######## fp_divsqrt_unit_flat ########
==> fp_divsqrt_unit_flat/clocks.png <==
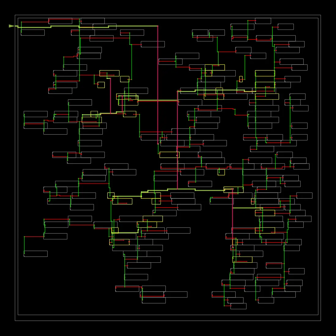

File: src/rtl/fp_divsqrt_if.sv
// Issue/writeback bundle between the integer unit and fp_divsqrt_unit.
// master: integer-unit side (drives the operation); slave: the divide unit.
interface fp_divsqrt_if;
  logic        start;
  logic        fsqrt;
  logic [31:0] a;
  logic [31:0] b;
  logic [4:0]  fd;
  logic        busy;
  logic        done;
  logic [4:0]  rn;
  logic [31:0] result;

  modport master (output start, fsqrt, a, b, fd,
                  input  busy, done, rn, result);
  modport slave  (input  start, fsqrt, a, b, fd,
                  output busy, done, rn, result);
endinterface

File: src/rtl/fp_divsqrt_unit.sv
// Iterative IEEE-754 single-precision divider (restoring, one quotient bit
// per cycle, round-to-nearest-even, denormals flushed to signed zero).
// Optional square root selected by fsqrt is built only when the macro
// FP_DIVSQRT_FSQRT_EN is defined; otherwise fsqrt returns the default qNaN
// after the same fixed latency.
// The datapath assumes ITER = 26 (24 significand bits + guard + round).
module fp_divsqrt_unit #(
  parameter int ITER = 26
) (
  input  logic        clk,
  input  logic        clrn,
  fp_divsqrt_if.slave bus
);
  localparam logic [31:0] QNAN = 32'h7FC0_0000;

  typedef enum logic [1:0] {S_IDLE, S_ITER, S_ROUND, S_DONE} state_t;

  state_t            state, state_nx;
  logic [4:0]        cnt;
  logic              busy, accept;
  logic              done_r;
  logic [31:0]       result_r;
  logic [4:0]        rn_r;

  // Operation context captured at start.
  logic              op_sqrt, sign, special;
  logic [31:0]       special_val;
  logic signed [9:0] exp_r;
  logic [4:0]        rn_lat;
  logic [23:0]       mb;
  logic [25:0]       q;
  logic [27:0]       rem;
  logic [31:0]       res_r;
`ifdef FP_DIVSQRT_FSQRT_EN
  logic [51:0]       rad;
  logic [51:0]       rad_in;
  logic signed [9:0] e_unb;
  logic [29:0]       sq_cat, sq_trial;
  logic              sq_ge;
`endif

  // Unpack/classify signals.
  logic [7:0]        ea, eb;
  logic [23:0]       ma, mb_in;
  logic              za, zb, ia, ib, na, nb, lt;
  logic              sign_in, sp_in;
  logic [31:0]       sp_val_in;
  logic signed [9:0] exp_in;
  logic [27:0]       rem_in;

  // Iteration/rounding signals.
  logic              div_ge;
  logic [25:0]       q_nx;
  logic [27:0]       rem_nx;
  logic              up;
  logic [24:0]       mr;
  logic [22:0]       mant;
  logic signed [9:0] e_rnd;
  logic [31:0]       round_val;

  assign accept     = bus.start && (state == S_IDLE) && !done_r;
  assign bus.busy   = busy;
  assign bus.done   = done_r;
  assign bus.rn     = rn_r;
  assign bus.result = result_r;

  // State register and iteration counter.
  // NOTE: sequential blocks use non-blocking (<=) so every flop samples pre-edge values.
  always_ff @(posedge clk) begin
    if (clrn) begin
      state <= S_IDLE;
      cnt   <= '0;
    end else begin
      state <= state_nx;
      cnt   <= (state == S_ITER) ? cnt + 5'd1 : '0;
    end
  end

  // Next-state and busy decode.
  // NOTE: every output gets a default first, so no path leaves one unassigned (no latch).
  always_comb begin
    state_nx = state;
    busy     = (state != S_IDLE) || done_r;
    case (state)
      S_IDLE:  if (accept) state_nx = S_ITER;
      S_ITER:  if (cnt == 5'(ITER - 1)) state_nx = S_ROUND;
      S_ROUND: state_nx = S_DONE;
      S_DONE:  state_nx = S_IDLE;
      default: state_nx = S_IDLE;
    endcase
  end

  // Operand unpack, special-case classification and initial exponent/remainder.
  always_comb begin
    ea        = bus.a[30:23];
    eb        = bus.b[30:23];
    ma        = {1'b1, bus.a[22:0]};
    mb_in     = {1'b1, bus.b[22:0]};
    za        = (ea == 8'h00);
    zb        = (eb == 8'h00);
    ia        = (ea == 8'hFF) && (bus.a[22:0] == 23'd0);
    ib        = (eb == 8'hFF) && (bus.b[22:0] == 23'd0);
    na        = (ea == 8'hFF) && (bus.a[22:0] != 23'd0);
    nb        = (eb == 8'hFF) && (bus.b[22:0] != 23'd0);
    lt        = ma < mb_in;
    sign_in   = bus.a[31] ^ bus.b[31];
    exp_in    = $signed({2'b00, ea}) - $signed({2'b00, eb}) + 10'sd127 - (lt ? 10'sd1 : 10'sd0);
    rem_in    = lt ? {3'b000, ma, 1'b0} : {4'b0000, ma};
    sp_in     = 1'b1;
    sp_val_in = QNAN;
`ifdef FP_DIVSQRT_FSQRT_EN
    e_unb     = $signed({2'b00, ea}) - 10'sd127;
    rad_in    = '0;
`endif
    if (bus.fsqrt) begin
`ifdef FP_DIVSQRT_FSQRT_EN
      sign_in = 1'b0;
      exp_in  = (e_unb >>> 1) + 10'sd127;
      rem_in  = '0;
      // Odd unbiased exponent (even biased) folds a factor of 2 into the radicand.
      rad_in  = ea[0] ? {1'b0, ma, 27'd0} : {ma, 1'b0, 27'd0};
      if (na || (bus.a[31] && !za)) sp_val_in = QNAN;
      else if (za)                  sp_val_in = {bus.a[31], 31'd0};
      else if (ia)                  sp_val_in = 32'h7F80_0000;
      else                          sp_in     = 1'b0;
`endif
    end else begin
      if (na || nb || (za && zb) || (ia && ib)) sp_val_in = QNAN;
      else if (ia || zb)                        sp_val_in = {sign_in, 8'hFF, 23'd0};
      else if (ib || za)                        sp_val_in = {sign_in, 31'd0};
      else                                      sp_in     = 1'b0;
    end
  end

  // One restoring step: quotient bit for divide, root bit for square root.
  always_comb begin
    div_ge = rem >= {4'b0000, mb};
    q_nx   = {q[24:0], div_ge};
    rem_nx = (div_ge ? rem - {4'b0000, mb} : rem) << 1;
`ifdef FP_DIVSQRT_FSQRT_EN
    sq_cat   = {rem, rad[51:50]};
    sq_trial = {2'b00, q, 2'b01};
    sq_ge    = sq_cat >= sq_trial;
    if (op_sqrt) begin
      q_nx   = {q[24:0], sq_ge};
      rem_nx = sq_ge ? sq_cat[27:0] - sq_trial[27:0] : sq_cat[27:0];
    end
`endif
  end

  // Round-to-nearest-even, carry renormalise, overflow/underflow, specials.
  always_comb begin
    up = q[1] & (q[0] | (rem != 28'd0) | q[2]);
    mr = {1'b0, q[25:2]} + {24'd0, up};
    if (mr[24]) begin
      mant  = mr[23:1];
      e_rnd = exp_r + 10'sd1;
    end else begin
      mant  = mr[22:0];
      e_rnd = exp_r;
    end
    if (special)                round_val = special_val;
    else if (e_rnd >= 10'sd255) round_val = {sign, 8'hFF, 23'd0};
    else if (e_rnd <= 10'sd0)   round_val = {sign, 31'd0};
    else                        round_val = {sign, e_rnd[7:0], mant};
  end

  // Operation datapath: capture at start, iterate, hold the rounded result.
  // NOTE: datapath registers carry no reset; they are always loaded before being read.
  always_ff @(posedge clk) begin
    case (state)
      S_IDLE: if (accept) begin
        op_sqrt     <= bus.fsqrt;
        rn_lat      <= bus.fd;
        sign        <= sign_in;
        special     <= sp_in;
        special_val <= sp_val_in;
        exp_r       <= exp_in;
        mb          <= mb_in;
        rem         <= rem_in;
        q           <= '0;
`ifdef FP_DIVSQRT_FSQRT_EN
        rad         <= rad_in;
`endif
      end
      S_ITER: begin
        q   <= q_nx;
        rem <= rem_nx;
`ifdef FP_DIVSQRT_FSQRT_EN
        rad <= rad << 2;
`endif
      end
      S_ROUND: res_r <= round_val;
      default: ;
    endcase
  end

  // Writeback outputs: one-cycle done pulse, result/rn held until the next op.
  always_ff @(posedge clk) begin
    if (clrn) begin
      done_r   <= 1'b0;
      result_r <= '0;
      rn_r     <= '0;
    end else begin
      done_r <= (state == S_DONE);
      if (state == S_DONE) begin
        result_r <= res_r;
        rn_r     <= rn_lat;
      end
    end
  end
endmodule

File: src/flat_wrapper.sv
// flat-port wrapper written by rule: the top's interface ports become plain ports
module fp_divsqrt_unit_flat 
#(
  parameter int ITER = 26
)
  (clk, clrn, bus_start, bus_fsqrt, bus_a, bus_b, bus_fd, bus_busy, bus_done, bus_rn, bus_result);
  fp_divsqrt_if bus_i ();
  input  logic clk;
  input  logic clrn;
  input wire logic [$bits(bus_i.start)-1:0] bus_start;
  input wire logic [$bits(bus_i.fsqrt)-1:0] bus_fsqrt;
  input wire logic [$bits(bus_i.a)-1:0] bus_a;
  input wire logic [$bits(bus_i.b)-1:0] bus_b;
  input wire logic [$bits(bus_i.fd)-1:0] bus_fd;
  output wire logic [$bits(bus_i.busy)-1:0] bus_busy;
  output wire logic [$bits(bus_i.done)-1:0] bus_done;
  output wire logic [$bits(bus_i.rn)-1:0] bus_rn;
  output wire logic [$bits(bus_i.result)-1:0] bus_result;
  assign bus_i.start = bus_start;
  assign bus_i.fsqrt = bus_fsqrt;
  assign bus_i.a = bus_a;
  assign bus_i.b = bus_b;
  assign bus_i.fd = bus_fd;
  assign bus_busy = bus_i.busy;
  assign bus_done = bus_i.done;
  assign bus_rn = bus_i.rn;
  assign bus_result = bus_i.result;
  fp_divsqrt_unit #(.ITER(ITER)) u_core (.clk(clk), .clrn(clrn), .bus(bus_i));
endmodule
File: config.mk
export PLATFORM = sky130hd
export DESIGN_NAME = fp_divsqrt_unit_flat
export DESIGN_NICKNAME = d
export VERILOG_FILES = /design/src/rtl/fp_divsqrt_if.sv /design/src/rtl/fp_divsqrt_unit.sv /design/src/flat_wrapper.sv
export SDC_FILE = /design/constraint.sdc
export NUM_CORES = 1
export LEC_CHECK = 0
export CAP_MARGIN = 20
export CORE_UTILIZATION = 52
export CTS_CLUSTER_DIAMETER = 80
export DETAILED_ROUTE_END_ITERATION = 16
export HOLD_SLACK_MARGIN = 0.02
export PLACE_DENSITY_LB_ADDON = 0.2
export SLEW_MARGIN = 20
export SYNTH_ARGS = -nofsm -noshare
export SYNTH_HDL_FRONTEND = slang
export SYNTH_SLANG_ARGS = --single-unit
File: constraint.sdc
create_clock -name clk -period 5.7 [get_ports clk]
set_clock_uncertainty 0.2 [all_clocks]
set_input_delay 1.425 -clock clk [delete_from_list [all_inputs] [get_ports clk]]
set_output_delay 1.425 -clock clk [all_outputs]
set_load 0.05 [all_outputs]
######## hamming_encoder_pipe_flat ########
File: src/rtl/hamming_pkg.sv
// Shared constants and helpers for the 32/38 even-parity Hamming encoder and corrector.
// Codeword bit index = position-1; parity sits at the power-of-two positions.
package hamming_pkg;

  localparam int unsigned DATA_W = 32;
  localparam int unsigned PAR_W  = 6;
  localparam int unsigned CW_W   = DATA_W + PAR_W;
  localparam int unsigned CNT_W  = 16;
  localparam int unsigned POS_W  = 6;

  localparam logic [POS_W-1:0] INJ_POS_MAX = POS_W'(CW_W);

  // Codeword indices of the parity bits (positions 1,2,4,8,16,32).
  localparam int unsigned PAR_IDX [PAR_W] = '{0, 1, 3, 7, 15, 31};

  // Codeword index of data bit k: the k-th non-power-of-two position, minus one.
  function automatic int unsigned data_to_pos(int unsigned k);
    int unsigned cnt;
    int unsigned res;
    cnt = 0;
    res = 0;
    for (int unsigned p = 1; p <= CW_W; p++) begin
      if ((p & (p - 1)) != 0) begin
        if (cnt == k) res = p - 1;
        cnt++;
      end
    end
    return res;
  endfunction

endpackage

File: src/rtl/hamming_encoder_pipe_if.sv
// Upstream/downstream valid-ready bundle of the Hamming encoder pipe, with the injection hook.
interface hamming_encoder_pipe_if;
  import hamming_pkg::*;

  logic              in_valid;
  logic              in_ready;
  logic [DATA_W-1:0] in_data;
  logic              inj_en;
  logic [POS_W-1:0]  inj_pos;
  logic              out_valid;
  logic              out_ready;
  logic [CW_W-1:0]   out_cw;

  modport master (
    output in_valid, in_data, inj_en, inj_pos, out_ready,
    input  in_ready, out_valid, out_cw
  );

  modport slave (
    input  in_valid, in_data, inj_en, inj_pos, out_ready,
    output in_ready, out_valid, out_cw
  );

endinterface

File: src/rtl/hamming_parity_gen.sv
// Combinational data placement plus even-parity generation: 32-bit word -> 38-bit codeword.
module hamming_parity_gen
  import hamming_pkg::*;
(
  input  logic [DATA_W-1:0] data_i,
  output logic [CW_W-1:0]   cw_o
);

  logic [CW_W-1:0]  placed;
  logic [PAR_W-1:0] par;

  always_comb begin
    placed = '0;
    for (int unsigned k = 0; k < DATA_W; k++) begin
      placed[6'(data_to_pos(k))] = data_i[5'(k)];
    end
  end

  // Parity positions are zero in placed, so covering them changes nothing.
  always_comb begin
    par = '0;
    for (int unsigned i = 0; i < PAR_W; i++) begin
      for (int unsigned j = 1; j <= CW_W; j++) begin
        if ((j & (32'd1 << i)) != 0) par[i] = par[i] ^ placed[6'(j - 1)];
      end
    end
  end

  always_comb begin
    cw_o = placed;
    for (int unsigned i = 0; i < PAR_W; i++) begin
      cw_o[6'(PAR_IDX[i])] = par[i];
    end
  end

endmodule

File: src/rtl/hamming_encoder_pipe.sv
// Two-stage valid/ready Hamming encoder with per-word single-bit error injection and counters.
module hamming_encoder_pipe
  import hamming_pkg::*;
(
  input  logic                clk,
  input  logic                rst_n,
  hamming_encoder_pipe_if.slave bus,
  output logic [CNT_W-1:0]    cw_count,
  output logic [CNT_W-1:0]    inj_count
);

  logic              s1_valid_q, s1_valid_d;
  logic [DATA_W-1:0] s1_data_q, s1_data_d;
  logic              s1_inj_en_q, s1_inj_en_d;
  logic [POS_W-1:0]  s1_inj_pos_q, s1_inj_pos_d;
  logic              out_valid_q, out_valid_d;
  logic [CW_W-1:0]   out_cw_q, out_cw_d;
  logic              flip_q, flip_d;
  logic [CNT_W-1:0]  cw_count_q, cw_count_d;
  logic [CNT_W-1:0]  inj_count_q, inj_count_d;

  logic            in_ready;
  logic            in_hs;
  logic            out_hs;
  logic            s2_load;
  logic            flip;
  logic [CW_W-1:0] enc_cw;
  logic [CW_W-1:0] inj_mask;

  hamming_parity_gen u_parity_gen (
    .data_i (s1_data_q),
    .cw_o   (enc_cw)
  );

  assign in_ready = !s1_valid_q || !out_valid_q || bus.out_ready;
  assign in_hs    = bus.in_valid && in_ready;
  assign out_hs   = out_valid_q && bus.out_ready;
  assign s2_load  = s1_valid_q && (!out_valid_q || bus.out_ready);

  assign flip     = s1_inj_en_q && (s1_inj_pos_q != '0) && (s1_inj_pos_q <= INJ_POS_MAX);
  assign inj_mask = flip ? (CW_W'(1) << (s1_inj_pos_q - 6'd1)) : '0;

  always_comb begin
    s1_valid_d   = s1_valid_q;
    s1_data_d    = s1_data_q;
    s1_inj_en_d  = s1_inj_en_q;
    s1_inj_pos_d = s1_inj_pos_q;
    out_valid_d  = out_valid_q;
    out_cw_d     = out_cw_q;
    flip_d       = flip_q;
    cw_count_d   = cw_count_q;
    inj_count_d  = inj_count_q;

    if (in_hs) begin
      s1_valid_d   = 1'b1;
      s1_data_d    = bus.in_data;
      s1_inj_en_d  = bus.inj_en;
      s1_inj_pos_d = bus.inj_pos;
    end else if (s2_load) begin
      s1_valid_d = 1'b0;
    end

    // A load wins over a drain so a same-cycle take-and-reload keeps out_valid high.
    if (s2_load) begin
      out_valid_d = 1'b1;
      out_cw_d    = enc_cw ^ inj_mask;
      flip_d      = flip;
    end else if (out_hs) begin
      out_valid_d = 1'b0;
    end

    if (out_hs) begin
      cw_count_d = cw_count_q + 1'b1;
      if (flip_q) inj_count_d = inj_count_q + 1'b1;
    end
  end

  always_ff @(posedge clk or negedge rst_n) begin
    if (!rst_n) begin
      s1_valid_q   <= 1'b0;
      s1_data_q    <= '0;
      s1_inj_en_q  <= 1'b0;
      s1_inj_pos_q <= '0;
      out_valid_q  <= 1'b0;
      out_cw_q     <= '0;
      flip_q       <= 1'b0;
      cw_count_q   <= '0;
      inj_count_q  <= '0;
    end else begin
      s1_valid_q   <= s1_valid_d;
      s1_data_q    <= s1_data_d;
      s1_inj_en_q  <= s1_inj_en_d;
      s1_inj_pos_q <= s1_inj_pos_d;
      out_valid_q  <= out_valid_d;
      out_cw_q     <= out_cw_d;
      flip_q       <= flip_d;
      cw_count_q   <= cw_count_d;
      inj_count_q  <= inj_count_d;
    end
  end

  assign bus.in_ready  = in_ready;
  assign bus.out_valid = out_valid_q;
  assign bus.out_cw    = out_cw_q;
  assign cw_count      = cw_count_q;
  assign inj_count     = inj_count_q;

endmodule

File: src/flat_wrapper.sv
// flat-port wrapper written by rule: the top's interface ports become plain ports
module hamming_encoder_pipe_flat import hamming_pkg::*;
  (clk, rst_n, cw_count, inj_count, bus_in_valid, bus_in_data, bus_inj_en, bus_inj_pos, bus_out_ready, bus_in_ready, bus_out_valid, bus_out_cw);
  hamming_encoder_pipe_if bus_i ();
  input  logic clk;
  input  logic rst_n;
  output logic [CNT_W-1:0] cw_count;
  output logic [CNT_W-1:0] inj_count;
  input wire logic [$bits(bus_i.in_valid)-1:0] bus_in_valid;
  input wire logic [$bits(bus_i.in_data)-1:0] bus_in_data;
  input wire logic [$bits(bus_i.inj_en)-1:0] bus_inj_en;
  input wire logic [$bits(bus_i.inj_pos)-1:0] bus_inj_pos;
  input wire logic [$bits(bus_i.out_ready)-1:0] bus_out_ready;
  output wire logic [$bits(bus_i.in_ready)-1:0] bus_in_ready;
  output wire logic [$bits(bus_i.out_valid)-1:0] bus_out_valid;
  output wire logic [$bits(bus_i.out_cw)-1:0] bus_out_cw;
  assign bus_i.in_valid = bus_in_valid;
  assign bus_i.in_data = bus_in_data;
  assign bus_i.inj_en = bus_inj_en;
  assign bus_i.inj_pos = bus_inj_pos;
  assign bus_i.out_ready = bus_out_ready;
  assign bus_in_ready = bus_i.in_ready;
  assign bus_out_valid = bus_i.out_valid;
  assign bus_out_cw = bus_i.out_cw;
  hamming_encoder_pipe u_core (.clk(clk), .rst_n(rst_n), .bus(bus_i), .cw_count(cw_count), .inj_count(inj_count));
endmodule
File: config.mk
export PLATFORM = sky130hd
export DESIGN_NAME = hamming_encoder_pipe_flat
export DESIGN_NICKNAME = d
export VERILOG_FILES = /design/src/rtl/hamming_pkg.sv /design/src/rtl/hamming_encoder_pipe_if.sv /design/src/rtl/hamming_parity_gen.sv /design/src/rtl/hamming_encoder_pipe.sv /design/src/flat_wrapper.sv
export SDC_FILE = /design/constraint.sdc
export NUM_CORES = 1
export LEC_CHECK = 0
export CAP_MARGIN = 15
export CORE_ASPECT_RATIO = 1.25
export CORE_MARGIN = 1.5
export CORE_UTILIZATION = 40
export DETAILED_ROUTE_END_ITERATION = 16
export SETUP_SLACK_MARGIN = 0.2
export SLEW_MARGIN = 30
export SYNTH_ARGS = -nofsm -noshare
export SYNTH_HDL_FRONTEND = slang
export SYNTH_SLANG_ARGS = --single-unit
File: constraint.sdc
create_clock -name clk -period 2.55 [get_ports clk]
set_input_delay 0.51 -clock clk [delete_from_list [all_inputs] [get_ports clk]]
set_output_delay 0.51 -clock clk [all_outputs]
set_load 0.05 [all_outputs]

==> screenshots <==
Signal wires on met3.
image #1
Bar = 50 um.
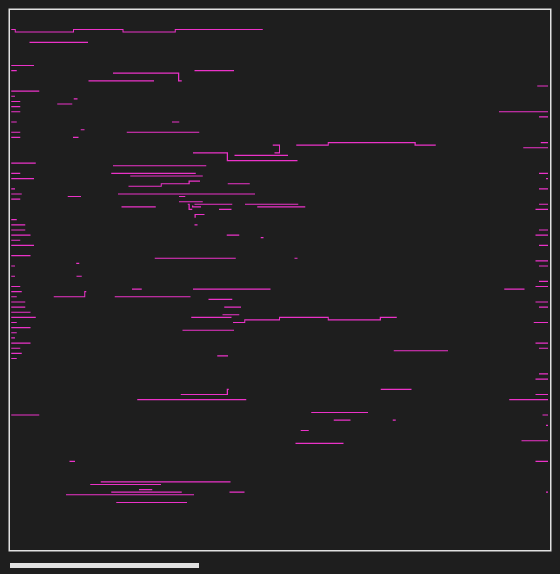
image #2
Bar = 20 um.
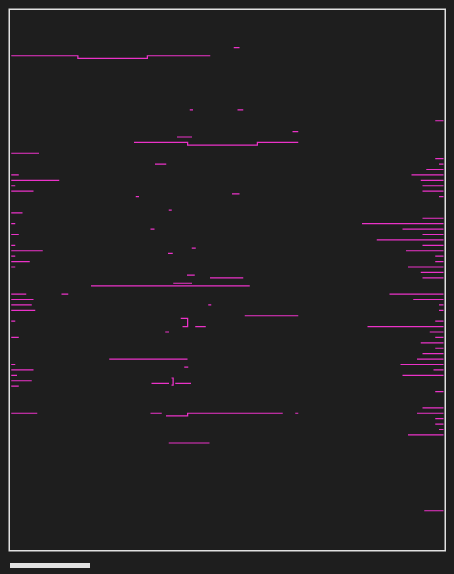
| picture | from |
|---|---|
| image #1 | fp_divsqrt_unit_flat |
| image #2 | hamming_encoder_pipe_flat |

==> hamming_encoder_pipe_flat/layer_met1.png <==
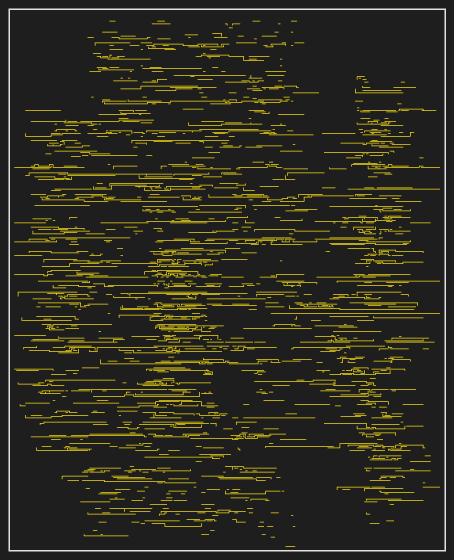
share of all routed wire: 44%
longest straight run: 42.3 um
wire length on this layer: 5,720 um
nets with wire on the layer: 570
main direction: horizontal

==> Changelog: implementation, hamming_encoder_pipe_flat <==
## Flow update

- Outcome: complete, no violations
- Layout cells sized above 1: 0.131
- Vias in the first global route: 4,090
- PortBufs: 114
- Combinational gate power: 3.09 mW
- Crit end category: output port
- Fin Clk Skew: 0.0121 ns
- DR WL/cell: 16.2 um
- Logic pwr share: 0.440
- Sequential power: 2.47 mW
- Clock root buffer: clkbuf_16
- Final WS setup: 0.409 ns
- Via count: 3,978
- Worst-path clk slew: 0.07 ns
- Largest net degree at the start of global routing: 49
- Ys async rst share: 1.00
- Chip footprint: 14,800 um^2
- Relative slew slack: 0.634
- Delay of the slowest critical-path stage: 0.85 ns
- Top power group: combinational logic
- Die width: 109 um
- Tcrit/Tclk final: 0.840
- RSZ-0062 raised after global routing: false
- WP data required: 2.04 ns
- Power density over cell area: 955 nW/um^2
- CP Launch Type: register
- Cell Type Count: 40
- Nets: 665
- Fin area: 7360 um^2
- Initial DRC Count: 143
- Mean area per synthesized cell: 11.2 um^2
- Internal power: 4.33 mW
- P_sw: 2.69 mW
[hamming_encoder_pipe_flat: layout make-up]
| type | instances | area (um^2) |
|---|---|---|
| tap | 175 | 219 |
| clock inverter | 3 | 47.5 |
| multi-input combinational | 370 | 2730 |
| sequential | 112 | 2800 |
| fill | 1249 | 6400 |
| clock buffer | 13 | 260 |
| timing repair buffer | 126 | 1290 |
| inverter | 1 | 3.75 |
[hamming_encoder_pipe_flat: per-layer routing]
metal / global-route usage / routed length (um) / vias to the layer above
met5: 0 / 0 / -
met4: 0.0899 / 468 / 0
met3: 0.0370 / 585 / 24
met2: 0.307 / 6220 / 112
met1: 0.230 / 5720 / 1912
li1: - / - / 1930
[hamming_encoder_pipe_flat: through the flow]
step	utilization	hold WS (ns)
global route	0.535	0.171
CTS	0.535	0.156
global placement	0.512	0.459
floorplan	-	0.214
detailed placement	0.512	0.468
finish	0.535	0.140
[hamming_encoder_pipe_flat: cells by family after synthesis]
family / Yosys count / synth area share
adders and majority gates: 2 / 0.00445
buffers and inverters: 22 / 0.0165
AOI/OAI and AO/OA: 42 / 0.0398
xor gates and xnor gates: 119 / 0.203
and+or+nand+nor: 164 / 0.153
muxes: 43 / 0.0859
DFF: 112 / 0.498
==> fp_divsqrt_unit_flat/metal_density.png <==
Bar = 50 um. 29 x 29 tiles, from dark blue (low) to red (high), scaled to the fullest tile. Values are wire area over tile area, all layers added.
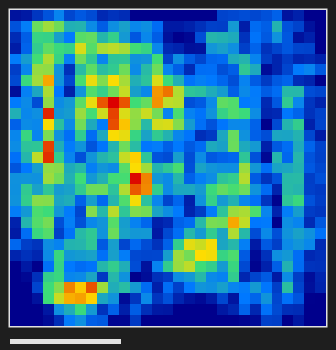
fullest tile: 0.55
nearly empty tiles: 7.0%
tiles over half the peak: 17%
mean over tiles: 0.17

==> fp_divsqrt_unit_flat/layer_met1.png <==
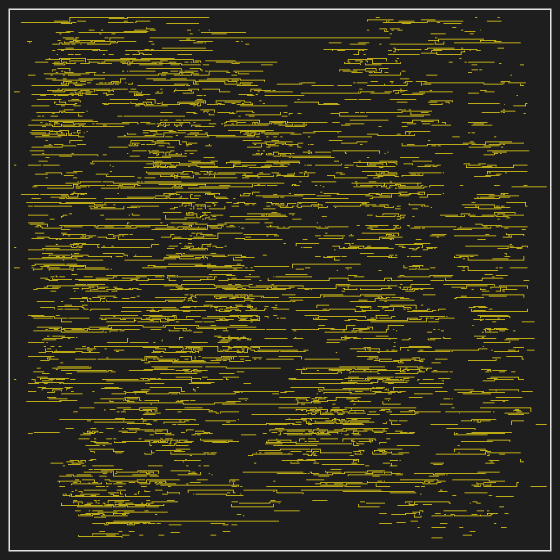
nets with wire on the layer: 1,146
wire length on this layer: 10,200 um
main direction: horizontal
longest straight run: 63.5 um

Notes on fp_divsqrt_unit_flat/clocks.png above:
Clk power: 1.16 mW
Clock Sinks: 174
clk latency of the worst-skew pair: 0.43 ns

==> Changelog: implementation, fp_divsqrt_unit_flat <==
## Flow update

- Post-DP Area: 11,700 um^2
- Number of diodes: 0
- Worst-path fanout max: 3
- Tool warnings: 31
- Fp_density: 0.530
- Cell Type Count: 65
- Cell type with the largest total area: edfxtp_1
- Hold buffers post-CTS: 0
- Slowest-stage cell, CP: clkdlybuf4s50_1
- Yosys simple share: 0.162
- Tot GR Track Use: 0.217
- Cells after DPL: 1,353
- Initial antenna violation count: 0
- Relative slew slack: 0.308
- Least-Margin Pin Slew: 1.04 ns
- IO Count: 112
- Post-synth regs: 174
- Mean area per synthesized cell: 10.3 um^2
- Initial DRC Count: 402
- Fin area: 12,300 um^2
- Final min period: 4.82 ns
- Worst hold start: u_core.cnt[0]$_SDFF_PP0_
- Crit-path cells: clkdlybuf4s50_1 -> inv_1 -> ha_1 -> a21o_1 -> a211oi_1 -> o21ai_0 -> a31oi_1 -> o21ai_0 -> a31oi_4 -> inv_1 -> ha_1 -> ha_1 -> a21o_1 -> a21oi_1 -> o21bai_1 -> a21oi_1 -> o21bai_1 -> a21oi_1 -> xnor2_1
- XORs/XNORs by Area: 0.0560
- Cts repair resizes: 0
- FF-to-FF path depth: 11
- Global-route wire length before repair: 34,500 um
- Via count: 7,555
- Top power group: combinational logic
- R2R Path End: u_core.rem[7]$_DFFE_PP_
- DRT Wirelength: 21,400 um
- Sequential cell count: 174
- Internal power: 3.50 mW
- DR vias/cell: 5.45
- Flop share of the area: 0.389
- Hold WC Path Type: register to register
- Top-count cell post-synth: edfxtp_1
- Final Max Tran Viols: 0
- Outcome: complete, no violations
- Sequential cell area: 4770 um^2
- Area fraction in mux cells: 0.0733
- Postcts setup bufs: 0
- Core area: 19,500 um^2
- WL met3: 1050 um
- Layout cells sized above 1: 0.0545
- Met2 Track Usage GR: 0.343
-- fp_divsqrt_unit_flat: cells in the final DEF, fill, tap and decap left out, types with 6 or more instances in the layout --
cell             synthesis  final
edfxtp_1               129    129
clkdlybuf4s50_1          0    111
nor2_1                 107    107
inv_1                   84     83
mux2i_1                 71     71
ha_1                    70     69
nand2_1                 51     51
a21oi_1                 50     50
dfxtp_1                 45     45
o21ai_0                 44     43
xnor2_1                 38     38
and2_1                  30     30
xor2_1                  28     28
nand2b_1                20     20
nand4_1                 19     19
nand3_1                 18     18
clkbuf_16                0     18
a21o_1                  17     17
nor4_1                  17     17
o211ai_1                16     16
and3_1                  13     13
nor3_1                  11     10
buf_4                    0      9
o21bai_1                 7      7
a211oi_1                 7      7
a31oi_1                  7      7
nor2b_1                  7      7
or4_1                    6      6
-- fp_divsqrt_unit_flat: registers in the layout (all words and copies together) (netlist names), 2 cells and up --
signal	cells
u_core.rn_lat	5
u_core.cnt	5
u_core.bus.result	32
u_core.special_val	3
u_core.res_r	32
u_core.state	2
u_core.exp_r	10
u_core.rem	28
u_core.bus.rn	5
u_core.mb	23
u_core.q	26

######## decode_queue ########
==> decode_queue/clocks.png <==
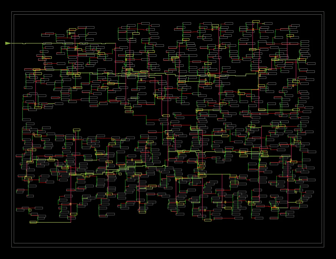

$ cat src/rtl/decode_queue_pkg.sv
// Shared types for the decode queue: decoded instruction record, operation and
// function codes, and the control-transfer classifier used for delay-slot pairing.
`ifndef W_TYPE
`define W_TYPE 2
`endif
`ifndef W_OPER
`define W_OPER 4
`endif
`ifndef W_FUNC
`define W_FUNC 5
`endif
`ifndef W_DATA
`define W_DATA 32
`endif
`ifndef W_REGF
`define W_REGF 5
`endif

package decode_queue_pkg;

   typedef enum logic [`W_TYPE-1:0] {ITYP_I = 0, ITYP_R = 1, ITYP_J = 2} ityp_e;

   typedef enum logic [`W_OPER-1:0] {
      OPER_NONE = 0, OPER_ALUS = 1, OPER_ALUU = 2, OPER_LOAD = 3,
      OPER_STOR = 4, OPER_JB   = 5, OPER_J    = 6, OPER_JR   = 7
   } oper_e;

   localparam logic [`W_FUNC-1:0] FUNC_NONE = 5'd0,  FUNC_ADD  = 5'd1,  FUNC_SUB  = 5'd2;
   localparam logic [`W_FUNC-1:0] FUNC_AND  = 5'd3,  FUNC_OR   = 5'd4,  FUNC_XOR  = 5'd5;
   localparam logic [`W_FUNC-1:0] FUNC_NOR  = 5'd6,  FUNC_SLT  = 5'd7,  FUNC_SLL  = 5'd8;
   localparam logic [`W_FUNC-1:0] FUNC_SRL  = 5'd9,  FUNC_SRA  = 5'd10, FUNC_LUI  = 5'd11;
   localparam logic [`W_FUNC-1:0] FUNC_BEQ  = 5'd12, FUNC_BNE  = 5'd13, FUNC_BLEZ = 5'd14;
   localparam logic [`W_FUNC-1:0] FUNC_BGTZ = 5'd15, FUNC_BLTZ = 5'd16, FUNC_BGEZ = 5'd17;

   localparam logic [`W_REGF-1:0] REG_LINK = 5'd31;

   typedef struct packed {
      ityp_e               ityp;
      oper_e               oper;
      logic [`W_FUNC-1:0]  func;
      logic [`W_DATA-1:0]  imme;
      logic [`W_REGF-1:0]  rs;
      logic [`W_REGF-1:0]  rt;
      logic [`W_REGF-1:0]  rd;
      logic                sy;
      logic                bp;
      logic                ri;
      logic                er;
   } decoded_t;

   function automatic logic is_ctrl_xfer(input oper_e oper);
      return (oper == OPER_JB) || (oper == OPER_J) || (oper == OPER_JR);
   endfunction

endpackage

$ cat src/rtl/decode_lane.sv
// Combinational single-instruction decoder: raw 32-bit MIPS-style word to decoded_t.
module decode_lane
   import decode_queue_pkg::*;
(
   input  logic [31:0] i_inst,
   output decoded_t    o_dec
);

   logic [5:0]         w_op;
   logic [5:0]         w_fn;
   logic [`W_DATA-1:0] w_simm;
   logic [`W_DATA-1:0] w_zimm;

   assign w_op   = i_inst[31:26];
   assign w_fn   = i_inst[5:0];
   assign w_simm = {{16{i_inst[15]}}, i_inst[15:0]};
   assign w_zimm = {16'd0, i_inst[15:0]};

   // I-type writes rt by default; R-type, branches and stores override rd.
   always_comb begin
      o_dec      = '0;
      o_dec.ityp = ITYP_I;
      o_dec.rs   = i_inst[25:21];
      o_dec.rt   = i_inst[20:16];
      o_dec.rd   = i_inst[20:16];
      case (w_op)
         6'h00: begin
            o_dec.ityp = ITYP_R;
            o_dec.oper = OPER_ALUS;
            o_dec.rd   = i_inst[15:11];
            case (w_fn)
               6'h00: begin o_dec.func = FUNC_SLL; o_dec.imme = {27'd0, i_inst[10:6]}; end
               6'h02: begin o_dec.func = FUNC_SRL; o_dec.imme = {27'd0, i_inst[10:6]}; end
               6'h03: begin o_dec.func = FUNC_SRA; o_dec.imme = {27'd0, i_inst[10:6]}; end
               6'h08: begin o_dec.oper = OPER_JR; o_dec.rd = '0; end
               6'h09: begin o_dec.oper = OPER_JR; o_dec.rd = REG_LINK; end
               6'h0C: begin
                  o_dec.oper = OPER_NONE; o_dec.sy = 1'b1;
                  o_dec.rs = '0; o_dec.rt = '0; o_dec.rd = '0;
               end
               6'h0D: begin
                  o_dec.oper = OPER_NONE; o_dec.bp = 1'b1;
                  o_dec.rs = '0; o_dec.rt = '0; o_dec.rd = '0;
               end
               6'h20: o_dec.func = FUNC_ADD;
               6'h21: begin o_dec.oper = OPER_ALUU; o_dec.func = FUNC_ADD; end
               6'h22: o_dec.func = FUNC_SUB;
               6'h23: begin o_dec.oper = OPER_ALUU; o_dec.func = FUNC_SUB; end
               6'h24: o_dec.func = FUNC_AND;
               6'h25: o_dec.func = FUNC_OR;
               6'h26: o_dec.func = FUNC_XOR;
               6'h27: o_dec.func = FUNC_NOR;
               6'h2A: o_dec.func = FUNC_SLT;
               6'h2B: begin o_dec.oper = OPER_ALUU; o_dec.func = FUNC_SLT; end
               default: begin o_dec.oper = OPER_NONE; o_dec.ri = 1'b1; end
            endcase
         end
         6'h01: begin
            o_dec.oper = OPER_JB;
            o_dec.imme = w_simm;
            o_dec.rd   = i_inst[20] ? REG_LINK : '0;
            case (i_inst[20:16])
               5'h00, 5'h10: o_dec.func = FUNC_BLTZ;
               5'h01, 5'h11: o_dec.func = FUNC_BGEZ;
               default: begin o_dec.oper = OPER_NONE; o_dec.ri = 1'b1; o_dec.rd = '0; end
            endcase
         end
         6'h02, 6'h03: begin
            o_dec.ityp = ITYP_J;
            o_dec.oper = OPER_J;
            o_dec.imme = {6'd0, i_inst[25:0]};
            o_dec.rs   = '0;
            o_dec.rt   = '0;
            o_dec.rd   = w_op[0] ? REG_LINK : '0;
         end
         6'h04: begin o_dec.oper = OPER_JB; o_dec.func = FUNC_BEQ;  o_dec.imme = w_simm; o_dec.rd = '0; end
         6'h05: begin o_dec.oper = OPER_JB; o_dec.func = FUNC_BNE;  o_dec.imme = w_simm; o_dec.rd = '0; end
         6'h06: begin o_dec.oper = OPER_JB; o_dec.func = FUNC_BLEZ; o_dec.imme = w_simm; o_dec.rd = '0; end
         6'h07: begin o_dec.oper = OPER_JB; o_dec.func = FUNC_BGTZ; o_dec.imme = w_simm; o_dec.rd = '0; end
         6'h08: begin o_dec.oper = OPER_ALUS; o_dec.func = FUNC_ADD; o_dec.imme = w_simm; end
         6'h09: begin o_dec.oper = OPER_ALUU; o_dec.func = FUNC_ADD; o_dec.imme = w_simm; end
         6'h0A: begin o_dec.oper = OPER_ALUS; o_dec.func = FUNC_SLT; o_dec.imme = w_simm; end
         6'h0B: begin o_dec.oper = OPER_ALUU; o_dec.func = FUNC_SLT; o_dec.imme = w_simm; end
         6'h0C: begin o_dec.oper = OPER_ALUU; o_dec.func = FUNC_AND; o_dec.imme = w_zimm; end
         6'h0D: begin o_dec.oper = OPER_ALUU; o_dec.func = FUNC_OR;  o_dec.imme = w_zimm; end
         6'h0E: begin o_dec.oper = OPER_ALUU; o_dec.func = FUNC_XOR; o_dec.imme = w_zimm; end
         6'h0F: begin o_dec.oper = OPER_ALUU; o_dec.func = FUNC_LUI; o_dec.imme = {i_inst[15:0], 16'd0}; end
         6'h10: begin
            o_dec.rd = '0;
            if (i_inst[25:0] == 26'h2000018) o_dec.er = 1'b1;
            else                             o_dec.ri = 1'b1;
         end
         // Memory ops carry the access size/sign code (opcode low bits) in func.
         6'h20, 6'h21, 6'h22, 6'h23, 6'h24, 6'h25: begin
            o_dec.oper = OPER_LOAD; o_dec.func = {2'b00, w_op[2:0]}; o_dec.imme = w_simm;
         end
         6'h28, 6'h29, 6'h2B: begin
            o_dec.oper = OPER_STOR; o_dec.func = {2'b00, w_op[2:0]}; o_dec.imme = w_simm; o_dec.rd = '0;
         end
         default: begin o_dec.ri = 1'b1; o_dec.rd = '0; end
      endcase
   end

endmodule

$ cat src/rtl/decode_queue.sv
// Decode queue between fetch and issue: decodes fetch packets on entry, exposes up to
// ISSUE_WIDTH entries in order. DQ_DELAY_SLOT_PAIR_EN holds a jump/branch until its delay slot is exposable.
module decode_queue
   import decode_queue_pkg::*;
#(
   parameter int unsigned FETCH_WIDTH = 2,
   parameter int unsigned ISSUE_WIDTH = 2,
   parameter int unsigned DEPTH       = 8
) (
   input  logic                                   clk,
   input  logic                                   resetn,
   input  logic                                   flush,
   input  logic                                   in_valid,
   output logic                                   in_ready,
   input  logic [FETCH_WIDTH-1:0]                 in_mask,
   input  logic [FETCH_WIDTH*32-1:0]              in_inst,
   input  logic [FETCH_WIDTH*32-1:0]              in_pc,
   output logic [ISSUE_WIDTH-1:0]                 out_valid,
   output logic [ISSUE_WIDTH*32-1:0]              out_pc,
   output logic [ISSUE_WIDTH*$bits(decoded_t)-1:0] out_dec,
   input  logic [$clog2(ISSUE_WIDTH+1)-1:0]       out_take,
   output logic [$clog2(DEPTH+1)-1:0]             count
);

   localparam int unsigned AW = $clog2(DEPTH);
   localparam int unsigned PW = AW + 1;
   localparam int unsigned DW = $bits(decoded_t);

`ifdef DQ_DELAY_SLOT_PAIR_EN
   if (ISSUE_WIDTH < 2) begin : g_iw_check
      $error("decode_queue: delay-slot pairing needs ISSUE_WIDTH >= 2");
   end
`endif

   logic [PW-1:0] r_head;
   logic [PW-1:0] r_tail;
   logic          r_rdy;
   logic [31:0]   r_pc  [DEPTH];
   decoded_t      r_dec [DEPTH];

   decoded_t      w_lane_dec [FETCH_WIDTH];
   logic [PW-1:0] w_count;
   logic [PW-1:0] w_n_in;
   logic [PW-1:0] w_n_occ;
   logic [PW-1:0] w_n_vis;
   logic [PW-1:0] w_n_take;
   logic          w_enq;

   for (genvar g = 0; g < FETCH_WIDTH; g++) begin : g_lane
      decode_lane u_decode_lane (
         .i_inst (in_inst[g*32 +: 32]),
         .o_dec  (w_lane_dec[g])
      );
   end

   // Wrap-bit pointers make the difference the occupancy directly.
   assign w_count  = r_tail - r_head;
   assign count    = w_count;
   assign in_ready = r_rdy && (w_count <= PW'(DEPTH - FETCH_WIDTH));
   assign w_enq    = in_valid && in_ready && !flush;

   always_comb begin
      w_n_in = '0;
      for (int i = 0; i < FETCH_WIDTH; i++) w_n_in = w_n_in + PW'(in_mask[i]);
   end

   assign w_n_occ = (w_count < PW'(ISSUE_WIDTH)) ? w_count : PW'(ISSUE_WIDTH);

`ifdef DQ_DELAY_SLOT_PAIR_EN
   logic [PW-1:0] w_last;
   // The last exposed lane never has its successor in the window, so a transfer there waits.
   assign w_last  = r_head + w_n_occ - PW'(1);
   assign w_n_vis = ((w_n_occ != '0) && is_ctrl_xfer(r_dec[w_last[AW-1:0]].oper)) ?
                    (w_n_occ - PW'(1)) : w_n_occ;
`else
   assign w_n_vis = w_n_occ;
`endif

   assign w_n_take = (PW'(out_take) > w_n_vis) ? w_n_vis : PW'(out_take);

   always_comb begin
      out_valid = '0;
      out_pc    = '0;
      out_dec   = '0;
      for (int i = 0; i < ISSUE_WIDTH; i++) begin
         if (PW'(i) < w_n_vis) begin
            out_valid[i]         = 1'b1;
            out_pc[i*32 +: 32]   = r_pc[AW'(r_head + PW'(i))];
            out_dec[i*DW +: DW]  = r_dec[AW'(r_head + PW'(i))];
         end
      end
   end

   always_ff @(posedge clk or negedge resetn) begin
      if (!resetn) begin
         r_head <= '0;
         r_tail <= '0;
         r_rdy  <= 1'b0;
      end else begin
         r_rdy <= 1'b1;
         if (flush) begin
            r_head <= '0;
            r_tail <= '0;
         end else begin
            r_head <= r_head + w_n_take;
            if (w_enq) r_tail <= r_tail + w_n_in;
         end
      end
   end

   always_ff @(posedge clk) begin
      if (w_enq) begin
         for (int i = 0; i < FETCH_WIDTH; i++) begin
            if (in_mask[i]) begin
               r_pc[AW'(r_tail + PW'(i))]  <= in_pc[i*32 +: 32];
               r_dec[AW'(r_tail + PW'(i))] <= w_lane_dec[i];
            end
         end
      end
   end

   a_mask_contig: assert property (@(posedge clk) disable iff (!resetn)
      in_valid |-> ((in_mask & (in_mask + 1'b1)) == '0));
   a_take_legal: assert property (@(posedge clk) disable iff (!resetn)
      !flush |-> (PW'(out_take) <= w_n_vis));

endmodule
$ cat config.mk
export PLATFORM = sky130hd
export DESIGN_NAME = decode_queue
export DESIGN_NICKNAME = d
export VERILOG_FILES = /design/src/rtl/decode_queue_pkg.sv /design/src/rtl/decode_lane.sv /design/src/rtl/decode_queue.sv
export SDC_FILE = /design/constraint.sdc
export NUM_CORES = 2
export LEC_CHECK = 0
export CORE_ASPECT_RATIO = 0.75
export CORE_MARGIN = 3
export CORE_UTILIZATION = 35
export DETAILED_ROUTE_END_ITERATION = 10
export GPL_TIMING_DRIVEN = 0
export PLACE_DENSITY = 0.49
export REMOVE_ABC_BUFFERS = 1
export SYNTH_ARGS = -nofsm -noshare
export SYNTH_HDL_FRONTEND = slang
export SYNTH_SLANG_ARGS = --single-unit
$ cat constraint.sdc
create_clock -name clk -period 25.1 [get_ports clk]
set_clock_uncertainty 0.2 [all_clocks]
set_input_delay 5.02 -clock clk [delete_from_list [all_inputs] [get_ports clk]]
set_output_delay 5.02 -clock clk [all_outputs]
set_load 0.05 [all_outputs]
######## row_read_scheduler ########
**src/rtl/row_read_scheduler.sv**
```systemverilog
// rtl/row_read_scheduler.sv - row buffer read sequencer feeding the PE array for one output feature map
//
// Walks channel x kernel-row x kernel-column (column innermost) for every
// output row, issues one row buffer read per accepted cycle, marks the beats
// that come back one cycle later, and hands the row buffer over with a
// one-cycle switch pulse when a row is complete.
//
// Ports:
//   clk                    clock, rising edge
//   rstn                   asynchronous active-low reset
//   start                  begin one feature map (only honoured in IDLE)
//   row_buffer_data_valid  row buffer holds a complete readable row set
//   pe_stall               PE input backpressure
//   R_C_Channel            [0]=kernel row, [1]=kernel col, [2]=channel (RAM address)
//   pe_ctrl_ready          read request; a read fires with row_buffer_data_valid
//   pe_buffer_switch       one-cycle pulse: current row finished
//   pe_data_valid          row buffer data beat is valid this cycle
//   pe_data_last           final beat of the row
//   row_idx                current output row
//   busy                   high outside IDLE
//   fm_done                one-cycle pulse after the last row's switch

module row_read_scheduler #(
  parameter int K         = 3,
  parameter int C         = 256,
  parameter int OUT_ROWS  = 56,
  parameter int ROW_WIDTH = 10
) (
  input  logic                            clk,
  input  logic                            rstn,
  input  logic                            start,
  input  logic                            row_buffer_data_valid,
  input  logic                            pe_stall,
  output logic [2:0][ROW_WIDTH-1:0]       R_C_Channel,
  output logic                            pe_ctrl_ready,
  output logic                            pe_buffer_switch,
  output logic                            pe_data_valid,
  output logic                            pe_data_last,
  output logic [ROW_WIDTH-1:0]            row_idx,
  output logic                            busy,
  output logic                            fm_done
);

  typedef enum logic [2:0] {
    S_IDLE,
    S_WAIT_VALID,
    S_ISSUE,
    S_DRAIN,
    S_SWITCH
  } state_t;

  localparam logic [ROW_WIDTH-1:0] K_LAST   = ROW_WIDTH'(K - 1);
  localparam logic [ROW_WIDTH-1:0] C_LAST   = ROW_WIDTH'(C - 1);
  localparam logic [ROW_WIDTH-1:0] ROW_LAST = ROW_WIDTH'(OUT_ROWS - 1);
  localparam logic [ROW_WIDTH-1:0] ONE      = ROW_WIDTH'(1);

  state_t state_q;
  state_t state_d;

  // Counters hold the tuple that the next fire will issue.
  logic [ROW_WIDTH-1:0] krow_cnt;
  logic [ROW_WIDTH-1:0] kcol_cnt;
  logic [ROW_WIDTH-1:0] ch_cnt;

  logic fire;
  logic last_tuple;
  logic last_row;

  assign last_tuple = (krow_cnt == K_LAST) && (kcol_cnt == K_LAST) && (ch_cnt == C_LAST);
  assign last_row   = (row_idx == ROW_LAST);

  always_comb begin
    state_d       = state_q;
    pe_ctrl_ready = 1'b0;
    fire          = 1'b0;
    case (state_q)
      S_IDLE: begin
        if (start) state_d = S_WAIT_VALID;
      end
      S_WAIT_VALID: begin
        if (row_buffer_data_valid) state_d = S_ISSUE;
      end
      S_ISSUE: begin
        pe_ctrl_ready = !pe_stall;
        fire          = !pe_stall && row_buffer_data_valid;
        if (fire && last_tuple) state_d = S_DRAIN;
      end
      S_DRAIN: begin
        state_d = S_SWITCH;
      end
      S_SWITCH: begin
        state_d = last_row ? S_IDLE : S_WAIT_VALID;
      end
      default: begin
        state_d = S_IDLE;
      end
    endcase
  end

  always_ff @(posedge clk or negedge rstn) begin
    if (!rstn) begin
      state_q <= S_IDLE;
    end else begin
      state_q <= state_d;
    end
  end

  // Tuple counters and the registered read address. The address only moves
  // on a fire so the row buffer's column/row mux never sees a glitch.
  always_ff @(posedge clk or negedge rstn) begin
    if (!rstn) begin
      krow_cnt    <= '0;
      kcol_cnt    <= '0;
      ch_cnt      <= '0;
      R_C_Channel <= '0;
    end else if (state_q == S_SWITCH || (state_q == S_IDLE && start)) begin
      krow_cnt <= '0;
      kcol_cnt <= '0;
      ch_cnt   <= '0;
    end else if (fire) begin
      R_C_Channel[0] <= krow_cnt;
      R_C_Channel[1] <= kcol_cnt;
      R_C_Channel[2] <= ch_cnt;
      // The final tuple leaves the counters parked; SWITCH clears them.
      if (!last_tuple) begin
        if (kcol_cnt == K_LAST) begin
          kcol_cnt <= '0;
          if (krow_cnt == K_LAST) begin
            krow_cnt <= '0;
            ch_cnt   <= ch_cnt + ONE;
          end else begin
            krow_cnt <= krow_cnt + ONE;
          end
        end else begin
          kcol_cnt <= kcol_cnt + ONE;
        end
      end
    end
  end

  // Registered status outputs. Beat flags trail the fire by the one-cycle
  // RAM read latency, so the last beat lands in DRAIN.
  always_ff @(posedge clk or negedge rstn) begin
    if (!rstn) begin
      pe_data_valid    <= 1'b0;
      pe_data_last     <= 1'b0;
      pe_buffer_switch <= 1'b0;
      fm_done          <= 1'b0;
      busy             <= 1'b0;
      row_idx          <= '0;
    end else begin
      pe_data_valid    <= fire;
      pe_data_last     <= fire && last_tuple;
      pe_buffer_switch <= (state_d == S_SWITCH);
      fm_done          <= (state_q == S_SWITCH) && last_row;
      busy             <= (state_d != S_IDLE);
      if (state_q == S_IDLE && start) begin
        row_idx <= '0;
      end else if (state_q == S_SWITCH) begin
        row_idx <= last_row ? '0 : row_idx + ONE;
      end
    end
  end

endmodule
```
**config.mk**
```make
export PLATFORM = sky130hd
export DESIGN_NAME = row_read_scheduler
export DESIGN_NICKNAME = d
export VERILOG_FILES = /design/src/rtl/row_read_scheduler.sv
export SDC_FILE = /design/constraint.sdc
export NUM_CORES = 1
export LEC_CHECK = 0
export ABC_AREA = 0
export CAP_MARGIN = 25
export CORE_MARGIN = 4
export CORE_UTILIZATION = 35
export CTS_CLUSTER_SIZE = 14
export DETAILED_ROUTE_END_ITERATION = 6
export PLACE_DENSITY = 0.53
export RECOVER_POWER = 50
export SETUP_SLACK_MARGIN = 0.3
export SLEW_MARGIN = 30
export SYNTH_ARGS = -nofsm -noshare
export SYNTH_HDL_FRONTEND = slang
export SYNTH_SLANG_ARGS = --single-unit
```
**constraint.sdc**
```tcl
create_clock -name clk -period 4 [get_ports clk]
set_clock_uncertainty 0.15 [all_clocks]
set_input_delay 0.8 -clock clk [delete_from_list [all_inputs] [get_ports clk]]
set_output_delay 0.8 -clock clk [all_outputs]
set_load 0.02 [all_outputs]
```
######## prbs_popcount8 ########
--- config.mk ---
export PLATFORM = sky130hd
export DESIGN_NAME = prbs_popcount8
export DESIGN_NICKNAME = d
export VERILOG_FILES = /design/src/rtl/prbs_popcount8.sv
export SDC_FILE = /design/constraint.sdc
export NUM_CORES = 1
export LEC_CHECK = 0
export ABC_AREA = 1
export CORE_AREA = 4 4 41 43
export DETAILED_ROUTE_END_ITERATION = 7
export DIE_AREA = 0 0 45 47
export SLEW_MARGIN = 20
export SYNTH_ARGS = -nofsm -noshare
export SYNTH_HDL_FRONTEND = slang
export SYNTH_SLANG_ARGS = --single-unit
--- constraint.sdc ---
create_clock -name vclk -period 5.03
set_input_delay 1.006 -clock vclk [all_inputs]
set_output_delay 1.006 -clock vclk [all_outputs]
set_load 0.02 [all_outputs]
--- src/rtl/prbs_popcount8.sv ---
// Combinational population count of an 8-bit vector (result 0..8).
module prbs_popcount8 (
    input  logic [7:0] bits,
    output logic [3:0] count
);

    always_comb begin
        count = 4'd0;
        for (int i = 0; i < 8; i++) begin
            count = count + {3'd0, bits[i]};
        end
    end

endmodule

==> decode_queue/layer_met1.png <==
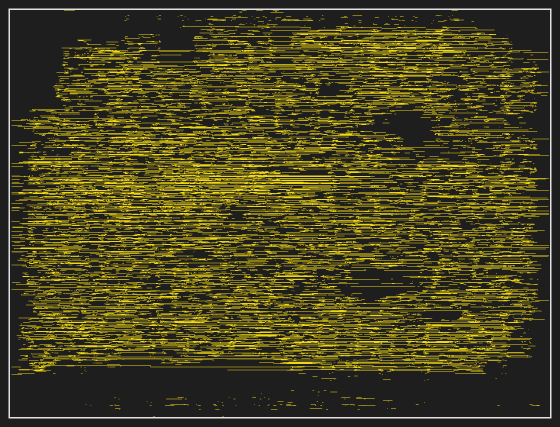
nets with wire on the layer: 4,335
longest straight run: 125 um
main direction: horizontal
DRT Wirelength: 180,000 um
grt met1 use: 0.364
via count: 36,500

Notes on decode_queue/clocks.png above:
Clk power: 1.26 mW
TritonCTS buffer count: 83

==> Changelog: implementation, decode_queue <==
## Flow update

- Outcome: complete, no violations
- Initial antenna violation count: 14
- Reg2reg start: r_head[2]$_DFF_PN0_
- Crit-path cells: buf_12 -> buf_16 -> inv_6 -> buf_16 -> ha_1 -> a21o_1 -> or3_4 -> a211oi_4 -> buf_8 -> inv_2 -> nor2_4 -> buf_12 -> buf_12 -> a21oi_1 -> clkdlybuf4s50_1
- DR top layer: met5
- Fin area: 55,200 um^2
- Clk latency of the worst-skew pair: 0.68 ns
- Crit end category: output port
- M1 WL: 75,500 um
- Drt first pass iters: 6
- Cells after DPL: 6,128
- Post-route DRC: 0
- Dpl hpwl: 121,000 um
- Cell type with the largest total area: edfxtp_1
- PortBufs: 328
- Relative slew slack: 0.0167
- Mean area per synthesized cell: 10.5 um^2
- # fillers: 12,200
- Final WS setup: 12.86 ns
-- decode_queue: cell families (layout without fill, tap and decap cells) --
logic type | Yosys count | in the layout | synth area share
muxes | 379 | 379 | 0.184
other | 2 | 13 | 0.000164
DFF | 753 | 753 | 0.492
xor gates and xnor gates | 15 | 15 | 0.00287
buffers and inverters | 470 | 637 | 0.0468
adders and majority gates | 15 | 15 | 0.00448
and+or+nand+nor | 1908 | 1908 | 0.168
AOI/OAI and AO/OA | 825 | 825 | 0.101
-- decode_queue: power by group through the flow --
stage / logic [mW] / clock network, mW / registers (mW)
2_1_floorplan: 3.22 / 0 / 1.61
3_3_place_gp: 5.13 / 0 / 1.73
3_5_place_dp: 4.49 / 0 / 1.47
4_1_cts: 4.51 / 1.28 / 1.44
5_1_grt: 4.66 / 1.32 / 1.45
6_report: 4.46 / 1.26 / 1.44
-- decode_queue: cell type report --
type                    count  area, um^2  area share
repair buffers            469        6240       0.113
diodes                      9        22.5    0.000408
well taps                1740        2180      0.0395
clock inverters            47         484     0.00878
multi-input cells        3146       21400       0.388
flip-flops and latches    753       22600       0.409
inverters                  21        83.8     0.00152
clock buffers             100        2180      0.0396
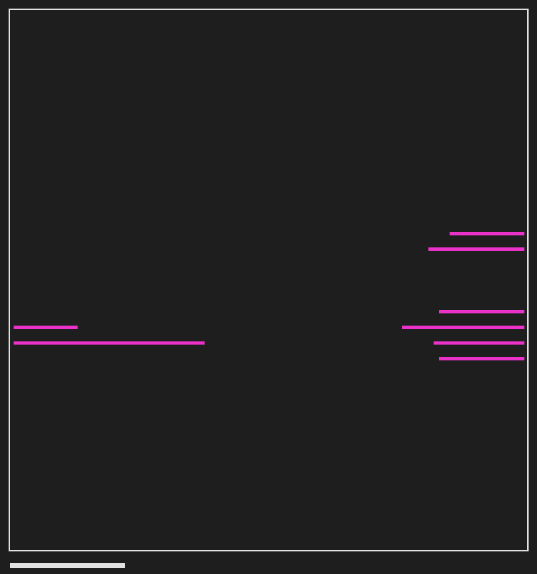
(prbs_popcount8/layer_met3.png)
Bar = 10 um.
wire length on this layer: 68.1 um
longest straight run: 16.3 um
nets with wire on the layer: 8

==> Changelog: implementation, prbs_popcount8 <==
## Flow update

- XORs/XNORs by Area: 0
- Mean area per synthesized cell: 6.95 um^2
- Largest net degree at the start of global routing: 5
- Fp_density: 0.155
- Max Clk Rate: 205 MHz
- Gpl congestion: 0.567
- Post-route DRC: 0
- Commonest cells in the netlist: inv_1, nand2_1, fa_1
- DR vias/cell: 3.28
- Drt first pass iters: 1
- Final Max Tran Viols: 0
- Yosys chip area: 201 um^2
- Yosys cell count: 29
- Die H: 47 um
- Sequential cell count: 0
- Tcrit/Tclk final: 0.968
- Dpl hpwl: 360 um
- Logic pwr share: 1.000
- Power density over cell area: 214 nW/um^2
- # fillers: 151
- Final setup vio count: 0
- Initial antenna violation count: 0
- Post-Syn Area: 201 um^2
- Slowest-stage cell, CP: fa_1
- Cell type with the largest total area: fa_1
- Nets: 59
- Clk pwr share: 0
- # Max-Cap Violations: 0
- Hold WC Path Type: input port to output port
- Crit end category: output port
- YS warnings: 0
- Vias in the first global route: 198
- RSZ-0062 raised after global routing: true
- Top-count cell post-synth: inv_1
- Post-synthesis sequential area ratio: 0
- Top cells by area: fa_1, inv_1, ha_1, nand2_1, nand3_1
- Worst Setup EP: count[1]
- Chip footprint: 2120 um^2
- Largest delay share family, worst path: adder cells
- Layout cells sized above 1: 0.0714
- Antenna-violating nets left: 0
- Clock buffer count: 0
- Final Hold Viols: 0
- Outcome: complete, no violations
- P_sw: 0.0388 mW
- Design Power: 0.0734 mW
- DR top layer: met3
- Synth Area in Compound Gates: 0
- Met2 Wirelength: 154 um
- Combinational gate power: 0.0734 mW
[prbs_popcount8: cells by family (layout without fill, tap and decap cells)]
group | after synthesis | in the layout
buffers and inverters | 16 | 29
adder cells (fa/ha/maj) | 7 | 7
AND/OR/NAND/NOR | 6 | 6
[prbs_popcount8: final cells by class]
class / instances / area share
Tap cell: 15 / 0.0547
Timing Repair Buffer: 13 / 0.358
Multi-Input combinational cell: 13 / 0.412
Inverter: 16 / 0.175
[prbs_popcount8: per-stage QoR]
stage	utilization	hold slack, ns	std cells	instance area, um^2
6_report	0.263	3.03	57	343
5_1_grt	0.263	3.09	57	343
4_1_cts	0.269	3.14	57	350
3_5_place_dp	0.267	3.19	57	348
3_3_place_gp	0.267	3.18	57	348
2_1_floorplan	-	2.22	29	201
[prbs_popcount8: cell usage in the layout (no fill, tap or decap)]
cell type	n
inv_1	16
clkdlybuf4s50_1	9
nand2_1	5
fa_1	4
ha_1	3
buf_4	2
nand3_1	1
buf_2	1
dlymetal6s2s_1	1
[prbs_popcount8: what timing repair did]
item | in CTS | in global routing
gates cloned | 0 | 0
endpoints found under the setup margin | 2 | 3
resized | 6 | 4
==> row_read_scheduler/clocks.png <==
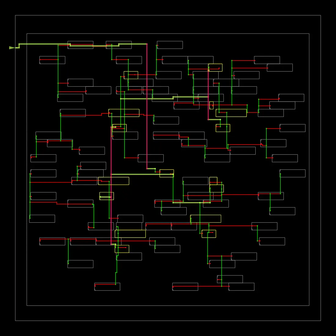
clk latency of the worst-skew pair: 0.36 ns
Clock Sinks: 78

==> Changelog: implementation, row_read_scheduler <==
## Flow update

- Post-DP Area: 4280 um^2
- Hold path cells: 2
- Top cells by area: dfrtp_1, nand2_1, o21ai_0, nand3_1, xor2_1
- Ys flop type: dfrtp_1
- Post-synthesis sequential area ratio: 0.536
- Yosys cell count: 393
- Vias in the first global route: 2,988
- Nets: 453
- IO Count: 51
- Crit Path Class: input port to output port
- Fp_density: 0.366
- XORs/XNORs by Area: 0.0361
- # Max-Cap Violations: 2
- Pleak: 2.07 nW
- M1 WL: 4280 um
- Final Max Tran Viols: 115
- Internal power: 1.52 mW
- Outcome: finished with violations
- Cells after DPL: 564
- Post-route DRC: 0
- Drt first pass iters: 4
- Congestion Overflow GR: 0
- Failing checks: max-capacitance violations, max-slew violations
- WP data required: 3.05 ns
- Postcts setup bufs: 0
-- row_read_scheduler: stage by stage --
| step | hold slack [ns] | setup WS [ns] | util |
|---|---|---|---|
| floorplan | 0.317 | 1.33 | - |
| global placement | 0.308 | 0.704 | 0.429 |
| finish | 0.326 | 0.806 | 0.457 |
| detailed placement | 0.312 | 0.630 | 0.430 |
| CTS | 0.333 | 0.761 | 0.459 |
| global route | 0.356 | 0.727 | 0.457 |
-- row_read_scheduler: area by class of cell --
cell class | count | area share
sequential | 78 | 0.430
tap | 133 | 0.0366
clock inverter | 6 | 0.0347
clock buffer | 10 | 0.0281
inverter | 6 | 0.00496
multi-input combinational | 292 | 0.350
timing repair buffer | 55 | 0.116
-- row_read_scheduler: how the worst max path moves through the flow --
stage               slack [ns]  cells past startpoint  startpoint                    end
global route              0.73                      3    pe_stall          pe_ctrl_ready
finish                    0.81                      3    pe_stall          pe_ctrl_ready
global placement          0.70                      6    pe_stall  ch_cnt[9]$_DFFE_PN0P_
floorplan                 1.33                      6    pe_stall  ch_cnt[5]$_DFFE_PN0P_
detailed placement        0.63                      6    pe_stall  ch_cnt[9]$_DFFE_PN0P_
CTS                       0.76                      3    pe_stall          pe_ctrl_ready

==> layout pictures side by side <==
Signal metal coverage by tile.
(a)
Bar = 20 um. 22 x 22 tiles, from dark blue (low) to red (high), scaled to the fullest tile. Values are wire area over tile area, all layers added.
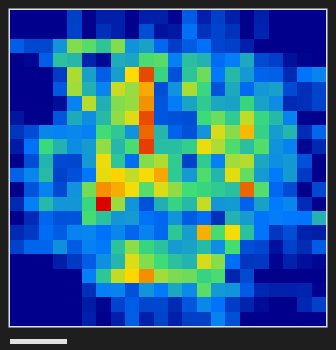
(b)
Bar = 10 um. 9 x 9 tiles, from dark blue (low) to red (high), scaled to the fullest tile. Values are wire area over tile area, all layers added.
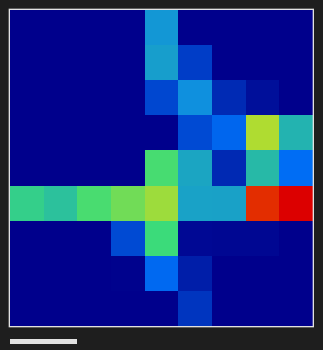
(c)
Bar = 100 um. 21 x 16 tiles, from dark blue (low) to red (high), scaled to the fullest tile. Values are wire area over tile area, all layers added.
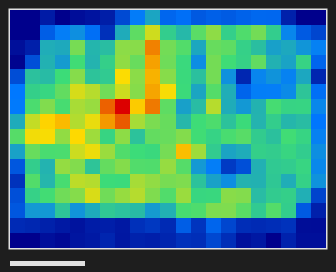
(b) is prbs_popcount8.
(c) is decode_queue.
(a) is row_read_scheduler.
- smallest die: (b)
- largest die: (c)


######## mac_issue ########
==> mac_issue/clocks.png <==
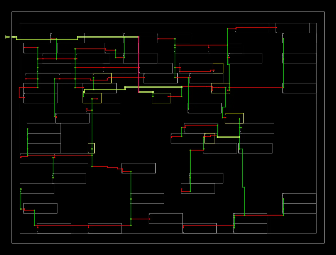

## src/rtl/mac_issue.sv

```systemverilog
`timescale 1ns/1ps
// mac_issue
// Issue sequencer at the head of the mac_col chain. A job replays load_beats
// key vectors (col_inst=01) followed by num_q query vectors (col_inst=10) to
// column 0. It then counts the psum writes returned by the last column and
// pulses done once every query has come back.
//
// Ports:
//   clk           rising-edge clock
//   reset         asynchronous, active-low reset
//   start         begin a job (sampled only in IDLE)
//   skip_load     with start: skip the key phase (keys already resident)
//   num_q         with start: number of query beats
//   in_data       upstream vector, pr*bw bits
//   in_valid      in_data valid
//   in_ready      a beat is accepted this cycle when in_valid is also high
//   col_q         registered vector to column 0 q_in
//   col_inst      registered instruction to column 0 ([1] execute, [0] load)
//   fifo_wr_last  fifo_wr of the last column in the chain
//   busy          high in every state except IDLE
//   done          one-cycle pulse at job completion
module mac_issue #(
    parameter int bw         = 4,
    parameter int pr         = 8,
    parameter int col        = 8,
    parameter int load_beats = 10,
    parameter int qcnt_bw    = 6
) (
    input  logic                 clk,
    input  logic                 reset,
    input  logic                 start,
    input  logic                 skip_load,
    input  logic [qcnt_bw-1:0]   num_q,
    input  logic [pr*bw-1:0]     in_data,
    input  logic                 in_valid,
    output logic                 in_ready,
    output logic [pr*bw-1:0]     col_q,
    output logic [1:0]           col_inst,
    input  logic                 fifo_wr_last,
    output logic                 busy,
    output logic                 done
);

    localparam int VW  = pr * bw;
    localparam int LBW = $clog2(load_beats + 1);
    localparam int BCW = (LBW > qcnt_bw) ? LBW : qcnt_bw;

    localparam logic [1:0] ST_IDLE  = 2'd0;
    localparam logic [1:0] ST_LOAD  = 2'd1;
    localparam logic [1:0] ST_EXEC  = 2'd2;
    localparam logic [1:0] ST_DRAIN = 2'd3;

    localparam logic [BCW-1:0] LOAD_N    = BCW'(load_beats);
    localparam logic [BCW-1:0] LOAD_LAST = BCW'(load_beats - 1);

    // Key beat k lands in column load_beats-1-k, so every column needs a beat.
    if (col > load_beats) begin : g_cfg_check
        $error("mac_issue: load_beats must be at least col");
    end

    logic [1:0]         state_q, state_d;
    logic [BCW-1:0]     beat_cnt_q, beat_cnt_d;
    logic [qcnt_bw-1:0] ret_cnt_q, ret_cnt_d;
    logic [qcnt_bw-1:0] num_q_q, num_q_d;
    logic [VW-1:0]      col_q_q, col_q_d;
    logic [1:0]         col_inst_q, col_inst_d;
    logic               done_q, done_d;

    logic               xfer;
    logic [BCW-1:0]     num_q_ext;
    logic [BCW-1:0]     beat_inc;

    assign num_q_ext = BCW'(num_q_q);
    assign beat_inc  = beat_cnt_q + BCW'(1);

    always_comb begin
        in_ready = 1'b0;
        case (state_q)
            ST_LOAD: in_ready = (beat_cnt_q < LOAD_N);
            ST_EXEC: in_ready = (beat_cnt_q < num_q_ext);
            default: in_ready = 1'b0;
        endcase
    end

    assign xfer = in_valid & in_ready;

    always_comb begin
        state_d    = state_q;
        beat_cnt_d = beat_cnt_q;
        ret_cnt_d  = ret_cnt_q;
        num_q_d    = num_q_q;
        col_q_d    = col_q_q;
        col_inst_d = 2'b00;
        done_d     = 1'b0;

        // A bubble issues a no-op and leaves the vector in place.
        if (xfer) begin
            col_q_d    = in_data;
            col_inst_d = (state_q == ST_LOAD) ? 2'b01 : 2'b10;
            beat_cnt_d = beat_inc;
        end

        // Returns only count once queries can be in flight; saturate at the job size.
        if ((state_q == ST_EXEC || state_q == ST_DRAIN) && fifo_wr_last &&
            (ret_cnt_q < num_q_q)) begin
            ret_cnt_d = ret_cnt_q + qcnt_bw'(1);
        end

        case (state_q)
            ST_IDLE: begin
                if (start) begin
                    num_q_d    = num_q;
                    beat_cnt_d = '0;
                    ret_cnt_d  = '0;
                    state_d    = skip_load ? ST_EXEC : ST_LOAD;
                end
            end
            ST_LOAD: begin
                if (xfer && beat_cnt_q == LOAD_LAST) begin
                    beat_cnt_d = '0;
                    state_d    = (num_q_q != '0) ? ST_EXEC : ST_DRAIN;
                end
            end
            ST_EXEC: begin
                // Second arm covers a skip-load job with zero queries.
                if (xfer && beat_inc == num_q_ext) begin
                    state_d = ST_DRAIN;
                end else if (beat_cnt_q >= num_q_ext) begin
                    state_d = ST_DRAIN;
                end
            end
            default: begin
                if (ret_cnt_q == num_q_q) begin
                    state_d = ST_IDLE;
                    done_d  = 1'b1;
                end
            end
        endcase
    end

    always_ff @(posedge clk or negedge reset) begin
        if (!reset) begin
            state_q    <= ST_IDLE;
            beat_cnt_q <= '0;
            ret_cnt_q  <= '0;
            num_q_q    <= '0;
            col_q_q    <= '0;
            col_inst_q <= 2'b00;
            done_q     <= 1'b0;
        end else begin
            state_q    <= state_d;
            beat_cnt_q <= beat_cnt_d;
            ret_cnt_q  <= ret_cnt_d;
            num_q_q    <= num_q_d;
            col_q_q    <= col_q_d;
            col_inst_q <= col_inst_d;
            done_q     <= done_d;
        end
    end

    assign col_q    = col_q_q;
    assign col_inst = col_inst_q;
    assign busy     = (state_q != ST_IDLE);
    assign done     = done_q;

endmodule

```

## config.mk

```make
export PLATFORM = sky130hd
export DESIGN_NAME = mac_issue
export DESIGN_NICKNAME = d
export VERILOG_FILES = /design/src/rtl/mac_issue.sv
export SDC_FILE = /design/constraint.sdc
export NUM_CORES = 1
export LEC_CHECK = 0
export CAP_MARGIN = 20
export CORE_AREA = 2 2 83 61
export DETAILED_ROUTE_END_ITERATION = 16
export DIE_AREA = 0 0 85 63
export DONT_BUFFER_PORTS = 1
export PLACE_DENSITY = 0.81
export SLEW_MARGIN = 20
export SYNTH_ARGS = -nofsm -noshare
export SYNTH_HDL_FRONTEND = slang
export SYNTH_SLANG_ARGS = --single-unit
```

## constraint.sdc

```tcl
create_clock -name clk -period 2.6 [get_ports clk]
set_input_delay 0.78 -clock clk [delete_from_list [all_inputs] [get_ports clk]]
set_output_delay 0.78 -clock clk [all_outputs]
set_load 0.02 [all_outputs]
```

######## rdoq_coef_quantizer ########
File: src/rtl/rdoq_coef_quantizer.sv
// rdoq_coef_quantizer: scalar forward quantizer, 3-stage valid/ready pipeline.
// S1 takes the magnitude and looks up scale/offset, S2 multiplies and adds,
// S3 shifts, clamps, restores the sign and registers the output beat.
// Optional feature macro: RDOQ_DELTA_EN adds the out_delta rounding-error output.
module rdoq_coef_quantizer #(
    parameter int COEF_W  = 16,
    parameter int LEVEL_W = 16,
    parameter int CNT_W   = 11
) (
    input  logic               clk,
    input  logic               rst_n,
    input  logic               in_valid,
    output logic               in_ready,
    input  logic [COEF_W-1:0]  in_coef,
    input  logic               in_last,
    input  logic [5:0]         cfg_qbits,
    input  logic [2:0]         cfg_qp_rem,
    input  logic               cfg_is_intra,
    output logic               out_valid,
    input  logic               out_ready,
    output logic [LEVEL_W-1:0] out_level,
    output logic               out_last,
`ifdef RDOQ_DELTA_EN
    output logic [8:0]         out_delta,
`endif
    output logic [CNT_W-1:0]   out_nz_count
);

    localparam logic [LEVEL_W-1:0] LEVEL_MAX = {1'b0, {(LEVEL_W-1){1'b1}}};
    localparam logic [CNT_W-1:0]   CNT_MAX   = {CNT_W{1'b1}};

    // One global advance: a stage only moves when the output slot frees up.
    logic       en;
    logic [3:1] vldPipe;

    assign en       = !vldPipe[3] || out_ready;
    assign in_ready = en;
    assign out_valid = vldPipe[3];

    // ---------------- S1 combinational front end ----------------
    logic [COEF_W:0] magIn;
    logic [14:0]     scaleIn;
    logic [5:0]      qbitsIn;
    logic [31:0]     offsetIn;

    // Magnitude, scale LUT, clamped qbits and rounding offset for the incoming beat.
    always_comb begin
        magIn = in_coef[COEF_W-1] ? ({(COEF_W+1){1'b0}} - {1'b1, in_coef}) : {1'b0, in_coef};
        case (cfg_qp_rem)
            3'd1:    scaleIn = 15'd23302;
            3'd2:    scaleIn = 15'd20560;
            3'd3:    scaleIn = 15'd18396;
            3'd4:    scaleIn = 15'd16384;
            3'd5:    scaleIn = 15'd14564;
            default: scaleIn = 15'd26214;
        endcase
        if (cfg_qbits < 6'd14)      qbitsIn = 6'd14;
        else if (cfg_qbits > 6'd33) qbitsIn = 6'd33;
        else                        qbitsIn = cfg_qbits;
        offsetIn = (cfg_is_intra ? 32'd171 : 32'd85) << (qbitsIn - 6'd9);
    end

    // ---------------- S1 registers ----------------
    logic [COEF_W:0] s1Mag;
    logic            s1Sign, s1Last;
    logic [14:0]     s1Scale;
    logic [5:0]      s1Qbits;
    logic [31:0]     s1Offset;

    // ---------------- S2 registers ----------------
    logic            s2Sign, s2Last;
    logic [5:0]      s2Qbits;
    logic [32:0]     s2Sum;
    logic [31:0]     s2Prod;

    // Valid shift register; bubbles shift along with real beats.
    always_ff @(posedge clk or negedge rst_n) begin
        if (!rst_n)  vldPipe <= '0;
        else if (en) vldPipe <= {vldPipe[2:1], in_valid};
    end

    // S1 capture: beat data plus its own per-beat configuration.
    always_ff @(posedge clk or negedge rst_n) begin
        if (!rst_n) begin
            s1Mag    <= '0;
            s1Sign   <= 1'b0;
            s1Last   <= 1'b0;
            s1Scale  <= '0;
            s1Qbits  <= 6'd14;
            s1Offset <= '0;
        end else if (en) begin
            s1Mag    <= magIn;
            s1Sign   <= in_coef[COEF_W-1];
            s1Last   <= in_last;
            s1Scale  <= scaleIn;
            s1Qbits  <= qbitsIn;
            s1Offset <= offsetIn;
        end
    end

    logic [31:0] prodS1;
    assign prodS1 = 32'(s1Mag) * 32'(s1Scale);

    // S2: product and rounded sum (33 bits so the add never overflows).
    always_ff @(posedge clk or negedge rst_n) begin
        if (!rst_n) begin
            s2Sign  <= 1'b0;
            s2Last  <= 1'b0;
            s2Qbits <= 6'd14;
            s2Sum   <= '0;
            s2Prod  <= '0;
        end else if (en) begin
            s2Sign  <= s1Sign;
            s2Last  <= s1Last;
            s2Qbits <= s1Qbits;
            s2Sum   <= {1'b0, prodS1} + {1'b0, s1Offset};
            s2Prod  <= prodS1;
        end
    end

    // ---------------- S3 combinational back end ----------------
    logic [32:0]        qRaw;
    logic [LEVEL_W-1:0] magC, levelNext;

    // Shift down, clamp to the level range, then re-apply the sign (zero stays zero).
    always_comb begin
        qRaw      = s2Sum >> s2Qbits;
        magC      = (qRaw > 33'(LEVEL_MAX)) ? LEVEL_MAX : qRaw[LEVEL_W-1:0];
        levelNext = s2Sign ? ({LEVEL_W{1'b0}} - magC) : magC;
    end

`ifdef RDOQ_DELTA_EN
    logic [32:0]        qBack;
    logic signed [33:0] diff, diffSh;
    logic [5:0]         dShift;

    // Rounding error of the unclamped quotient, scaled to 8 fractional bits.
    always_comb begin
        qBack  = qRaw << s2Qbits;
        diff   = signed'({2'b00, s2Prod}) - signed'({1'b0, qBack});
        dShift = s2Qbits - 6'd8;
        diffSh = diff >>> dShift;
    end

    // Delta is registered alongside the level.
    always_ff @(posedge clk or negedge rst_n) begin
        if (!rst_n)  out_delta <= '0;
        else if (en) out_delta <= diffSh[8:0];
    end
`endif

    // S3 output register.
    always_ff @(posedge clk or negedge rst_n) begin
        if (!rst_n) begin
            out_level <= '0;
            out_last  <= 1'b0;
        end else if (en) begin
            out_level <= levelNext;
            out_last  <= s2Last;
        end
    end

    // ---------------- non-zero counter ----------------
    logic [CNT_W-1:0] cnt;

    // Running count including the presented beat, saturating at the top.
    always_comb begin
        if (cnt == CNT_MAX) out_nz_count = CNT_MAX;
        else                out_nz_count = cnt + CNT_W'(|out_level);
    end

    // Commit only on output handshake; a TU's last beat restarts the count.
    always_ff @(posedge clk or negedge rst_n) begin
        if (!rst_n)                      cnt <= '0;
        else if (out_valid && out_ready) cnt <= out_last ? '0 : out_nz_count;
    end

endmodule

File: config.mk
export PLATFORM = sky130hd
export DESIGN_NAME = rdoq_coef_quantizer
export DESIGN_NICKNAME = d
export VERILOG_FILES = /design/src/rtl/rdoq_coef_quantizer.sv
export SDC_FILE = /design/constraint.sdc
export NUM_CORES = 1
export LEC_CHECK = 0
export CAP_MARGIN = 20
export CORE_AREA = 2 2 271 273
export CTS_CLUSTER_DIAMETER = 40
export DETAILED_ROUTE_END_ITERATION = 7
export DIE_AREA = 0 0 273 275
export HOLD_SLACK_MARGIN = 0.08
export PLACE_DENSITY = 0.39
export SLEW_MARGIN = 20
export SYNTH_ARGS = -nofsm -noshare
export SYNTH_HDL_FRONTEND = slang
export SYNTH_SLANG_ARGS = --single-unit
File: constraint.sdc
create_clock -name clk -period 16.6 [get_ports clk]
set_input_delay 1.66 -clock clk [delete_from_list [all_inputs] [get_ports clk]]
set_output_delay 1.66 -clock clk [all_outputs]
set_load 0.005 [all_outputs]
######## fetch_unit ########
`config.mk`:
```
export PLATFORM = sky130hd
export DESIGN_NAME = fetch_unit
export DESIGN_NICKNAME = d
export VERILOG_FILES = /design/src/rtl/cpu_pkg.sv /design/src/rtl/fetch_fifo.sv /design/src/rtl/fetch_unit.sv
export SDC_FILE = /design/constraint.sdc
export NUM_CORES = 1
export LEC_CHECK = 0
export CAP_MARGIN = 40
export CORE_MARGIN = 10
export CORE_UTILIZATION = 52
export DETAILED_ROUTE_END_ITERATION = 16
export MAX_ROUTING_LAYER = met4
export PLACE_DENSITY = 0.88
export SYNTH_ARGS = -nofsm -noshare
export SYNTH_HDL_FRONTEND = slang
export SYNTH_SLANG_ARGS = --single-unit
export TNS_END_PERCENT = 50
```
`constraint.sdc`:
```
create_clock -name CLK -period 3.2 [get_ports CLK]
set_input_delay 0.64 -clock CLK [delete_from_list [all_inputs] [get_ports CLK]]
set_output_delay 0.64 -clock CLK [all_outputs]
set_load 0.01 [all_outputs]
```
`src/rtl/cpu_pkg.sv`:
```
// CPU-wide shared definitions: instruction width, reset vector and the
// fetch state machine encoding.
package cpu_pkg;

  localparam int INSTR_W = 32;
  localparam logic [INSTR_W-1:0] RESET_PC_DEFAULT = 32'h0000_0000;
  localparam int FETCH_STRIDE = 4;

  // RUN fetches normally; DROP waits for one squashed in-flight response.
  typedef enum logic {
    RUN  = 1'b0,
    DROP = 1'b1
  } fetch_state_t;

endpackage

```
`src/rtl/fetch_fifo.sv`:
```
// Shift-register instruction buffer; entry 0 is always the head, so the
// head outputs come straight from a register.
module fetch_fifo #(
  parameter int DEPTH = 2,
  parameter int WIDTH = 64
) (
  input  logic                         CLK,
  input  logic                         RESET_N,
  input  logic                         push,
  input  logic [WIDTH-1:0]             push_data,
  input  logic                         pop,
  input  logic                         flush,
  output logic [$clog2(DEPTH+1)-1:0]   count,
  output logic                         head_valid,
  output logic [WIDTH-1:0]             head_data
);

  localparam int CW = $clog2(DEPTH + 1);

  logic [WIDTH-1:0] mem   [DEPTH];
  logic [WIDTH-1:0] mem_n [DEPTH];
  logic             pop_eff;
  logic             push_eff;
  logic [CW-1:0]    wr_idx;

  // A pop frees the slot at the tail, so a push at full occupancy is legal.
  always_comb begin
    pop_eff  = pop && (count != '0);
    push_eff = push && ((count < CW'(DEPTH)) || pop_eff);
    wr_idx   = pop_eff ? (count - CW'(1)) : count;
    for (int i = 0; i < DEPTH; i++) mem_n[i] = mem[i];
    if (pop_eff) begin
      for (int i = 0; i < DEPTH - 1; i++) mem_n[i] = mem[i+1];
    end
    if (push_eff) begin
      for (int i = 0; i < DEPTH; i++) begin
        if (wr_idx == CW'(i)) mem_n[i] = push_data;
      end
    end
  end

  always_ff @(posedge CLK or negedge RESET_N) begin
    if (!RESET_N) begin
      count <= '0;
      for (int i = 0; i < DEPTH; i++) mem[i] <= '0;
    end else if (flush) begin
      count <= '0;
    end else begin
      count <= count + CW'(push_eff) - CW'(pop_eff);
      for (int i = 0; i < DEPTH; i++) mem[i] <= mem_n[i];
    end
  end

  assign head_valid = (count != '0);
  assign head_data  = mem[0];

endmodule

```
`src/rtl/fetch_unit.sv`:
```
// Instruction fetch front end: issues word fetches with one request in
// flight, buffers returned words for decode and squashes them on redirect.
module fetch_unit
  import cpu_pkg::*;
#(
  parameter int              size     = INSTR_W,
  parameter int              DEPTH    = 2,
  parameter logic [size-1:0] RESET_PC = size'(RESET_PC_DEFAULT)
) (
  input  logic            CLK,
  input  logic            RESET_N,
  output logic            imem_req,
  output logic [size-1:0] imem_addr,
  input  logic            imem_gnt,
  input  logic            imem_rvalid,
  input  logic [size-1:0] imem_rdata,
  input  logic            redirect_valid,
  input  logic [size-1:0] redirect_pc,
  output logic            if_valid,
  input  logic            if_ready,
  output logic [size-1:0] if_instr,
  output logic [size-1:0] if_pc
);

  localparam int CW = $clog2(DEPTH + 1);

  fetch_state_t    state;
  logic [size-1:0] fetch_pc;
  logic [size-1:0] req_addr;
  logic            outstanding;
  logic [CW-1:0]   count;
  logic [CW:0]     occupancy;
  logic            req_ok;
  logic            req_fire;
  logic            push;
  logic [2*size-1:0] head_data;

  // Buffer slots are reserved at grant time, so the buffer can never overflow.
  assign occupancy = {1'b0, count} + (CW+1)'(outstanding);
  assign req_ok    = (state == RUN) && !outstanding && !redirect_valid &&
                     (occupancy < (CW+1)'(DEPTH));
  assign imem_req  = RESET_N && req_ok;
  assign imem_addr = fetch_pc;
  assign req_fire  = req_ok && imem_gnt;
  assign push      = (state == RUN) && outstanding && imem_rvalid && !redirect_valid;

  always_ff @(posedge CLK or negedge RESET_N) begin
    if (!RESET_N) begin
      state       <= RUN;
      fetch_pc    <= RESET_PC;
      req_addr    <= '0;
      outstanding <= 1'b0;
    end else if (redirect_valid) begin
      // A response still in flight must be swallowed before fetching again.
      fetch_pc <= redirect_pc;
      if (outstanding && !imem_rvalid) begin
        state <= DROP;
      end else begin
        state       <= RUN;
        outstanding <= 1'b0;
      end
    end else begin
      case (state)
        RUN: begin
          if (imem_rvalid && outstanding) outstanding <= 1'b0;
          if (req_fire) begin
            fetch_pc    <= fetch_pc + size'(FETCH_STRIDE);
            req_addr    <= fetch_pc;
            outstanding <= 1'b1;
          end
        end
        DROP: begin
          if (imem_rvalid) begin
            outstanding <= 1'b0;
            state       <= RUN;
          end
        end
        default: state <= RUN;
      endcase
    end
  end

  fetch_fifo #(
    .DEPTH (DEPTH),
    .WIDTH (2 * size)
  ) u_fifo (
    .CLK        (CLK),
    .RESET_N    (RESET_N),
    .push       (push),
    .push_data  ({imem_rdata, req_addr}),
    .pop        (if_ready),
    .flush      (redirect_valid),
    .count      (count),
    .head_valid (if_valid),
    .head_data  (head_data)
  );

  assign if_instr = head_data[2*size-1:size];
  assign if_pc    = head_data[size-1:0];

endmodule

```
==> mac_issue/placement_by_type.png <==
Fill, decap, tap and diode cells in gray.
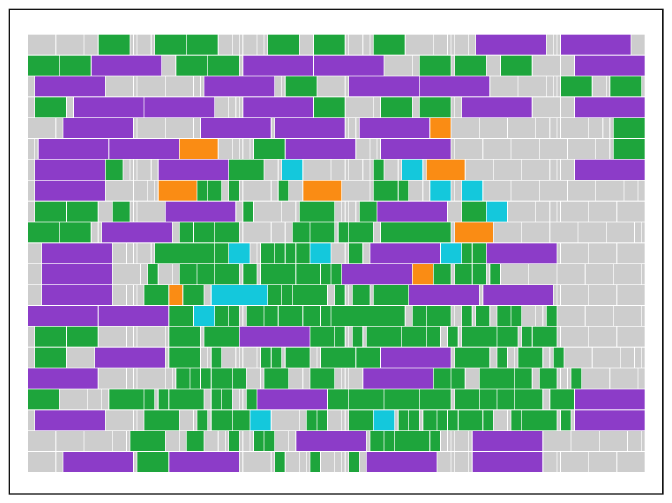
| class | color | cells |
|---|---|---|
| flops | purple | 55 |
| combinational and other logic | green | 182 |
| clock drivers and dummy loads | orange | 8 |
| other buffers and delay cells | cyan | 12 |

## Picture notes: mac_issue/clocks.png
Clock Sinks: 55
TritonCTS buffer count: 5
clock buffer count: 5
sequential cell count: 55
Fin Clk Skew: 0.00634 ns

==> Changelog: implementation, mac_issue <==
## Flow update

- Final WS setup: 0.0646 ns
- Max reg flops: 32
- FF-to-FF setup slack: 0.13 ns
- Drt first pass iters: 4
- Antenna-violating nets left: 0
- DR vias/cell: 5.80
- Max Clk Rate: 394 MHz
- Post-route DRC: 0
- Initial antenna violation count: 0
- FF-to-FF path depth: 9
- Crit end category: output port
- WP buf/inv: 1
- Post-synth regs: 55
- Clock root buffer: clkbuf_8
- Outcome: complete, no violations
- Least-Margin Pin Slew: 0.512 ns
- Final Hold Viols: 0
- Max Root-Sink Buffers: 2
- Commonest cells in the netlist: dfrtp_1, mux2_2, nor2_1
- Hold buffers post-CTS: 0
- Largest delay share family, worst path: AND-OR/OR-AND gates
- Top cells by area: dfrtp_1, mux2_2, ha_1, xor2_1, nor2_1
- Vias in the first global route: 1,780
- Cts repair resizes: 8
- PortBufs: 0
- Congestion Overflow GR: 0
- Slowest-stage cell, CP: dfrtp_1
- WP data required: 1.82 ns
- Via count: 1,820
- Cells after DPL: 300
- Nets: 319
- Final setup vio count: 0
- Mean area per synthesized cell: 11.3 um^2
- Final Max Tran Viols: 0
- Most numerous logic cell after layout: dfrtp_1
mac_issue: per-layer routing:
metal	track usage	wire length, um	share of wire
met4	0.0437	38	0.0071
met1	0.289	2380	0.44
met5	0	0	0
met3	0.0727	413	0.077
met2	0.300	2550	0.47
mac_issue: area by class of cell:
cell class | count | area (um^2)
fillers | 334 | 1570
flip-flops and latches | 55 | 1380
multi-input cells | 166 | 1330
repair buffers | 12 | 103
well taps | 57 | 71.3
clock buffers | 5 | 68.8
inverters | 16 | 60.1
clock inverters | 3 | 20.0
mac_issue: cells by family (layout without fill, tap and decap cells):
family | after synthesis | count (layout) | share of synthesized area
and+or+nand+nor | 68 | 68 | 0.116
DFF | 55 | 55 | 0.499
AOI/OAI and AO/OA | 27 | 27 | 0.0676
muxes | 35 | 35 | 0.142
adders and majority gates | 19 | 19 | 0.0862
buffers and inverters | 24 | 36 | 0.0354
xor gates and xnor gates | 17 | 17 | 0.0540
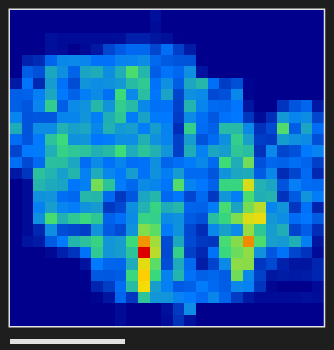
(rdoq_coef_quantizer/metal_density.png)
Bar = 100 um. 27 x 28 tiles, from dark blue (low) to red (high), scaled to the fullest tile. Values are wire area over tile area, all layers added.
emptiest ninth of the die: top right
tiles over half the peak: 4.6%
nearly empty tiles: 28%
fullest tile: 0.57
mean over tiles: 0.11
via count: 13,500
DR WL/cell: 18.2 um
DRT Wirelength: 53,800 um
Tot GR Track Use: 0.147

==> Changelog: implementation, rdoq_coef_quantizer <==
## Flow update

- Outcome: complete, no violations
- Cell Type Count: 75
- Clock root buffer: clkbuf_16
- # Max-Cap Violations: 0
- Final WS setup: 9.77 ns
- Rows: 99
- Final core occ: 0.276
- Ys flop type: dfrtp_1
- Hold path cells: 2
- TritonCTS buffer count: 17
- WP data arrival: 7.18 ns
- Worst Setup EP: s2Sum[31]$_DFFE_PN0P_
- Die H: 275 um
- Hold buffers post-CTS: 0
- CTS tree: done
- Final Hold Viols: 0
- Initial antenna violation count: 0
- Post-DP Area: 19,400 um^2
- Mean area per synthesized cell: 8.96 um^2
- Worst-path fanout max: 14
- Worst hold start: s1Qbits[2]$_DFFE_PN1P_
- Clock Sinks: 142
- Least-Margin Pin Slew: 0.966 ns
- Tool warnings: 30
- Ys async rst share: 1.00
- Yosys chip area: 17,900 um^2
- Most numerous logic cell after layout: inv_1
- Die width: 273 um
- Global-route wire length before repair: 84,800 um
- Post-Syn Area: 17,900 um^2
- Biggest register: s2Sum
- Crit Path Class: register to register
- Max Root-Sink Buffers: 2
- Nets: 2,340
- Worst Setup SP: s1Mag[2]$_DFFE_PN0P_
- CP Launch Type: register
- Post-route DRC: 0
- Commonest cells in the netlist: inv_1, nand2_1, fa_1
- Drt first pass iters: 7
- Largest net degree at the start of global routing: 89
- Delay of the slowest critical-path stage: 0.67 ns
- CP most frequent cell: fa_1
- Hold WC Path Type: register to register
- Final setup vio count: 0
[rdoq_coef_quantizer: through the flow]
step	hold WS [ns]	instances
6_report	0.460	2954
5_1_grt	0.474	2954
4_1_cts	0.466	2954
3_5_place_dp	0.455	2922
3_3_place_gp	0.441	2922
2_1_floorplan	0.430	2003
[rdoq_coef_quantizer: layout make-up]
class	count	area (um^2)
clock buffers	20	467
clock inverters	12	148
fillers	7794	52400
inverters	339	1270
multi-input cells	1414	12700
flip-flops and latches	142	3560
well taps	959	1200
repair buffers	68	662
[rdoq_coef_quantizer: critical path: cells and delay by family, from the launching register on]
family	cells	cell delay, ns
AOI/OAI and AO/OA	8	1.86
DFF	1	0.67
xor gates and xnor gates	1	0.15
adders and majority gates	7	3.51
buffers and inverters	4	0.22
and+or+nand+nor	1	0.25
[rdoq_coef_quantizer: cells by family after synthesis]
logic type,share of synthesized area
mux,0.0812
xor+xnor,0.0288
fa+ha+maj,0.315
simple gates,0.162
compound gates,0.117
flops,0.198
buf+inv,0.0967
[rdoq_coef_quantizer: metal layers]
metal	GRT usage	wire length, um
met5	0	0
met3	0.0242	1680
met4	0.0454	1240
met2	0.244	25400
met1	0.197	25500
==> fetch_unit/layer_met1.png <==
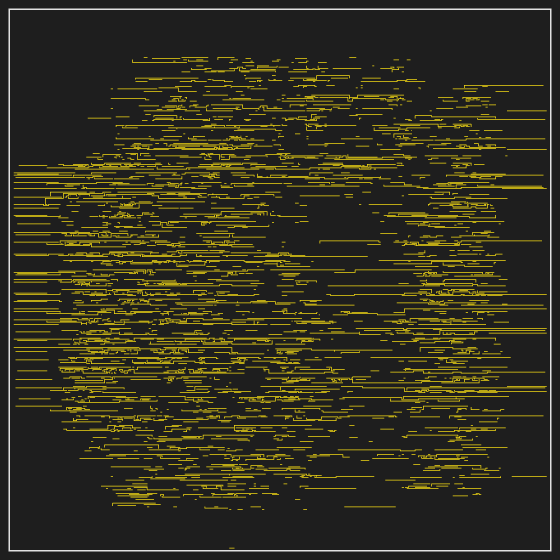
longest straight run: 39.8 um
nets with wire on the layer: 870

==> Changelog: implementation, fetch_unit <==
## Flow update

- Outcome: complete, no violations
- FF-to-FF path depth: 10
- Yosys chip area: 8940 um^2
- Top-area cell share: 0.548
- Rows: 47
- Post-synth regs: 196
- Ys flop type: dfrtp_1
- Net Count, Synth: 864
- Crit Path Class: register to output port
- Post-DP Area: 10,500 um^2
- Yosys simple share: 0.111
- H-Tree Depth: 4
- WP buf/inv: 2
- Final core occ: 0.664
- Initial antenna violation count: 0
- TritonCTS buffer count: 17
- Tot GR Track Use: 0.204
- Antenna-violating nets left: 0
- Max Clk Rate: 360 MHz
- WP data required: 2.56 ns
- Slowest-stage cell, CP: clkdlybuf4s50_1
- Pre-CTS setup slack: 0.292 ns
- CP Launch Type: register
- Worst Setup SP: outstanding$_DFFE_PN0P_
- Fin Clk Skew: 0.0130 ns
- Cell Type Count: 50
- EDFF count, synth: 0
- Cts repair resizes: 0
- Clk latency of the worst-skew pair: 0.43 ns
- Vias in the first global route: 6,797
- PortBufs: 167
- Post-Syn Area: 8940 um^2
- Crit-path cells: nor4_2 -> buf_4 -> and2_1 -> clkdlybuf4s50_1
fetch_unit: metal layers:
| metal | track usage | up-vias | wire [um] |
|---|---|---|---|
| li1 | - | 2957 | - |
| met4 | 0.0616 | 0 | 334 |
| met3 | 0.0445 | 27 | 1760 |
| met1 | 0.264 | 3285 | 9950 |
| met5 | - | - | 0 |
| met2 | 0.317 | 279 | 10500 |
fetch_unit: cell usage after synthesis (all sizes together), types with 2 or more instances:
cell,number
nor4,5
nor2,18
nor3,7
clkbuf,28
a32oi,3
mux2i,4
a31oi,3
a22o,64
o21ai,21
a22oi,3
and2,4
and3,6
o311ai,6
nand4,11
xnor2,2
a21o,66
dfrtp,196
o221ai,2
a221o,6
o211ai,5
nand2,125
nand2b,3
buf,79
nand3,20
or3,2
mux2,67
xor2,2
nand3b,2
ha,4
inv,11
a21oi,4
nor2b,2
fetch_unit: area by class of cell:
cell class | instances | share of cell area
clock buffers | 18 | 0.0387
clock inverters | 14 | 0.0158
inverters | 12 | 0.00406
multi-input cells | 475 | 0.303
flip-flops and latches | 196 | 0.442
well taps | 220 | 0.0248
repair buffers | 188 | 0.171

######## weighted_run_encoder ########
**config.mk**
```make
export PLATFORM = sky130hd
export DESIGN_NAME = weighted_run_encoder
export DESIGN_NICKNAME = d
export VERILOG_FILES = /design/src/rtl/weighted_run_encoder.sv
export SDC_FILE = /design/constraint.sdc
export NUM_CORES = 1
export LEC_CHECK = 0
export CORE_ASPECT_RATIO = 1.75
export CORE_MARGIN = 3
export CORE_UTILIZATION = 50
export DETAILED_ROUTE_END_ITERATION = 8
export GPL_TIMING_DRIVEN = 0
export PLACE_DENSITY = 0.7
export SLEW_MARGIN = 15
export SYNTH_ARGS = -nofsm -noshare
export SYNTH_HDL_FRONTEND = slang
export SYNTH_SLANG_ARGS = --single-unit
```
**constraint.sdc**
```tcl
create_clock -name clk -period 4.7 [get_ports clk]
set_input_delay 1.175 -clock clk [delete_from_list [all_inputs] [get_ports clk]]
set_output_delay 1.175 -clock clk [all_outputs]
set_load 0.1 [all_outputs]
```
**src/rtl/weighted_run_encoder.sv**
```systemverilog
// weighted_run_encoder
//   Run-length encodes the voted bit stream into (level, length) tokens and
//   queues them in a small FIFO behind a valid/ready output.
//
//   Ports
//     clk, rst        : clock, synchronous active-high reset
//     in_valid/in_bit : voted sample strobe and value
//     flush           : close the open run (only honoured when in_valid=0)
//     tok_valid/ready : token handshake; pop on valid & ready
//     tok_level/len   : head token (both zero when the FIFO is empty)
//     fifo_count      : number of stored tokens
//     overflow        : sticky drop flag, present only when the macro
//                       WEIGHTED_RUN_OVERFLOW_EN is defined
module weighted_run_encoder #(
  parameter int unsigned LEN_W      = 8,
  parameter int unsigned FIFO_DEPTH = 4
) (
  input  logic                          clk,
  input  logic                          rst,
  input  logic                          in_valid,
  input  logic                          in_bit,
  input  logic                          flush,
  output logic                          tok_valid,
  input  logic                          tok_ready,
  output logic                          tok_level,
  output logic [LEN_W-1:0]              tok_len,
  output logic [$clog2(FIFO_DEPTH):0]   fifo_count
`ifdef WEIGHTED_RUN_OVERFLOW_EN
  ,
  output logic                          overflow
`endif
);

  localparam int unsigned PTR_W = $clog2(FIFO_DEPTH);
  localparam int unsigned CNT_W = PTR_W + 1;
  localparam logic [LEN_W-1:0] LEN_MAX = '1;

  typedef enum logic {IDLE, RUN} state_e;

  state_e           state_q;
  logic             cur_level_q;
  logic [LEN_W-1:0] run_len_q;

  logic             push_d;
  logic             push_level_d;
  logic [LEN_W-1:0] push_len_d;

  logic             lvl_mem [FIFO_DEPTH];
  logic [LEN_W-1:0] len_mem [FIFO_DEPTH];
  logic [PTR_W-1:0] wr_ptr_q;
  logic [PTR_W-1:0] rd_ptr_q;
  logic [CNT_W-1:0] count_q;

  logic full;
  logic pop;
  logic push_ok;

  // A token is emitted when an open run is closed: by a level change, by
  // reaching the maximum length (saturate-and-split), or by a lone flush.
  // In every case the closed run is exactly (cur_level_q, run_len_q).
  always_comb begin
    push_d       = 1'b0;
    push_level_d = cur_level_q;
    push_len_d   = run_len_q;
    if (state_q == RUN) begin
      if (in_valid) begin
        if ((in_bit != cur_level_q) || (run_len_q == LEN_MAX)) begin
          push_d = 1'b1;
        end
      end else if (flush) begin
        push_d = 1'b1;
      end
    end
  end

  always_ff @(posedge clk) begin
    if (rst) begin
      state_q     <= IDLE;
      cur_level_q <= 1'b0;
      run_len_q   <= '0;
    end else begin
      case (state_q)
        IDLE: begin
          if (in_valid) begin
            state_q     <= RUN;
            cur_level_q <= in_bit;
            run_len_q   <= LEN_W'(1);
          end
        end
        RUN: begin
          if (in_valid) begin
            if ((in_bit != cur_level_q) || (run_len_q == LEN_MAX)) begin
              cur_level_q <= in_bit;
              run_len_q   <= LEN_W'(1);
            end else begin
              run_len_q <= run_len_q + LEN_W'(1);
            end
          end else if (flush) begin
            state_q   <= IDLE;
            run_len_q <= '0;
          end
        end
        default: state_q <= IDLE;
      endcase
    end
  end

  assign full    = (count_q == CNT_W'(FIFO_DEPTH));
  assign pop     = tok_valid & tok_ready;
  // A pop in the same cycle frees a slot, so a push into a full FIFO is
  // still accepted when the head is being consumed.
  assign push_ok = push_d & (~full | pop);

  always_ff @(posedge clk) begin
    if (push_ok) begin
      lvl_mem[wr_ptr_q] <= push_level_d;
      len_mem[wr_ptr_q] <= push_len_d;
    end
  end

  always_ff @(posedge clk) begin
    if (rst) begin
      wr_ptr_q <= '0;
      rd_ptr_q <= '0;
      count_q  <= '0;
    end else begin
      if (push_ok) wr_ptr_q <= wr_ptr_q + PTR_W'(1);
      if (pop)     rd_ptr_q <= rd_ptr_q + PTR_W'(1);
      case ({push_ok, pop})
        2'b10:   count_q <= count_q + CNT_W'(1);
        2'b01:   count_q <= count_q - CNT_W'(1);
        default: count_q <= count_q;
      endcase
    end
  end

`ifdef WEIGHTED_RUN_OVERFLOW_EN
  always_ff @(posedge clk) begin
    if (rst) begin
      overflow <= 1'b0;
    end else if (push_d && !push_ok) begin
      overflow <= 1'b1;
    end
  end
`endif

  assign tok_valid  = (count_q != '0);
  assign tok_level  = tok_valid ? lvl_mem[rd_ptr_q] : 1'b0;
  assign tok_len    = tok_valid ? len_mem[rd_ptr_q] : '0;
  assign fifo_count = count_q;

endmodule

```
######## score_keeper ########
<file path="src/rtl/score_pkg.sv">
`default_nettype none
// ============================================================================
// Module      : score_pkg
// Description : Shared widths, converter state encoding and double-dabble step
// Revision    : 1.0 - initial release
// ============================================================================
package score_pkg;

    localparam int SCORE_W    = 20;
    localparam int NUM_DIGITS = 6;
    localparam int BCD_W      = 24;
    localparam int DD_W       = BCD_W + SCORE_W;

    typedef enum logic [1:0] {
        IDLE  = 2'd0,
        LOAD  = 2'd1,
        SHIFT = 2'd2,
        DONE  = 2'd3
    } conv_state_t;

    // One double-dabble iteration over {bcd, bin}: add-3 correction, then shift.
    function automatic logic [DD_W-1:0] dd_step(input logic [DD_W-1:0] v);
        logic [DD_W-1:0] t;
        t = v;
        for (int i = 0; i < NUM_DIGITS; i++) begin
            if (t[SCORE_W+4*i +: 4] >= 4'd5)
                t[SCORE_W+4*i +: 4] = t[SCORE_W+4*i +: 4] + 4'd3;
        end
        return {t[DD_W-2:0], 1'b0};
    endfunction

endpackage
`default_nettype wire

</file>
<file path="src/rtl/bcd_conv.sv">
`default_nettype none
// ============================================================================
// Module      : bcd_conv
// Description : Sequential binary-to-BCD converter, one bit per clock
// Revision    : 1.0 - initial release
// ============================================================================
module bcd_conv
    import score_pkg::*;
(
    input  logic               Clk,
    input  logic               Reset_n,
    input  logic               start,
    input  logic [SCORE_W-1:0] bin,
    output logic [BCD_W-1:0]   bcd,
    output logic               valid,
    output logic               busy
);

    localparam logic [4:0] c_num_shifts = 5'(SCORE_W);

    conv_state_t       r_state;
    conv_state_t       w_state_next;
    logic [4:0]        r_count;
    logic [DD_W-1:0]   r_sr;
    logic              w_load;
    logic              w_shift;
    logic              w_done;

    always_ff @(posedge Clk or negedge Reset_n) begin
        if (!Reset_n) r_state <= IDLE;
        else          r_state <= w_state_next;
    end

    always_comb begin
        w_state_next = r_state;
        case (r_state)
            IDLE:    if (start) w_state_next = LOAD;
            LOAD:    w_state_next = SHIFT;
            SHIFT:   if (r_count == 5'd1) w_state_next = DONE;
            DONE:    w_state_next = IDLE;
            default: w_state_next = IDLE;
        endcase
    end

    always_comb begin
        busy    = (r_state != IDLE);
        w_load  = (r_state == LOAD);
        w_shift = (r_state == SHIFT);
        w_done  = (r_state == DONE);
    end

    always_ff @(posedge Clk or negedge Reset_n) begin
        if (!Reset_n) begin
            r_sr    <= '0;
            r_count <= '0;
            bcd     <= '0;
            valid   <= 1'b0;
        end else begin
            valid <= w_done;
            if (w_load) begin
                r_sr    <= {{BCD_W{1'b0}}, bin};
                r_count <= c_num_shifts;
            end else if (w_shift) begin
                r_sr    <= dd_step(r_sr);
                r_count <= r_count - 5'd1;
            end
            if (w_done)
                bcd <= r_sr[DD_W-1:SCORE_W];
        end
    end

endmodule
`default_nettype wire

</file>
<file path="src/rtl/score_keeper.sv">
`default_nettype none
// ============================================================================
// Module      : score_keeper
// Description : Frame-domain input sync, score/hi-score accumulation, BCD feed
// Revision    : 1.0 - initial release
// ============================================================================
module score_keeper
    import score_pkg::*;
#(
    parameter int FLAG_POINTS = 100,
    parameter int LEVEL_BONUS = 1000,
    parameter int MAX_SCORE   = 999999,
    parameter int SYNC_STAGES = 2
) (
    input  logic               Clk,
    input  logic               Reset_n,
    input  logic [3:0]         flagcount,
    input  logic [2:0]         livesCount,
    input  logic [1:0]         levelindex,
    input  logic               GameOver,
    input  logic               Winscreen,
    input  logic               new_game,
    input  logic               display_sel,
    output logic [SCORE_W-1:0] score,
    output logic [SCORE_W-1:0] hi_score,
    output logic [BCD_W-1:0]   bcd_digits,
    output logic               bcd_valid,
    output logic               busy
);

    localparam int c_in_w = 11;
    typedef logic [SCORE_W:0] sum_t;

    localparam sum_t c_flag_pts0   = sum_t'(FLAG_POINTS);
    localparam sum_t c_flag_pts1   = sum_t'(2 * FLAG_POINTS);
    localparam sum_t c_flag_pts2   = sum_t'(3 * FLAG_POINTS);
    localparam sum_t c_flag_pts3   = sum_t'(4 * FLAG_POINTS);
    localparam sum_t c_level_bonus = sum_t'(LEVEL_BONUS);
    localparam sum_t c_max_score   = sum_t'(MAX_SCORE);

    logic [c_in_w-1:0]  r_sync [SYNC_STAGES];
    logic [c_in_w-1:0]  r_sample_q;
    logic [c_in_w-1:0]  w_in;
    logic [c_in_w-1:0]  w_synced;
    logic               w_stable;
    logic [3:0]         w_flag;
    logic [2:0]         w_lives;
    logic [1:0]         w_level;
    logic               w_end;
    logic [3:0]         r_prev_flag;
    logic [1:0]         r_prev_level;
    logic               r_prev_end;
    logic               r_sel_q;
    logic               r_dirty;
    logic               w_flag_evt;
    logic               w_level_evt;
    logic               w_end_rise;
    sum_t               w_flag_pts;
    sum_t               w_life_bonus;
    sum_t               w_sum;
    logic [SCORE_W-1:0] w_score_next;
    logic [SCORE_W-1:0] w_hi_next;
    logic [SCORE_W-1:0] w_bin;
    logic               w_accept;
    logic               w_change;

    assign w_in     = {GameOver, Winscreen, levelindex, livesCount, flagcount};
    assign w_synced = r_sync[SYNC_STAGES-1];
    // Whole snapshot must repeat once so award logic never sees a skewed bus.
    assign w_stable = (w_synced == r_sample_q);
    assign w_flag   = w_synced[3:0];
    assign w_lives  = w_synced[6:4];
    assign w_level  = w_synced[8:7];
    assign w_end    = w_synced[9] | w_synced[10];

    always_ff @(posedge Clk or negedge Reset_n) begin
        if (!Reset_n) begin
            for (int i = 0; i < SYNC_STAGES; i++) r_sync[i] <= '0;
            r_sample_q <= '0;
        end else begin
            r_sync[0] <= w_in;
            for (int i = 1; i < SYNC_STAGES; i++) r_sync[i] <= r_sync[i-1];
            r_sample_q <= w_synced;
        end
    end

    // Widened compares keep 15->0 and 3->0 wraps from counting as increments.
    assign w_flag_evt  = w_stable && ({1'b0, w_flag}  == ({1'b0, r_prev_flag}  + 5'd1));
    assign w_level_evt = w_stable && ({1'b0, w_level} == ({1'b0, r_prev_level} + 3'd1));
    assign w_end_rise  = w_stable && w_end && !r_prev_end;

    always_comb begin
        case (w_level)
            2'd0:    w_flag_pts = c_flag_pts0;
            2'd1:    w_flag_pts = c_flag_pts1;
            2'd2:    w_flag_pts = c_flag_pts2;
            default: w_flag_pts = c_flag_pts3;
        endcase

        w_life_bonus = '0;
        if (w_lives[0]) w_life_bonus = w_life_bonus + c_level_bonus;
        if (w_lives[1]) w_life_bonus = w_life_bonus + (c_level_bonus << 1);
        if (w_lives[2]) w_life_bonus = w_life_bonus + (c_level_bonus << 2);

        w_sum = {1'b0, score}
              + (w_flag_evt  ? w_flag_pts   : '0)
              + (w_level_evt ? w_life_bonus : '0);

        if (new_game)
            w_score_next = '0;
        else if (w_sum > c_max_score)
            w_score_next = c_max_score[SCORE_W-1:0];
        else
            w_score_next = w_sum[SCORE_W-1:0];

        w_hi_next = (w_end_rise && (score > hi_score)) ? score : hi_score;
    end

    assign w_change = (w_score_next != score) || (w_hi_next != hi_score)
                   || (display_sel != r_sel_q);
    assign w_accept = r_dirty && !busy;
    assign w_bin    = display_sel ? hi_score : score;

    always_ff @(posedge Clk or negedge Reset_n) begin
        if (!Reset_n) begin
            score        <= '0;
            hi_score     <= '0;
            r_prev_flag  <= '0;
            r_prev_level <= '0;
            r_prev_end   <= 1'b0;
            r_sel_q      <= 1'b0;
            r_dirty      <= 1'b1;
        end else begin
            score    <= w_score_next;
            hi_score <= w_hi_next;
            r_sel_q  <= display_sel;
            if (new_game || w_stable) begin
                r_prev_flag  <= w_flag;
                r_prev_level <= w_level;
            end
            if (w_stable)
                r_prev_end <= w_end;
            // A change in the accept cycle wins so the newest value is reconverted.
            if (w_change)
                r_dirty <= 1'b1;
            else if (w_accept)
                r_dirty <= 1'b0;
        end
    end

    bcd_conv u_bcd_conv (
        .Clk     (Clk),
        .Reset_n (Reset_n),
        .start   (r_dirty),
        .bin     (w_bin),
        .bcd     (bcd_digits),
        .valid   (bcd_valid),
        .busy    (busy)
    );

endmodule
`default_nettype wire

</file>
<file path="config.mk">
export PLATFORM = sky130hd
export DESIGN_NAME = score_keeper
export DESIGN_NICKNAME = d
export VERILOG_FILES = /design/src/rtl/score_pkg.sv /design/src/rtl/bcd_conv.sv /design/src/rtl/score_keeper.sv
export SDC_FILE = /design/constraint.sdc
export NUM_CORES = 1
export LEC_CHECK = 0
export ABC_AREA = 1
export CAP_MARGIN = 10
export CORE_MARGIN = 4
export CORE_UTILIZATION = 55
export CTS_CLUSTER_SIZE = 40
export DETAILED_ROUTE_END_ITERATION = 10
export PLACE_DENSITY = 0.76
export SYNTH_ARGS = -nofsm -noshare
export SYNTH_HDL_FRONTEND = slang
export SYNTH_HIERARCHICAL = 1
export SYNTH_SLANG_ARGS = --single-unit
</file>
<file path="constraint.sdc">
create_clock -name Clk -period 6.25 [get_ports Clk]
set_clock_uncertainty 0.2 [all_clocks]
set_input_delay 1.25 -clock Clk [delete_from_list [all_inputs] [get_ports Clk]]
set_output_delay 1.25 -clock Clk [all_outputs]
set_load 0.005 [all_outputs]
</file>
######## fp_normalizer ########
==> src/rtl/fp_pkg.sv <==
// Shared constants for the FP ALU normalization stage.
package fp_pkg;

  localparam int unsigned MANTISSA_SIZE = 23;
  localparam int unsigned EXPONENT_SIZE = 8;

  // Shift direction, same convention as the shifter.
  localparam logic DIR_LEFT  = 1'b0;
  localparam logic DIR_RIGHT = 1'b1;

  // All-ones biased exponent for the default exponent width.
  localparam logic [EXPONENT_SIZE-1:0] EXP_MAX = '1;

  typedef enum logic [1:0] {
    ST_IDLE = 2'd0,
    ST_RUN  = 2'd1,
    ST_DONE = 2'd2
  } norm_state_e;

endpackage

==> src/rtl/fp_normalizer.sv <==
// Iterative post-add normalizer: one single-bit shift and exponent step per cycle.
module fp_normalizer
  import fp_pkg::*;
#(
  parameter int unsigned Mantissa_Size = MANTISSA_SIZE,
  parameter int unsigned Exponent_Size = EXPONENT_SIZE
) (
  input  logic                     clk,
  input  logic                     reset,
  input  logic                     start,
  input  logic [Mantissa_Size+1:0] mantissa_in,
  input  logic [Exponent_Size-1:0] exponent_in,
  output logic [Mantissa_Size:0]   mantissa_out,
  output logic [Exponent_Size-1:0] exponent_out,
  output logic [Exponent_Size-1:0] no_of_shifts,
  output logic                     direction,
  output logic                     busy,
  output logic                     done,
  output logic                     zero,
  output logic                     underflow,
  output logic                     overflow
);

  localparam int unsigned MW = Mantissa_Size + 2;
  localparam logic [Exponent_Size-1:0] ExpMax = '1;

  norm_state_e            state_q, state_d;
  logic [MW-1:0]          mant_q, mant_d;
  logic [Exponent_Size-1:0] exp_q, exp_d, cnt_q, cnt_d, exp_inc;
  logic                   dir_q, dir_d, ovf_q, ovf_d;

  logic [Mantissa_Size:0]   mant_out_d;
  logic [Exponent_Size-1:0] exp_out_d, shifts_d;
  logic                     direction_d, busy_d, done_d, zero_d, uf_d, of_d;
  logic                     finish;

  assign exp_inc = exp_q + Exponent_Size'(1);

  // Next-state, working datapath and published-result logic.
  always_comb begin
    state_d     = state_q;
    mant_d      = mant_q;
    exp_d       = exp_q;
    cnt_d       = cnt_q;
    dir_d       = dir_q;
    ovf_d       = ovf_q;
    mant_out_d  = mantissa_out;
    exp_out_d   = exponent_out;
    shifts_d    = no_of_shifts;
    direction_d = direction;
    busy_d      = busy;
    done_d      = 1'b0;
    zero_d      = zero;
    uf_d        = underflow;
    of_d        = overflow;
    finish      = 1'b0;

    unique case (state_q)
      ST_IDLE: begin
        if (start) begin
          mant_d      = mantissa_in;
          exp_d       = exponent_in;
          cnt_d       = '0;
          dir_d       = DIR_LEFT;
          ovf_d       = 1'b0;
          shifts_d    = '0;
          direction_d = DIR_LEFT;
          zero_d      = 1'b0;
          uf_d        = 1'b0;
          of_d        = 1'b0;
          busy_d      = 1'b1;
          state_d     = ST_RUN;
        end
      end

      ST_RUN: begin
        if (ovf_q) begin
          // Saturated to infinity on the previous right shift.
          finish     = 1'b1;
          of_d       = 1'b1;
          mant_out_d = '0;
          exp_out_d  = ExpMax;
        end else if (mant_q[MW-1]) begin
          cnt_d = Exponent_Size'(1);
          dir_d = DIR_RIGHT;
          if (exp_q == ExpMax || exp_inc == ExpMax) begin
            ovf_d  = 1'b1;
            mant_d = '0;
            exp_d  = ExpMax;
          end else begin
            mant_d = mant_q >> 1;
            exp_d  = exp_inc;
          end
        end else if (mant_q == '0) begin
          finish     = 1'b1;
          zero_d     = 1'b1;
          mant_out_d = '0;
          exp_out_d  = '0;
        end else if (mant_q[MW-2]) begin
          finish     = 1'b1;
          mant_out_d = mant_q[MW-2:0];
          exp_out_d  = exp_q;
        end else if (exp_q <= Exponent_Size'(1)) begin
          finish     = 1'b1;
          uf_d       = 1'b1;
          mant_out_d = mant_q[MW-2:0];
          exp_out_d  = '0;
        end else begin
          mant_d = mant_q << 1;
          exp_d  = exp_q - Exponent_Size'(1);
          cnt_d  = cnt_q + Exponent_Size'(1);
          dir_d  = DIR_LEFT;
        end

        if (finish) begin
          shifts_d    = cnt_q;
          direction_d = dir_q;
          done_d      = 1'b1;
          busy_d      = 1'b0;
          state_d     = ST_DONE;
        end
      end

      ST_DONE: state_d = ST_IDLE;

      default: state_d = ST_IDLE;
    endcase
  end

  // State, working registers and registered outputs.
  always_ff @(posedge clk) begin
    if (reset) begin
      state_q      <= ST_IDLE;
      mant_q       <= '0;
      exp_q        <= '0;
      cnt_q        <= '0;
      dir_q        <= 1'b0;
      ovf_q        <= 1'b0;
      mantissa_out <= '0;
      exponent_out <= '0;
      no_of_shifts <= '0;
      direction    <= 1'b0;
      busy         <= 1'b0;
      done         <= 1'b0;
      zero         <= 1'b0;
      underflow    <= 1'b0;
      overflow     <= 1'b0;
    end else begin
      state_q      <= state_d;
      mant_q       <= mant_d;
      exp_q        <= exp_d;
      cnt_q        <= cnt_d;
      dir_q        <= dir_d;
      ovf_q        <= ovf_d;
      mantissa_out <= mant_out_d;
      exponent_out <= exp_out_d;
      no_of_shifts <= shifts_d;
      direction    <= direction_d;
      busy         <= busy_d;
      done         <= done_d;
      zero         <= zero_d;
      underflow    <= uf_d;
      overflow     <= of_d;
    end
  end

endmodule

==> config.mk <==
export PLATFORM = sky130hd
export DESIGN_NAME = fp_normalizer
export DESIGN_NICKNAME = d
export VERILOG_FILES = /design/src/rtl/fp_pkg.sv /design/src/rtl/fp_normalizer.sv
export SDC_FILE = /design/constraint.sdc
export NUM_CORES = 1
export LEC_CHECK = 0
export CAP_MARGIN = 0
export CORE_MARGIN = 2
export CORE_UTILIZATION = 40
export DETAILED_ROUTE_END_ITERATION = 10
export PLACE_DENSITY_LB_ADDON = 0.1
export SLEW_MARGIN = 5
export SYNTH_ARGS = -nofsm -noshare
export SYNTH_HDL_FRONTEND = slang
export SYNTH_SLANG_ARGS = --single-unit
==> constraint.sdc <==
create_clock -name clk -period 6.17 [get_ports clk]
set_input_delay 1.234 -clock clk [delete_from_list [all_inputs] [get_ports clk]]
set_output_delay 1.234 -clock clk [all_outputs]
set_load 0.1 [all_outputs]
==> fp_normalizer/metal_density.png <==
Bar = 20 um. 22 x 22 tiles, from dark blue (low) to red (high), scaled to the fullest tile. Values are wire area over tile area, all layers added.
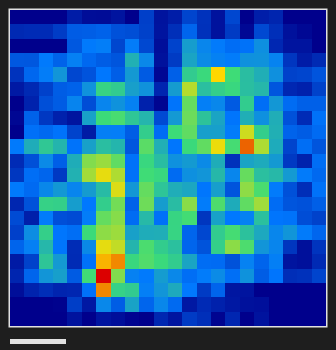
densest ninth of the die: middle
mean over tiles: 0.17
nearly empty tiles: 9.9%

==> fp_normalizer/clocks.png <==
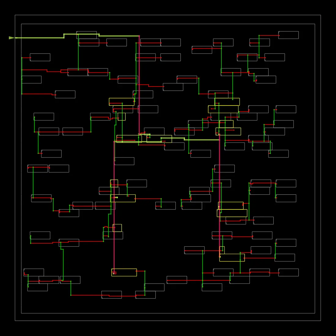
clk latency of the worst-skew pair: 0.34 ns
Fin Clk Skew: 0.00795 ns
sequential cell count: 91
Clk power: 0.604 mW

==> Changelog: implementation, fp_normalizer <==
## Flow update

- Yosys simple share: 0.144
- Rows: 39
- Commonest cells in the netlist: dfxtp_1, a21oi_1, clkbuf_1
- Final Hold Viols: 0
- Yosys chip area: 4670 um^2
- Hold buffers post-CTS: 0
- Least-Margin Pin Slew: 1.15 ns
- Most numerous logic cell after layout: dfxtp_1
- Drt first pass iters: 5
- H-Tree Depth: 3
- Worst hold start: overflow$_SDFFE_PP0P_
- Worst Setup SP: start
- Top-count cell post-synth: dfxtp_1
- Design Power: 2.24 mW
- Post-Syn Area: 4670 um^2
- Core area: 11,400 um^2
- Nets: 610
- Chip footprint: 12,600 um^2
- Hold path cells: 2
- Outcome: complete, no violations
- Mean area per synthesized cell: 8.95 um^2
- Die width: 112 um
- Reg2reg start: mant_q[24]$_SDFFE_PP0P_
- Via count: 4,312
[fp_normalizer: worst max-delay path, stage by stage]
cell	delay [ns]
clkdlybuf4s50_1	0.49
nand2b_1	0.11
a21o_1	0.24
a31oi_2	0.79
a21o_1	0.71
o32ai_1	0.20
[fp_normalizer: area by class of cell]
cell class / instances / area share
clock buffers: 10 / 0.0414
inverters: 26 / 0.0169
multi-input cells: 353 / 0.431
flip-flops and latches: 91 / 0.315
clock inverters: 6 / 0.0154
well taps: 143 / 0.0310
repair buffers: 88 / 0.149
[fp_normalizer: metal layers]
metal  vias to the layer above  global-route usage  part of all wire
met5                         -                   0                 0
li1                       2080                   -                 -
met4                         0              0.0732             0.013
met2                       155               0.318              0.45
met1                      2060               0.296              0.48
met3                        17              0.0297             0.055
[fp_normalizer: worst paths after layout]
kind              slack (ns)                     end
hold / removal          0.47   overflow$_SDFFE_PP0P_
setup reg to reg        3.07  mant_q[7]$_SDFFE_PP0P_
hold reg to reg         0.47   overflow$_SDFFE_PP0P_
setup / recovery        2.58  mant_q[7]$_SDFFE_PP0P_
[fp_normalizer: where the power goes]
group	internal, mW	switching (mW)
combinational	0.286	0.549
sequential	0.674	0.128
clock	0.366	0.238
total	1.33	0.915
==> score_keeper/metal_density.png <==
Bar = 50 um. 28 x 28 tiles, from dark blue (low) to red (high), scaled to the fullest tile. Values are wire area over tile area, all layers added.
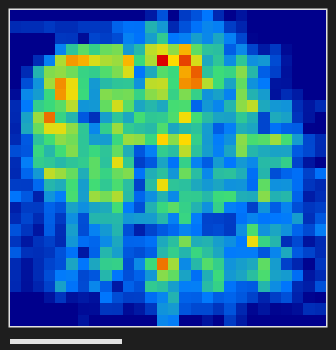
mean over tiles: 0.18
tiles over half the peak: 15%
fullest tile: 0.64
nearly empty tiles: 13%
DRT Wirelength: 22,400 um
DR WL/cell: 14.1 um
via count: 8,505
Tot GR Track Use: 0.235

==> score_keeper/placement_by_type.png <==
Fill, decap, tap and diode cells in gray.
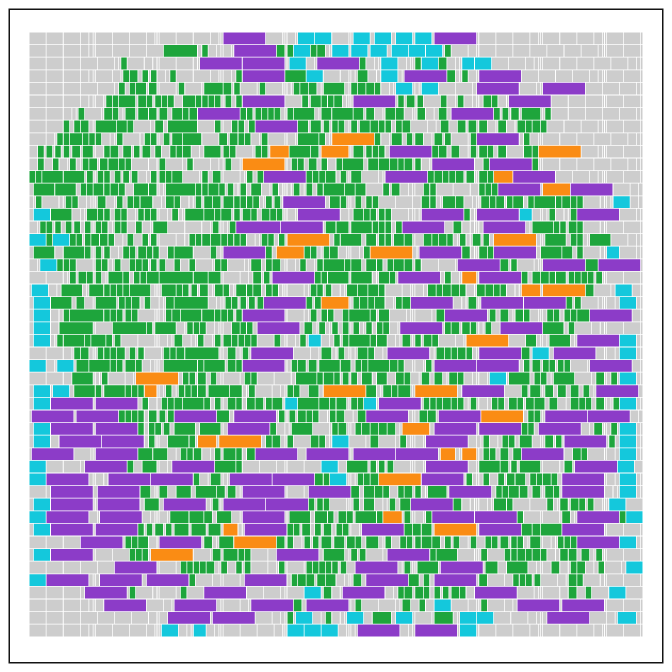
| class | color | cells |
|---|---|---|
| other buffers and delay cells | cyan | 87 |
| clock drivers and dummy loads | orange | 32 |
| flops | purple | 158 |
| combinational and other logic | green | 1,083 |

==> Changelog: implementation, score_keeper <==
## Flow update

- P&R area growth vs syn: 16.0%
- Mean area per synthesized cell: 7.55 um^2
- Fin area: 11,200 um^2
- Fp_density: 0.560
- Logic pwr share: 0.259
- Cell count after synthesis: 1,283
- Post-synthesis sequential area ratio: 0.408
- Cts repair resizes: 0
- Die width: 141 um
- Outcome: complete, no violations
- Flop share of the area: 0.352
- Worst-path fanout max: 16
- M3 GR Usage: 0.0488
- Fa+ha+maj area frac: 0.0997
- Clock root buffer: clkbuf_16
- Top power group: sequential cells
- Final core occ: 0.650
- Clock-cell share: 0.0539
- Clk pwr share: 0.343
- Drt first pass iters: 6
- Worst-path clk slew: 0.07 ns
- WL met3: 1490 um
- Antenna-violating nets left: 0
- Hold buffers post-CTS: 0
- Inverters: 179
- Hold WC Path Type: register to register
- Post-DP Area: 10,600 um^2
- Synth Area in Compound Gates: 0.0727
- Chip footprint: 19,800 um^2
- Design Power: 3.05 mW
- WP data arrival: 5.34 ns
- CTS tree: done
- Rows: 48
- Final setup vio count: 0
- Worst VDD drop: 235 uV
- Final Max Tran Viols: 0
- Cell type with the largest total area: dfrtp_1
- Hold Path Sink: w_synced[6]$_DFF_PN0_
- Most numerous logic cell after layout: nand2_1
==> score_keeper: worst register-to-register path: cells and delay by family (launching register included) <==
family	cells	cell delay (ns)
buffers and inverters	4	0.24
AOI/OAI and AO/OA	2	0.37
adders and majority gates	3	1.21
xor gates and xnor gates	1	0.16
and+or+nand+nor	21	2.51
DFF	1	0.43
==> score_keeper: synth_stat cells <==
master and n:
a211oi_1 2, xnor2_1 10, and2_1 2, nor3_2 1, dfstp_2 1, or2_1 1
nor2_4 3, o211ai_1 2, o22ai_1 4, mux2_2 4, clkinv_1 3, nor3b_1 1
nand3_1 110, buf_1 4, xor2_1 8, o21ai_0 59, inv_2 9, nand2_2 2
buf_6 2, a21oi_1 53, buf_4 1, inv_1 167, o21bai_1 6, or2_2 5
buf_2 14, nand4_1 67, nor2_8 1, a22oi_1 1, nor3_1 4, dfrtp_1 157
clkbuf_1 21, a21boi_1 1, nand3b_2 2, a31oi_1 1, a21o_1 1, nor2_2 1
o21ai_1 3, nand3_4 2, fa_1 7, nand2_1 370, nand3_2 1, nand3b_1 7
ha_1 66, nor2_1 96
==> weighted_run_encoder/layer_met3.png <==
Bar = 20 um.
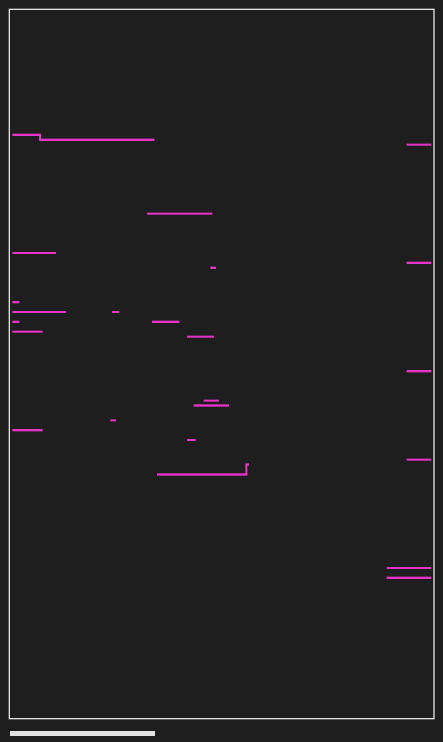
main direction: horizontal
share of all routed wire: 2.6%
nets with wire on the layer: 18
DRT Wirelength: 4010 um
M3 GR Usage: 0.0331
via count: 1,377

==> Changelog: implementation, weighted_run_encoder <==
## Flow update

- Initial DRC Count: 27
- Final setup vio count: 0
- Relative slew slack: 0.346
- Pre-CTS setup slack: 1.16 ns
- Fa+ha+maj area frac: 0.0343
- Post-DP Area: 2640 um^2
- Outcome: complete, no violations
- Synth Area in Compound Gates: 0.0779
- Post-synth regs: 55
- Logic share of the area: 0.320
- Layout cells sized above 1: 0.191
- Non-CTS buffers: 25
- Cell Type Count: 42
- Max Root-Sink Buffers: 2
- Number of diodes: 0
- Yosys chip area: 2410 um^2
- Worst-path fanout max: 10
- YS warnings: 0
- Tcrit/Tclk final: 0.809
- Vias in the first global route: 1,371
- CP Launch Type: register
- Cells after DPL: 237
- Pleak: 0.965 nW
- Crit-path cells: or3_4 -> clkbuf_1 -> and2_1 -> clkdlybuf4s50_1
- Largest net degree at the start of global routing: 17
- Net Count, Synth: 181
- Sequential power: 0.570 mW
- Initial antenna violation count: 0
- H-Tree Depth: 2
- Internal power: 0.878 mW
- Setup TNS Final: 0 ns
weighted_run_encoder: final timing paths:
check / end / cells past startpoint / start
hold reg to reg: rd_ptr_q[1]$_SDFFE_PP0P_ / 2 / rd_ptr_q[1]$_SDFFE_PP0P_
setup / recovery: tok_len[1] / 4 / fifo_count[0]$_SDFFE_PP0P_
setup reg to reg: fifo_count[2]$_SDFFE_PP0P_ / 8 / push_len_d[0]$_SDFFE_PP0P_
hold / removal: rd_ptr_q[1]$_SDFFE_PP0P_ / 2 / rd_ptr_q[1]$_SDFFE_PP0P_
weighted_run_encoder: flip-flops by register name (all words and copies together) (netlist names), named ones only:
register     count
rd_ptr_q         2
lvl_mem          4
state_q          1
cur_level_q      1
fifo_count       3
len_mem         32
wr_ptr_q         2
push_len_d       8
weighted_run_encoder: cells in the final DEF (no fill, tap or decap), types with 9 or more instances in the layout:
cell type        Yosys  routed
clkdlybuf4s50_1      0      17
and2_1               9       9
nor2_1              16      16
dfxtp_1             19      19
mux4_2               9       9
a21oi_1              9       9
edfxtp_1            36      36
weighted_run_encoder: routing by layer:
metal  wire length [um]  track usage
met5                  0            0
met2               2320        0.283
met3                104       0.0331
met1               1510        0.171
met4                 68       0.0589


==> layout pictures side by side <==
Signal metal coverage by tile.
panel A
Bar = 20 um. 17 x 13 tiles, from dark blue (low) to red (high), scaled to the fullest tile. Values are wire area over tile area, all layers added.
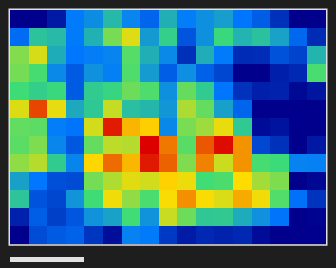
panel B
Bar = 20 um. 22 x 27 tiles, from dark blue (low) to red (high), scaled to the fullest tile. Values are wire area over tile area, all layers added.
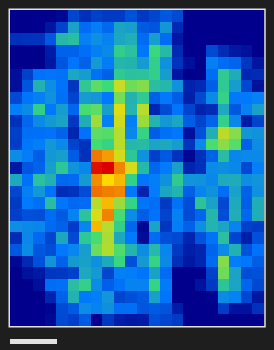
panel C
Bar = 20 um. 12 x 20 tiles, from dark blue (low) to red (high), scaled to the fullest tile. Values are wire area over tile area, all layers added.
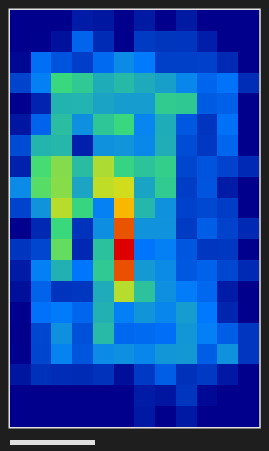
panel D
Bar = 50 um. 30 x 30 tiles, from dark blue (low) to red (high), scaled to the fullest tile. Values are wire area over tile area, all layers added.
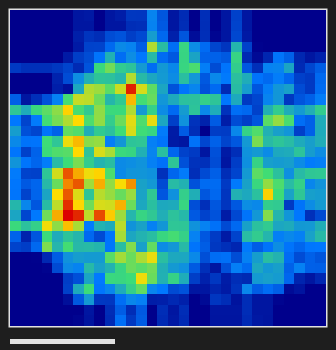
- largest die: panel D
panel C -> weighted_run_encoder
panel B -> hamming_encoder_pipe_flat
panel D -> fetch_unit
panel A -> mac_issue


## Gallery

Signal wires on met3.
picture 1
Bar = 50 um.
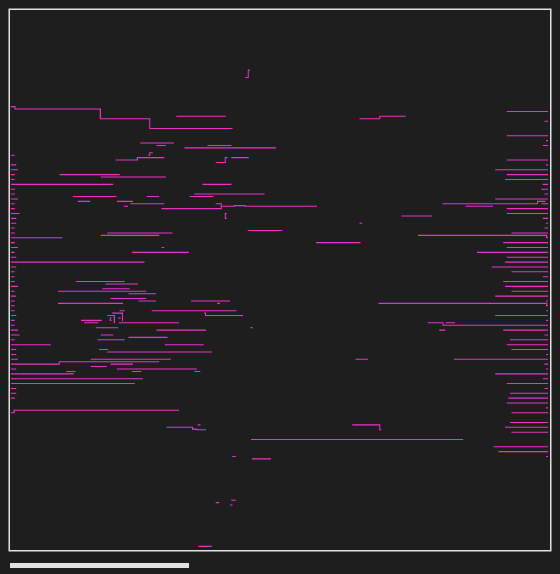
picture 2
Bar = 50 um.
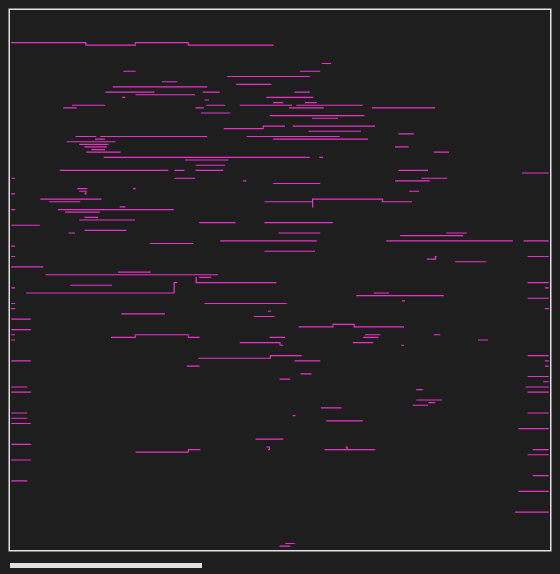
picture 3
Bar = 20 um.
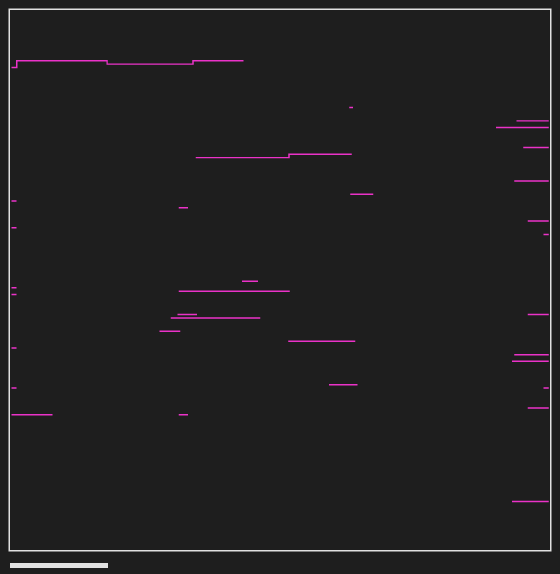
picture 4
Bar = 100 um.
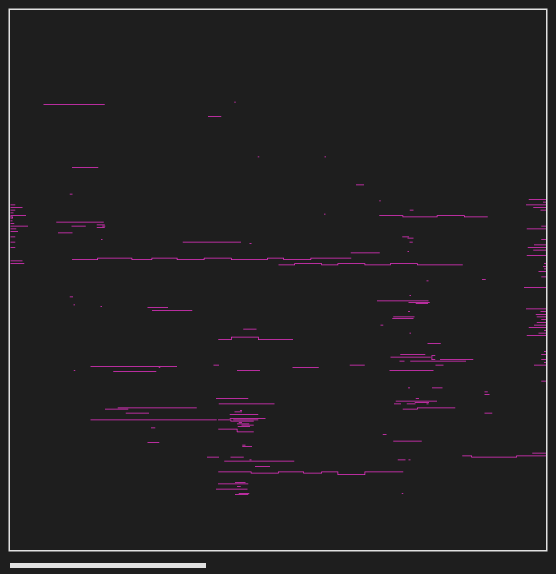
picture 5
Bar = 20 um.
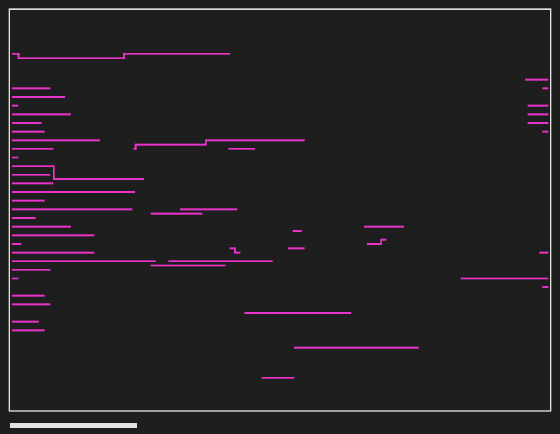
picture 6
Bar = 20 um.
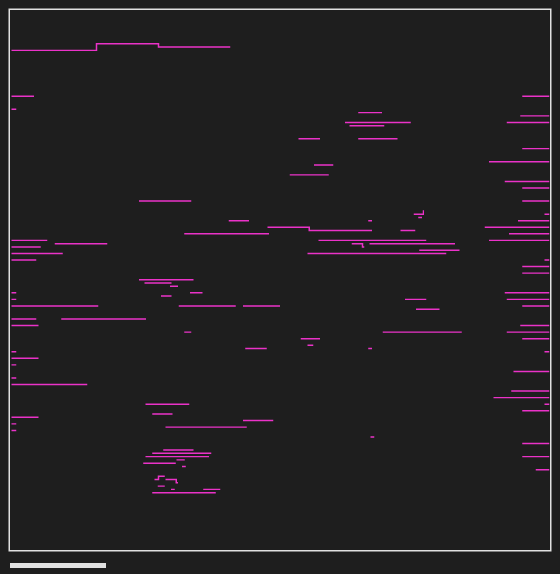
Of these, largest die: picture 4
Of these, smallest die: picture 5
fp_normalizer: picture 6
rdoq_coef_quantizer: picture 4
score_keeper: picture 2
row_read_scheduler: picture 3
mac_issue: picture 5
fetch_unit: picture 1

Key to picture 4:
wire length on this layer: 1,680 um
main direction: horizontal

No activity file was given, so power comes from the tool's default toggle rates.
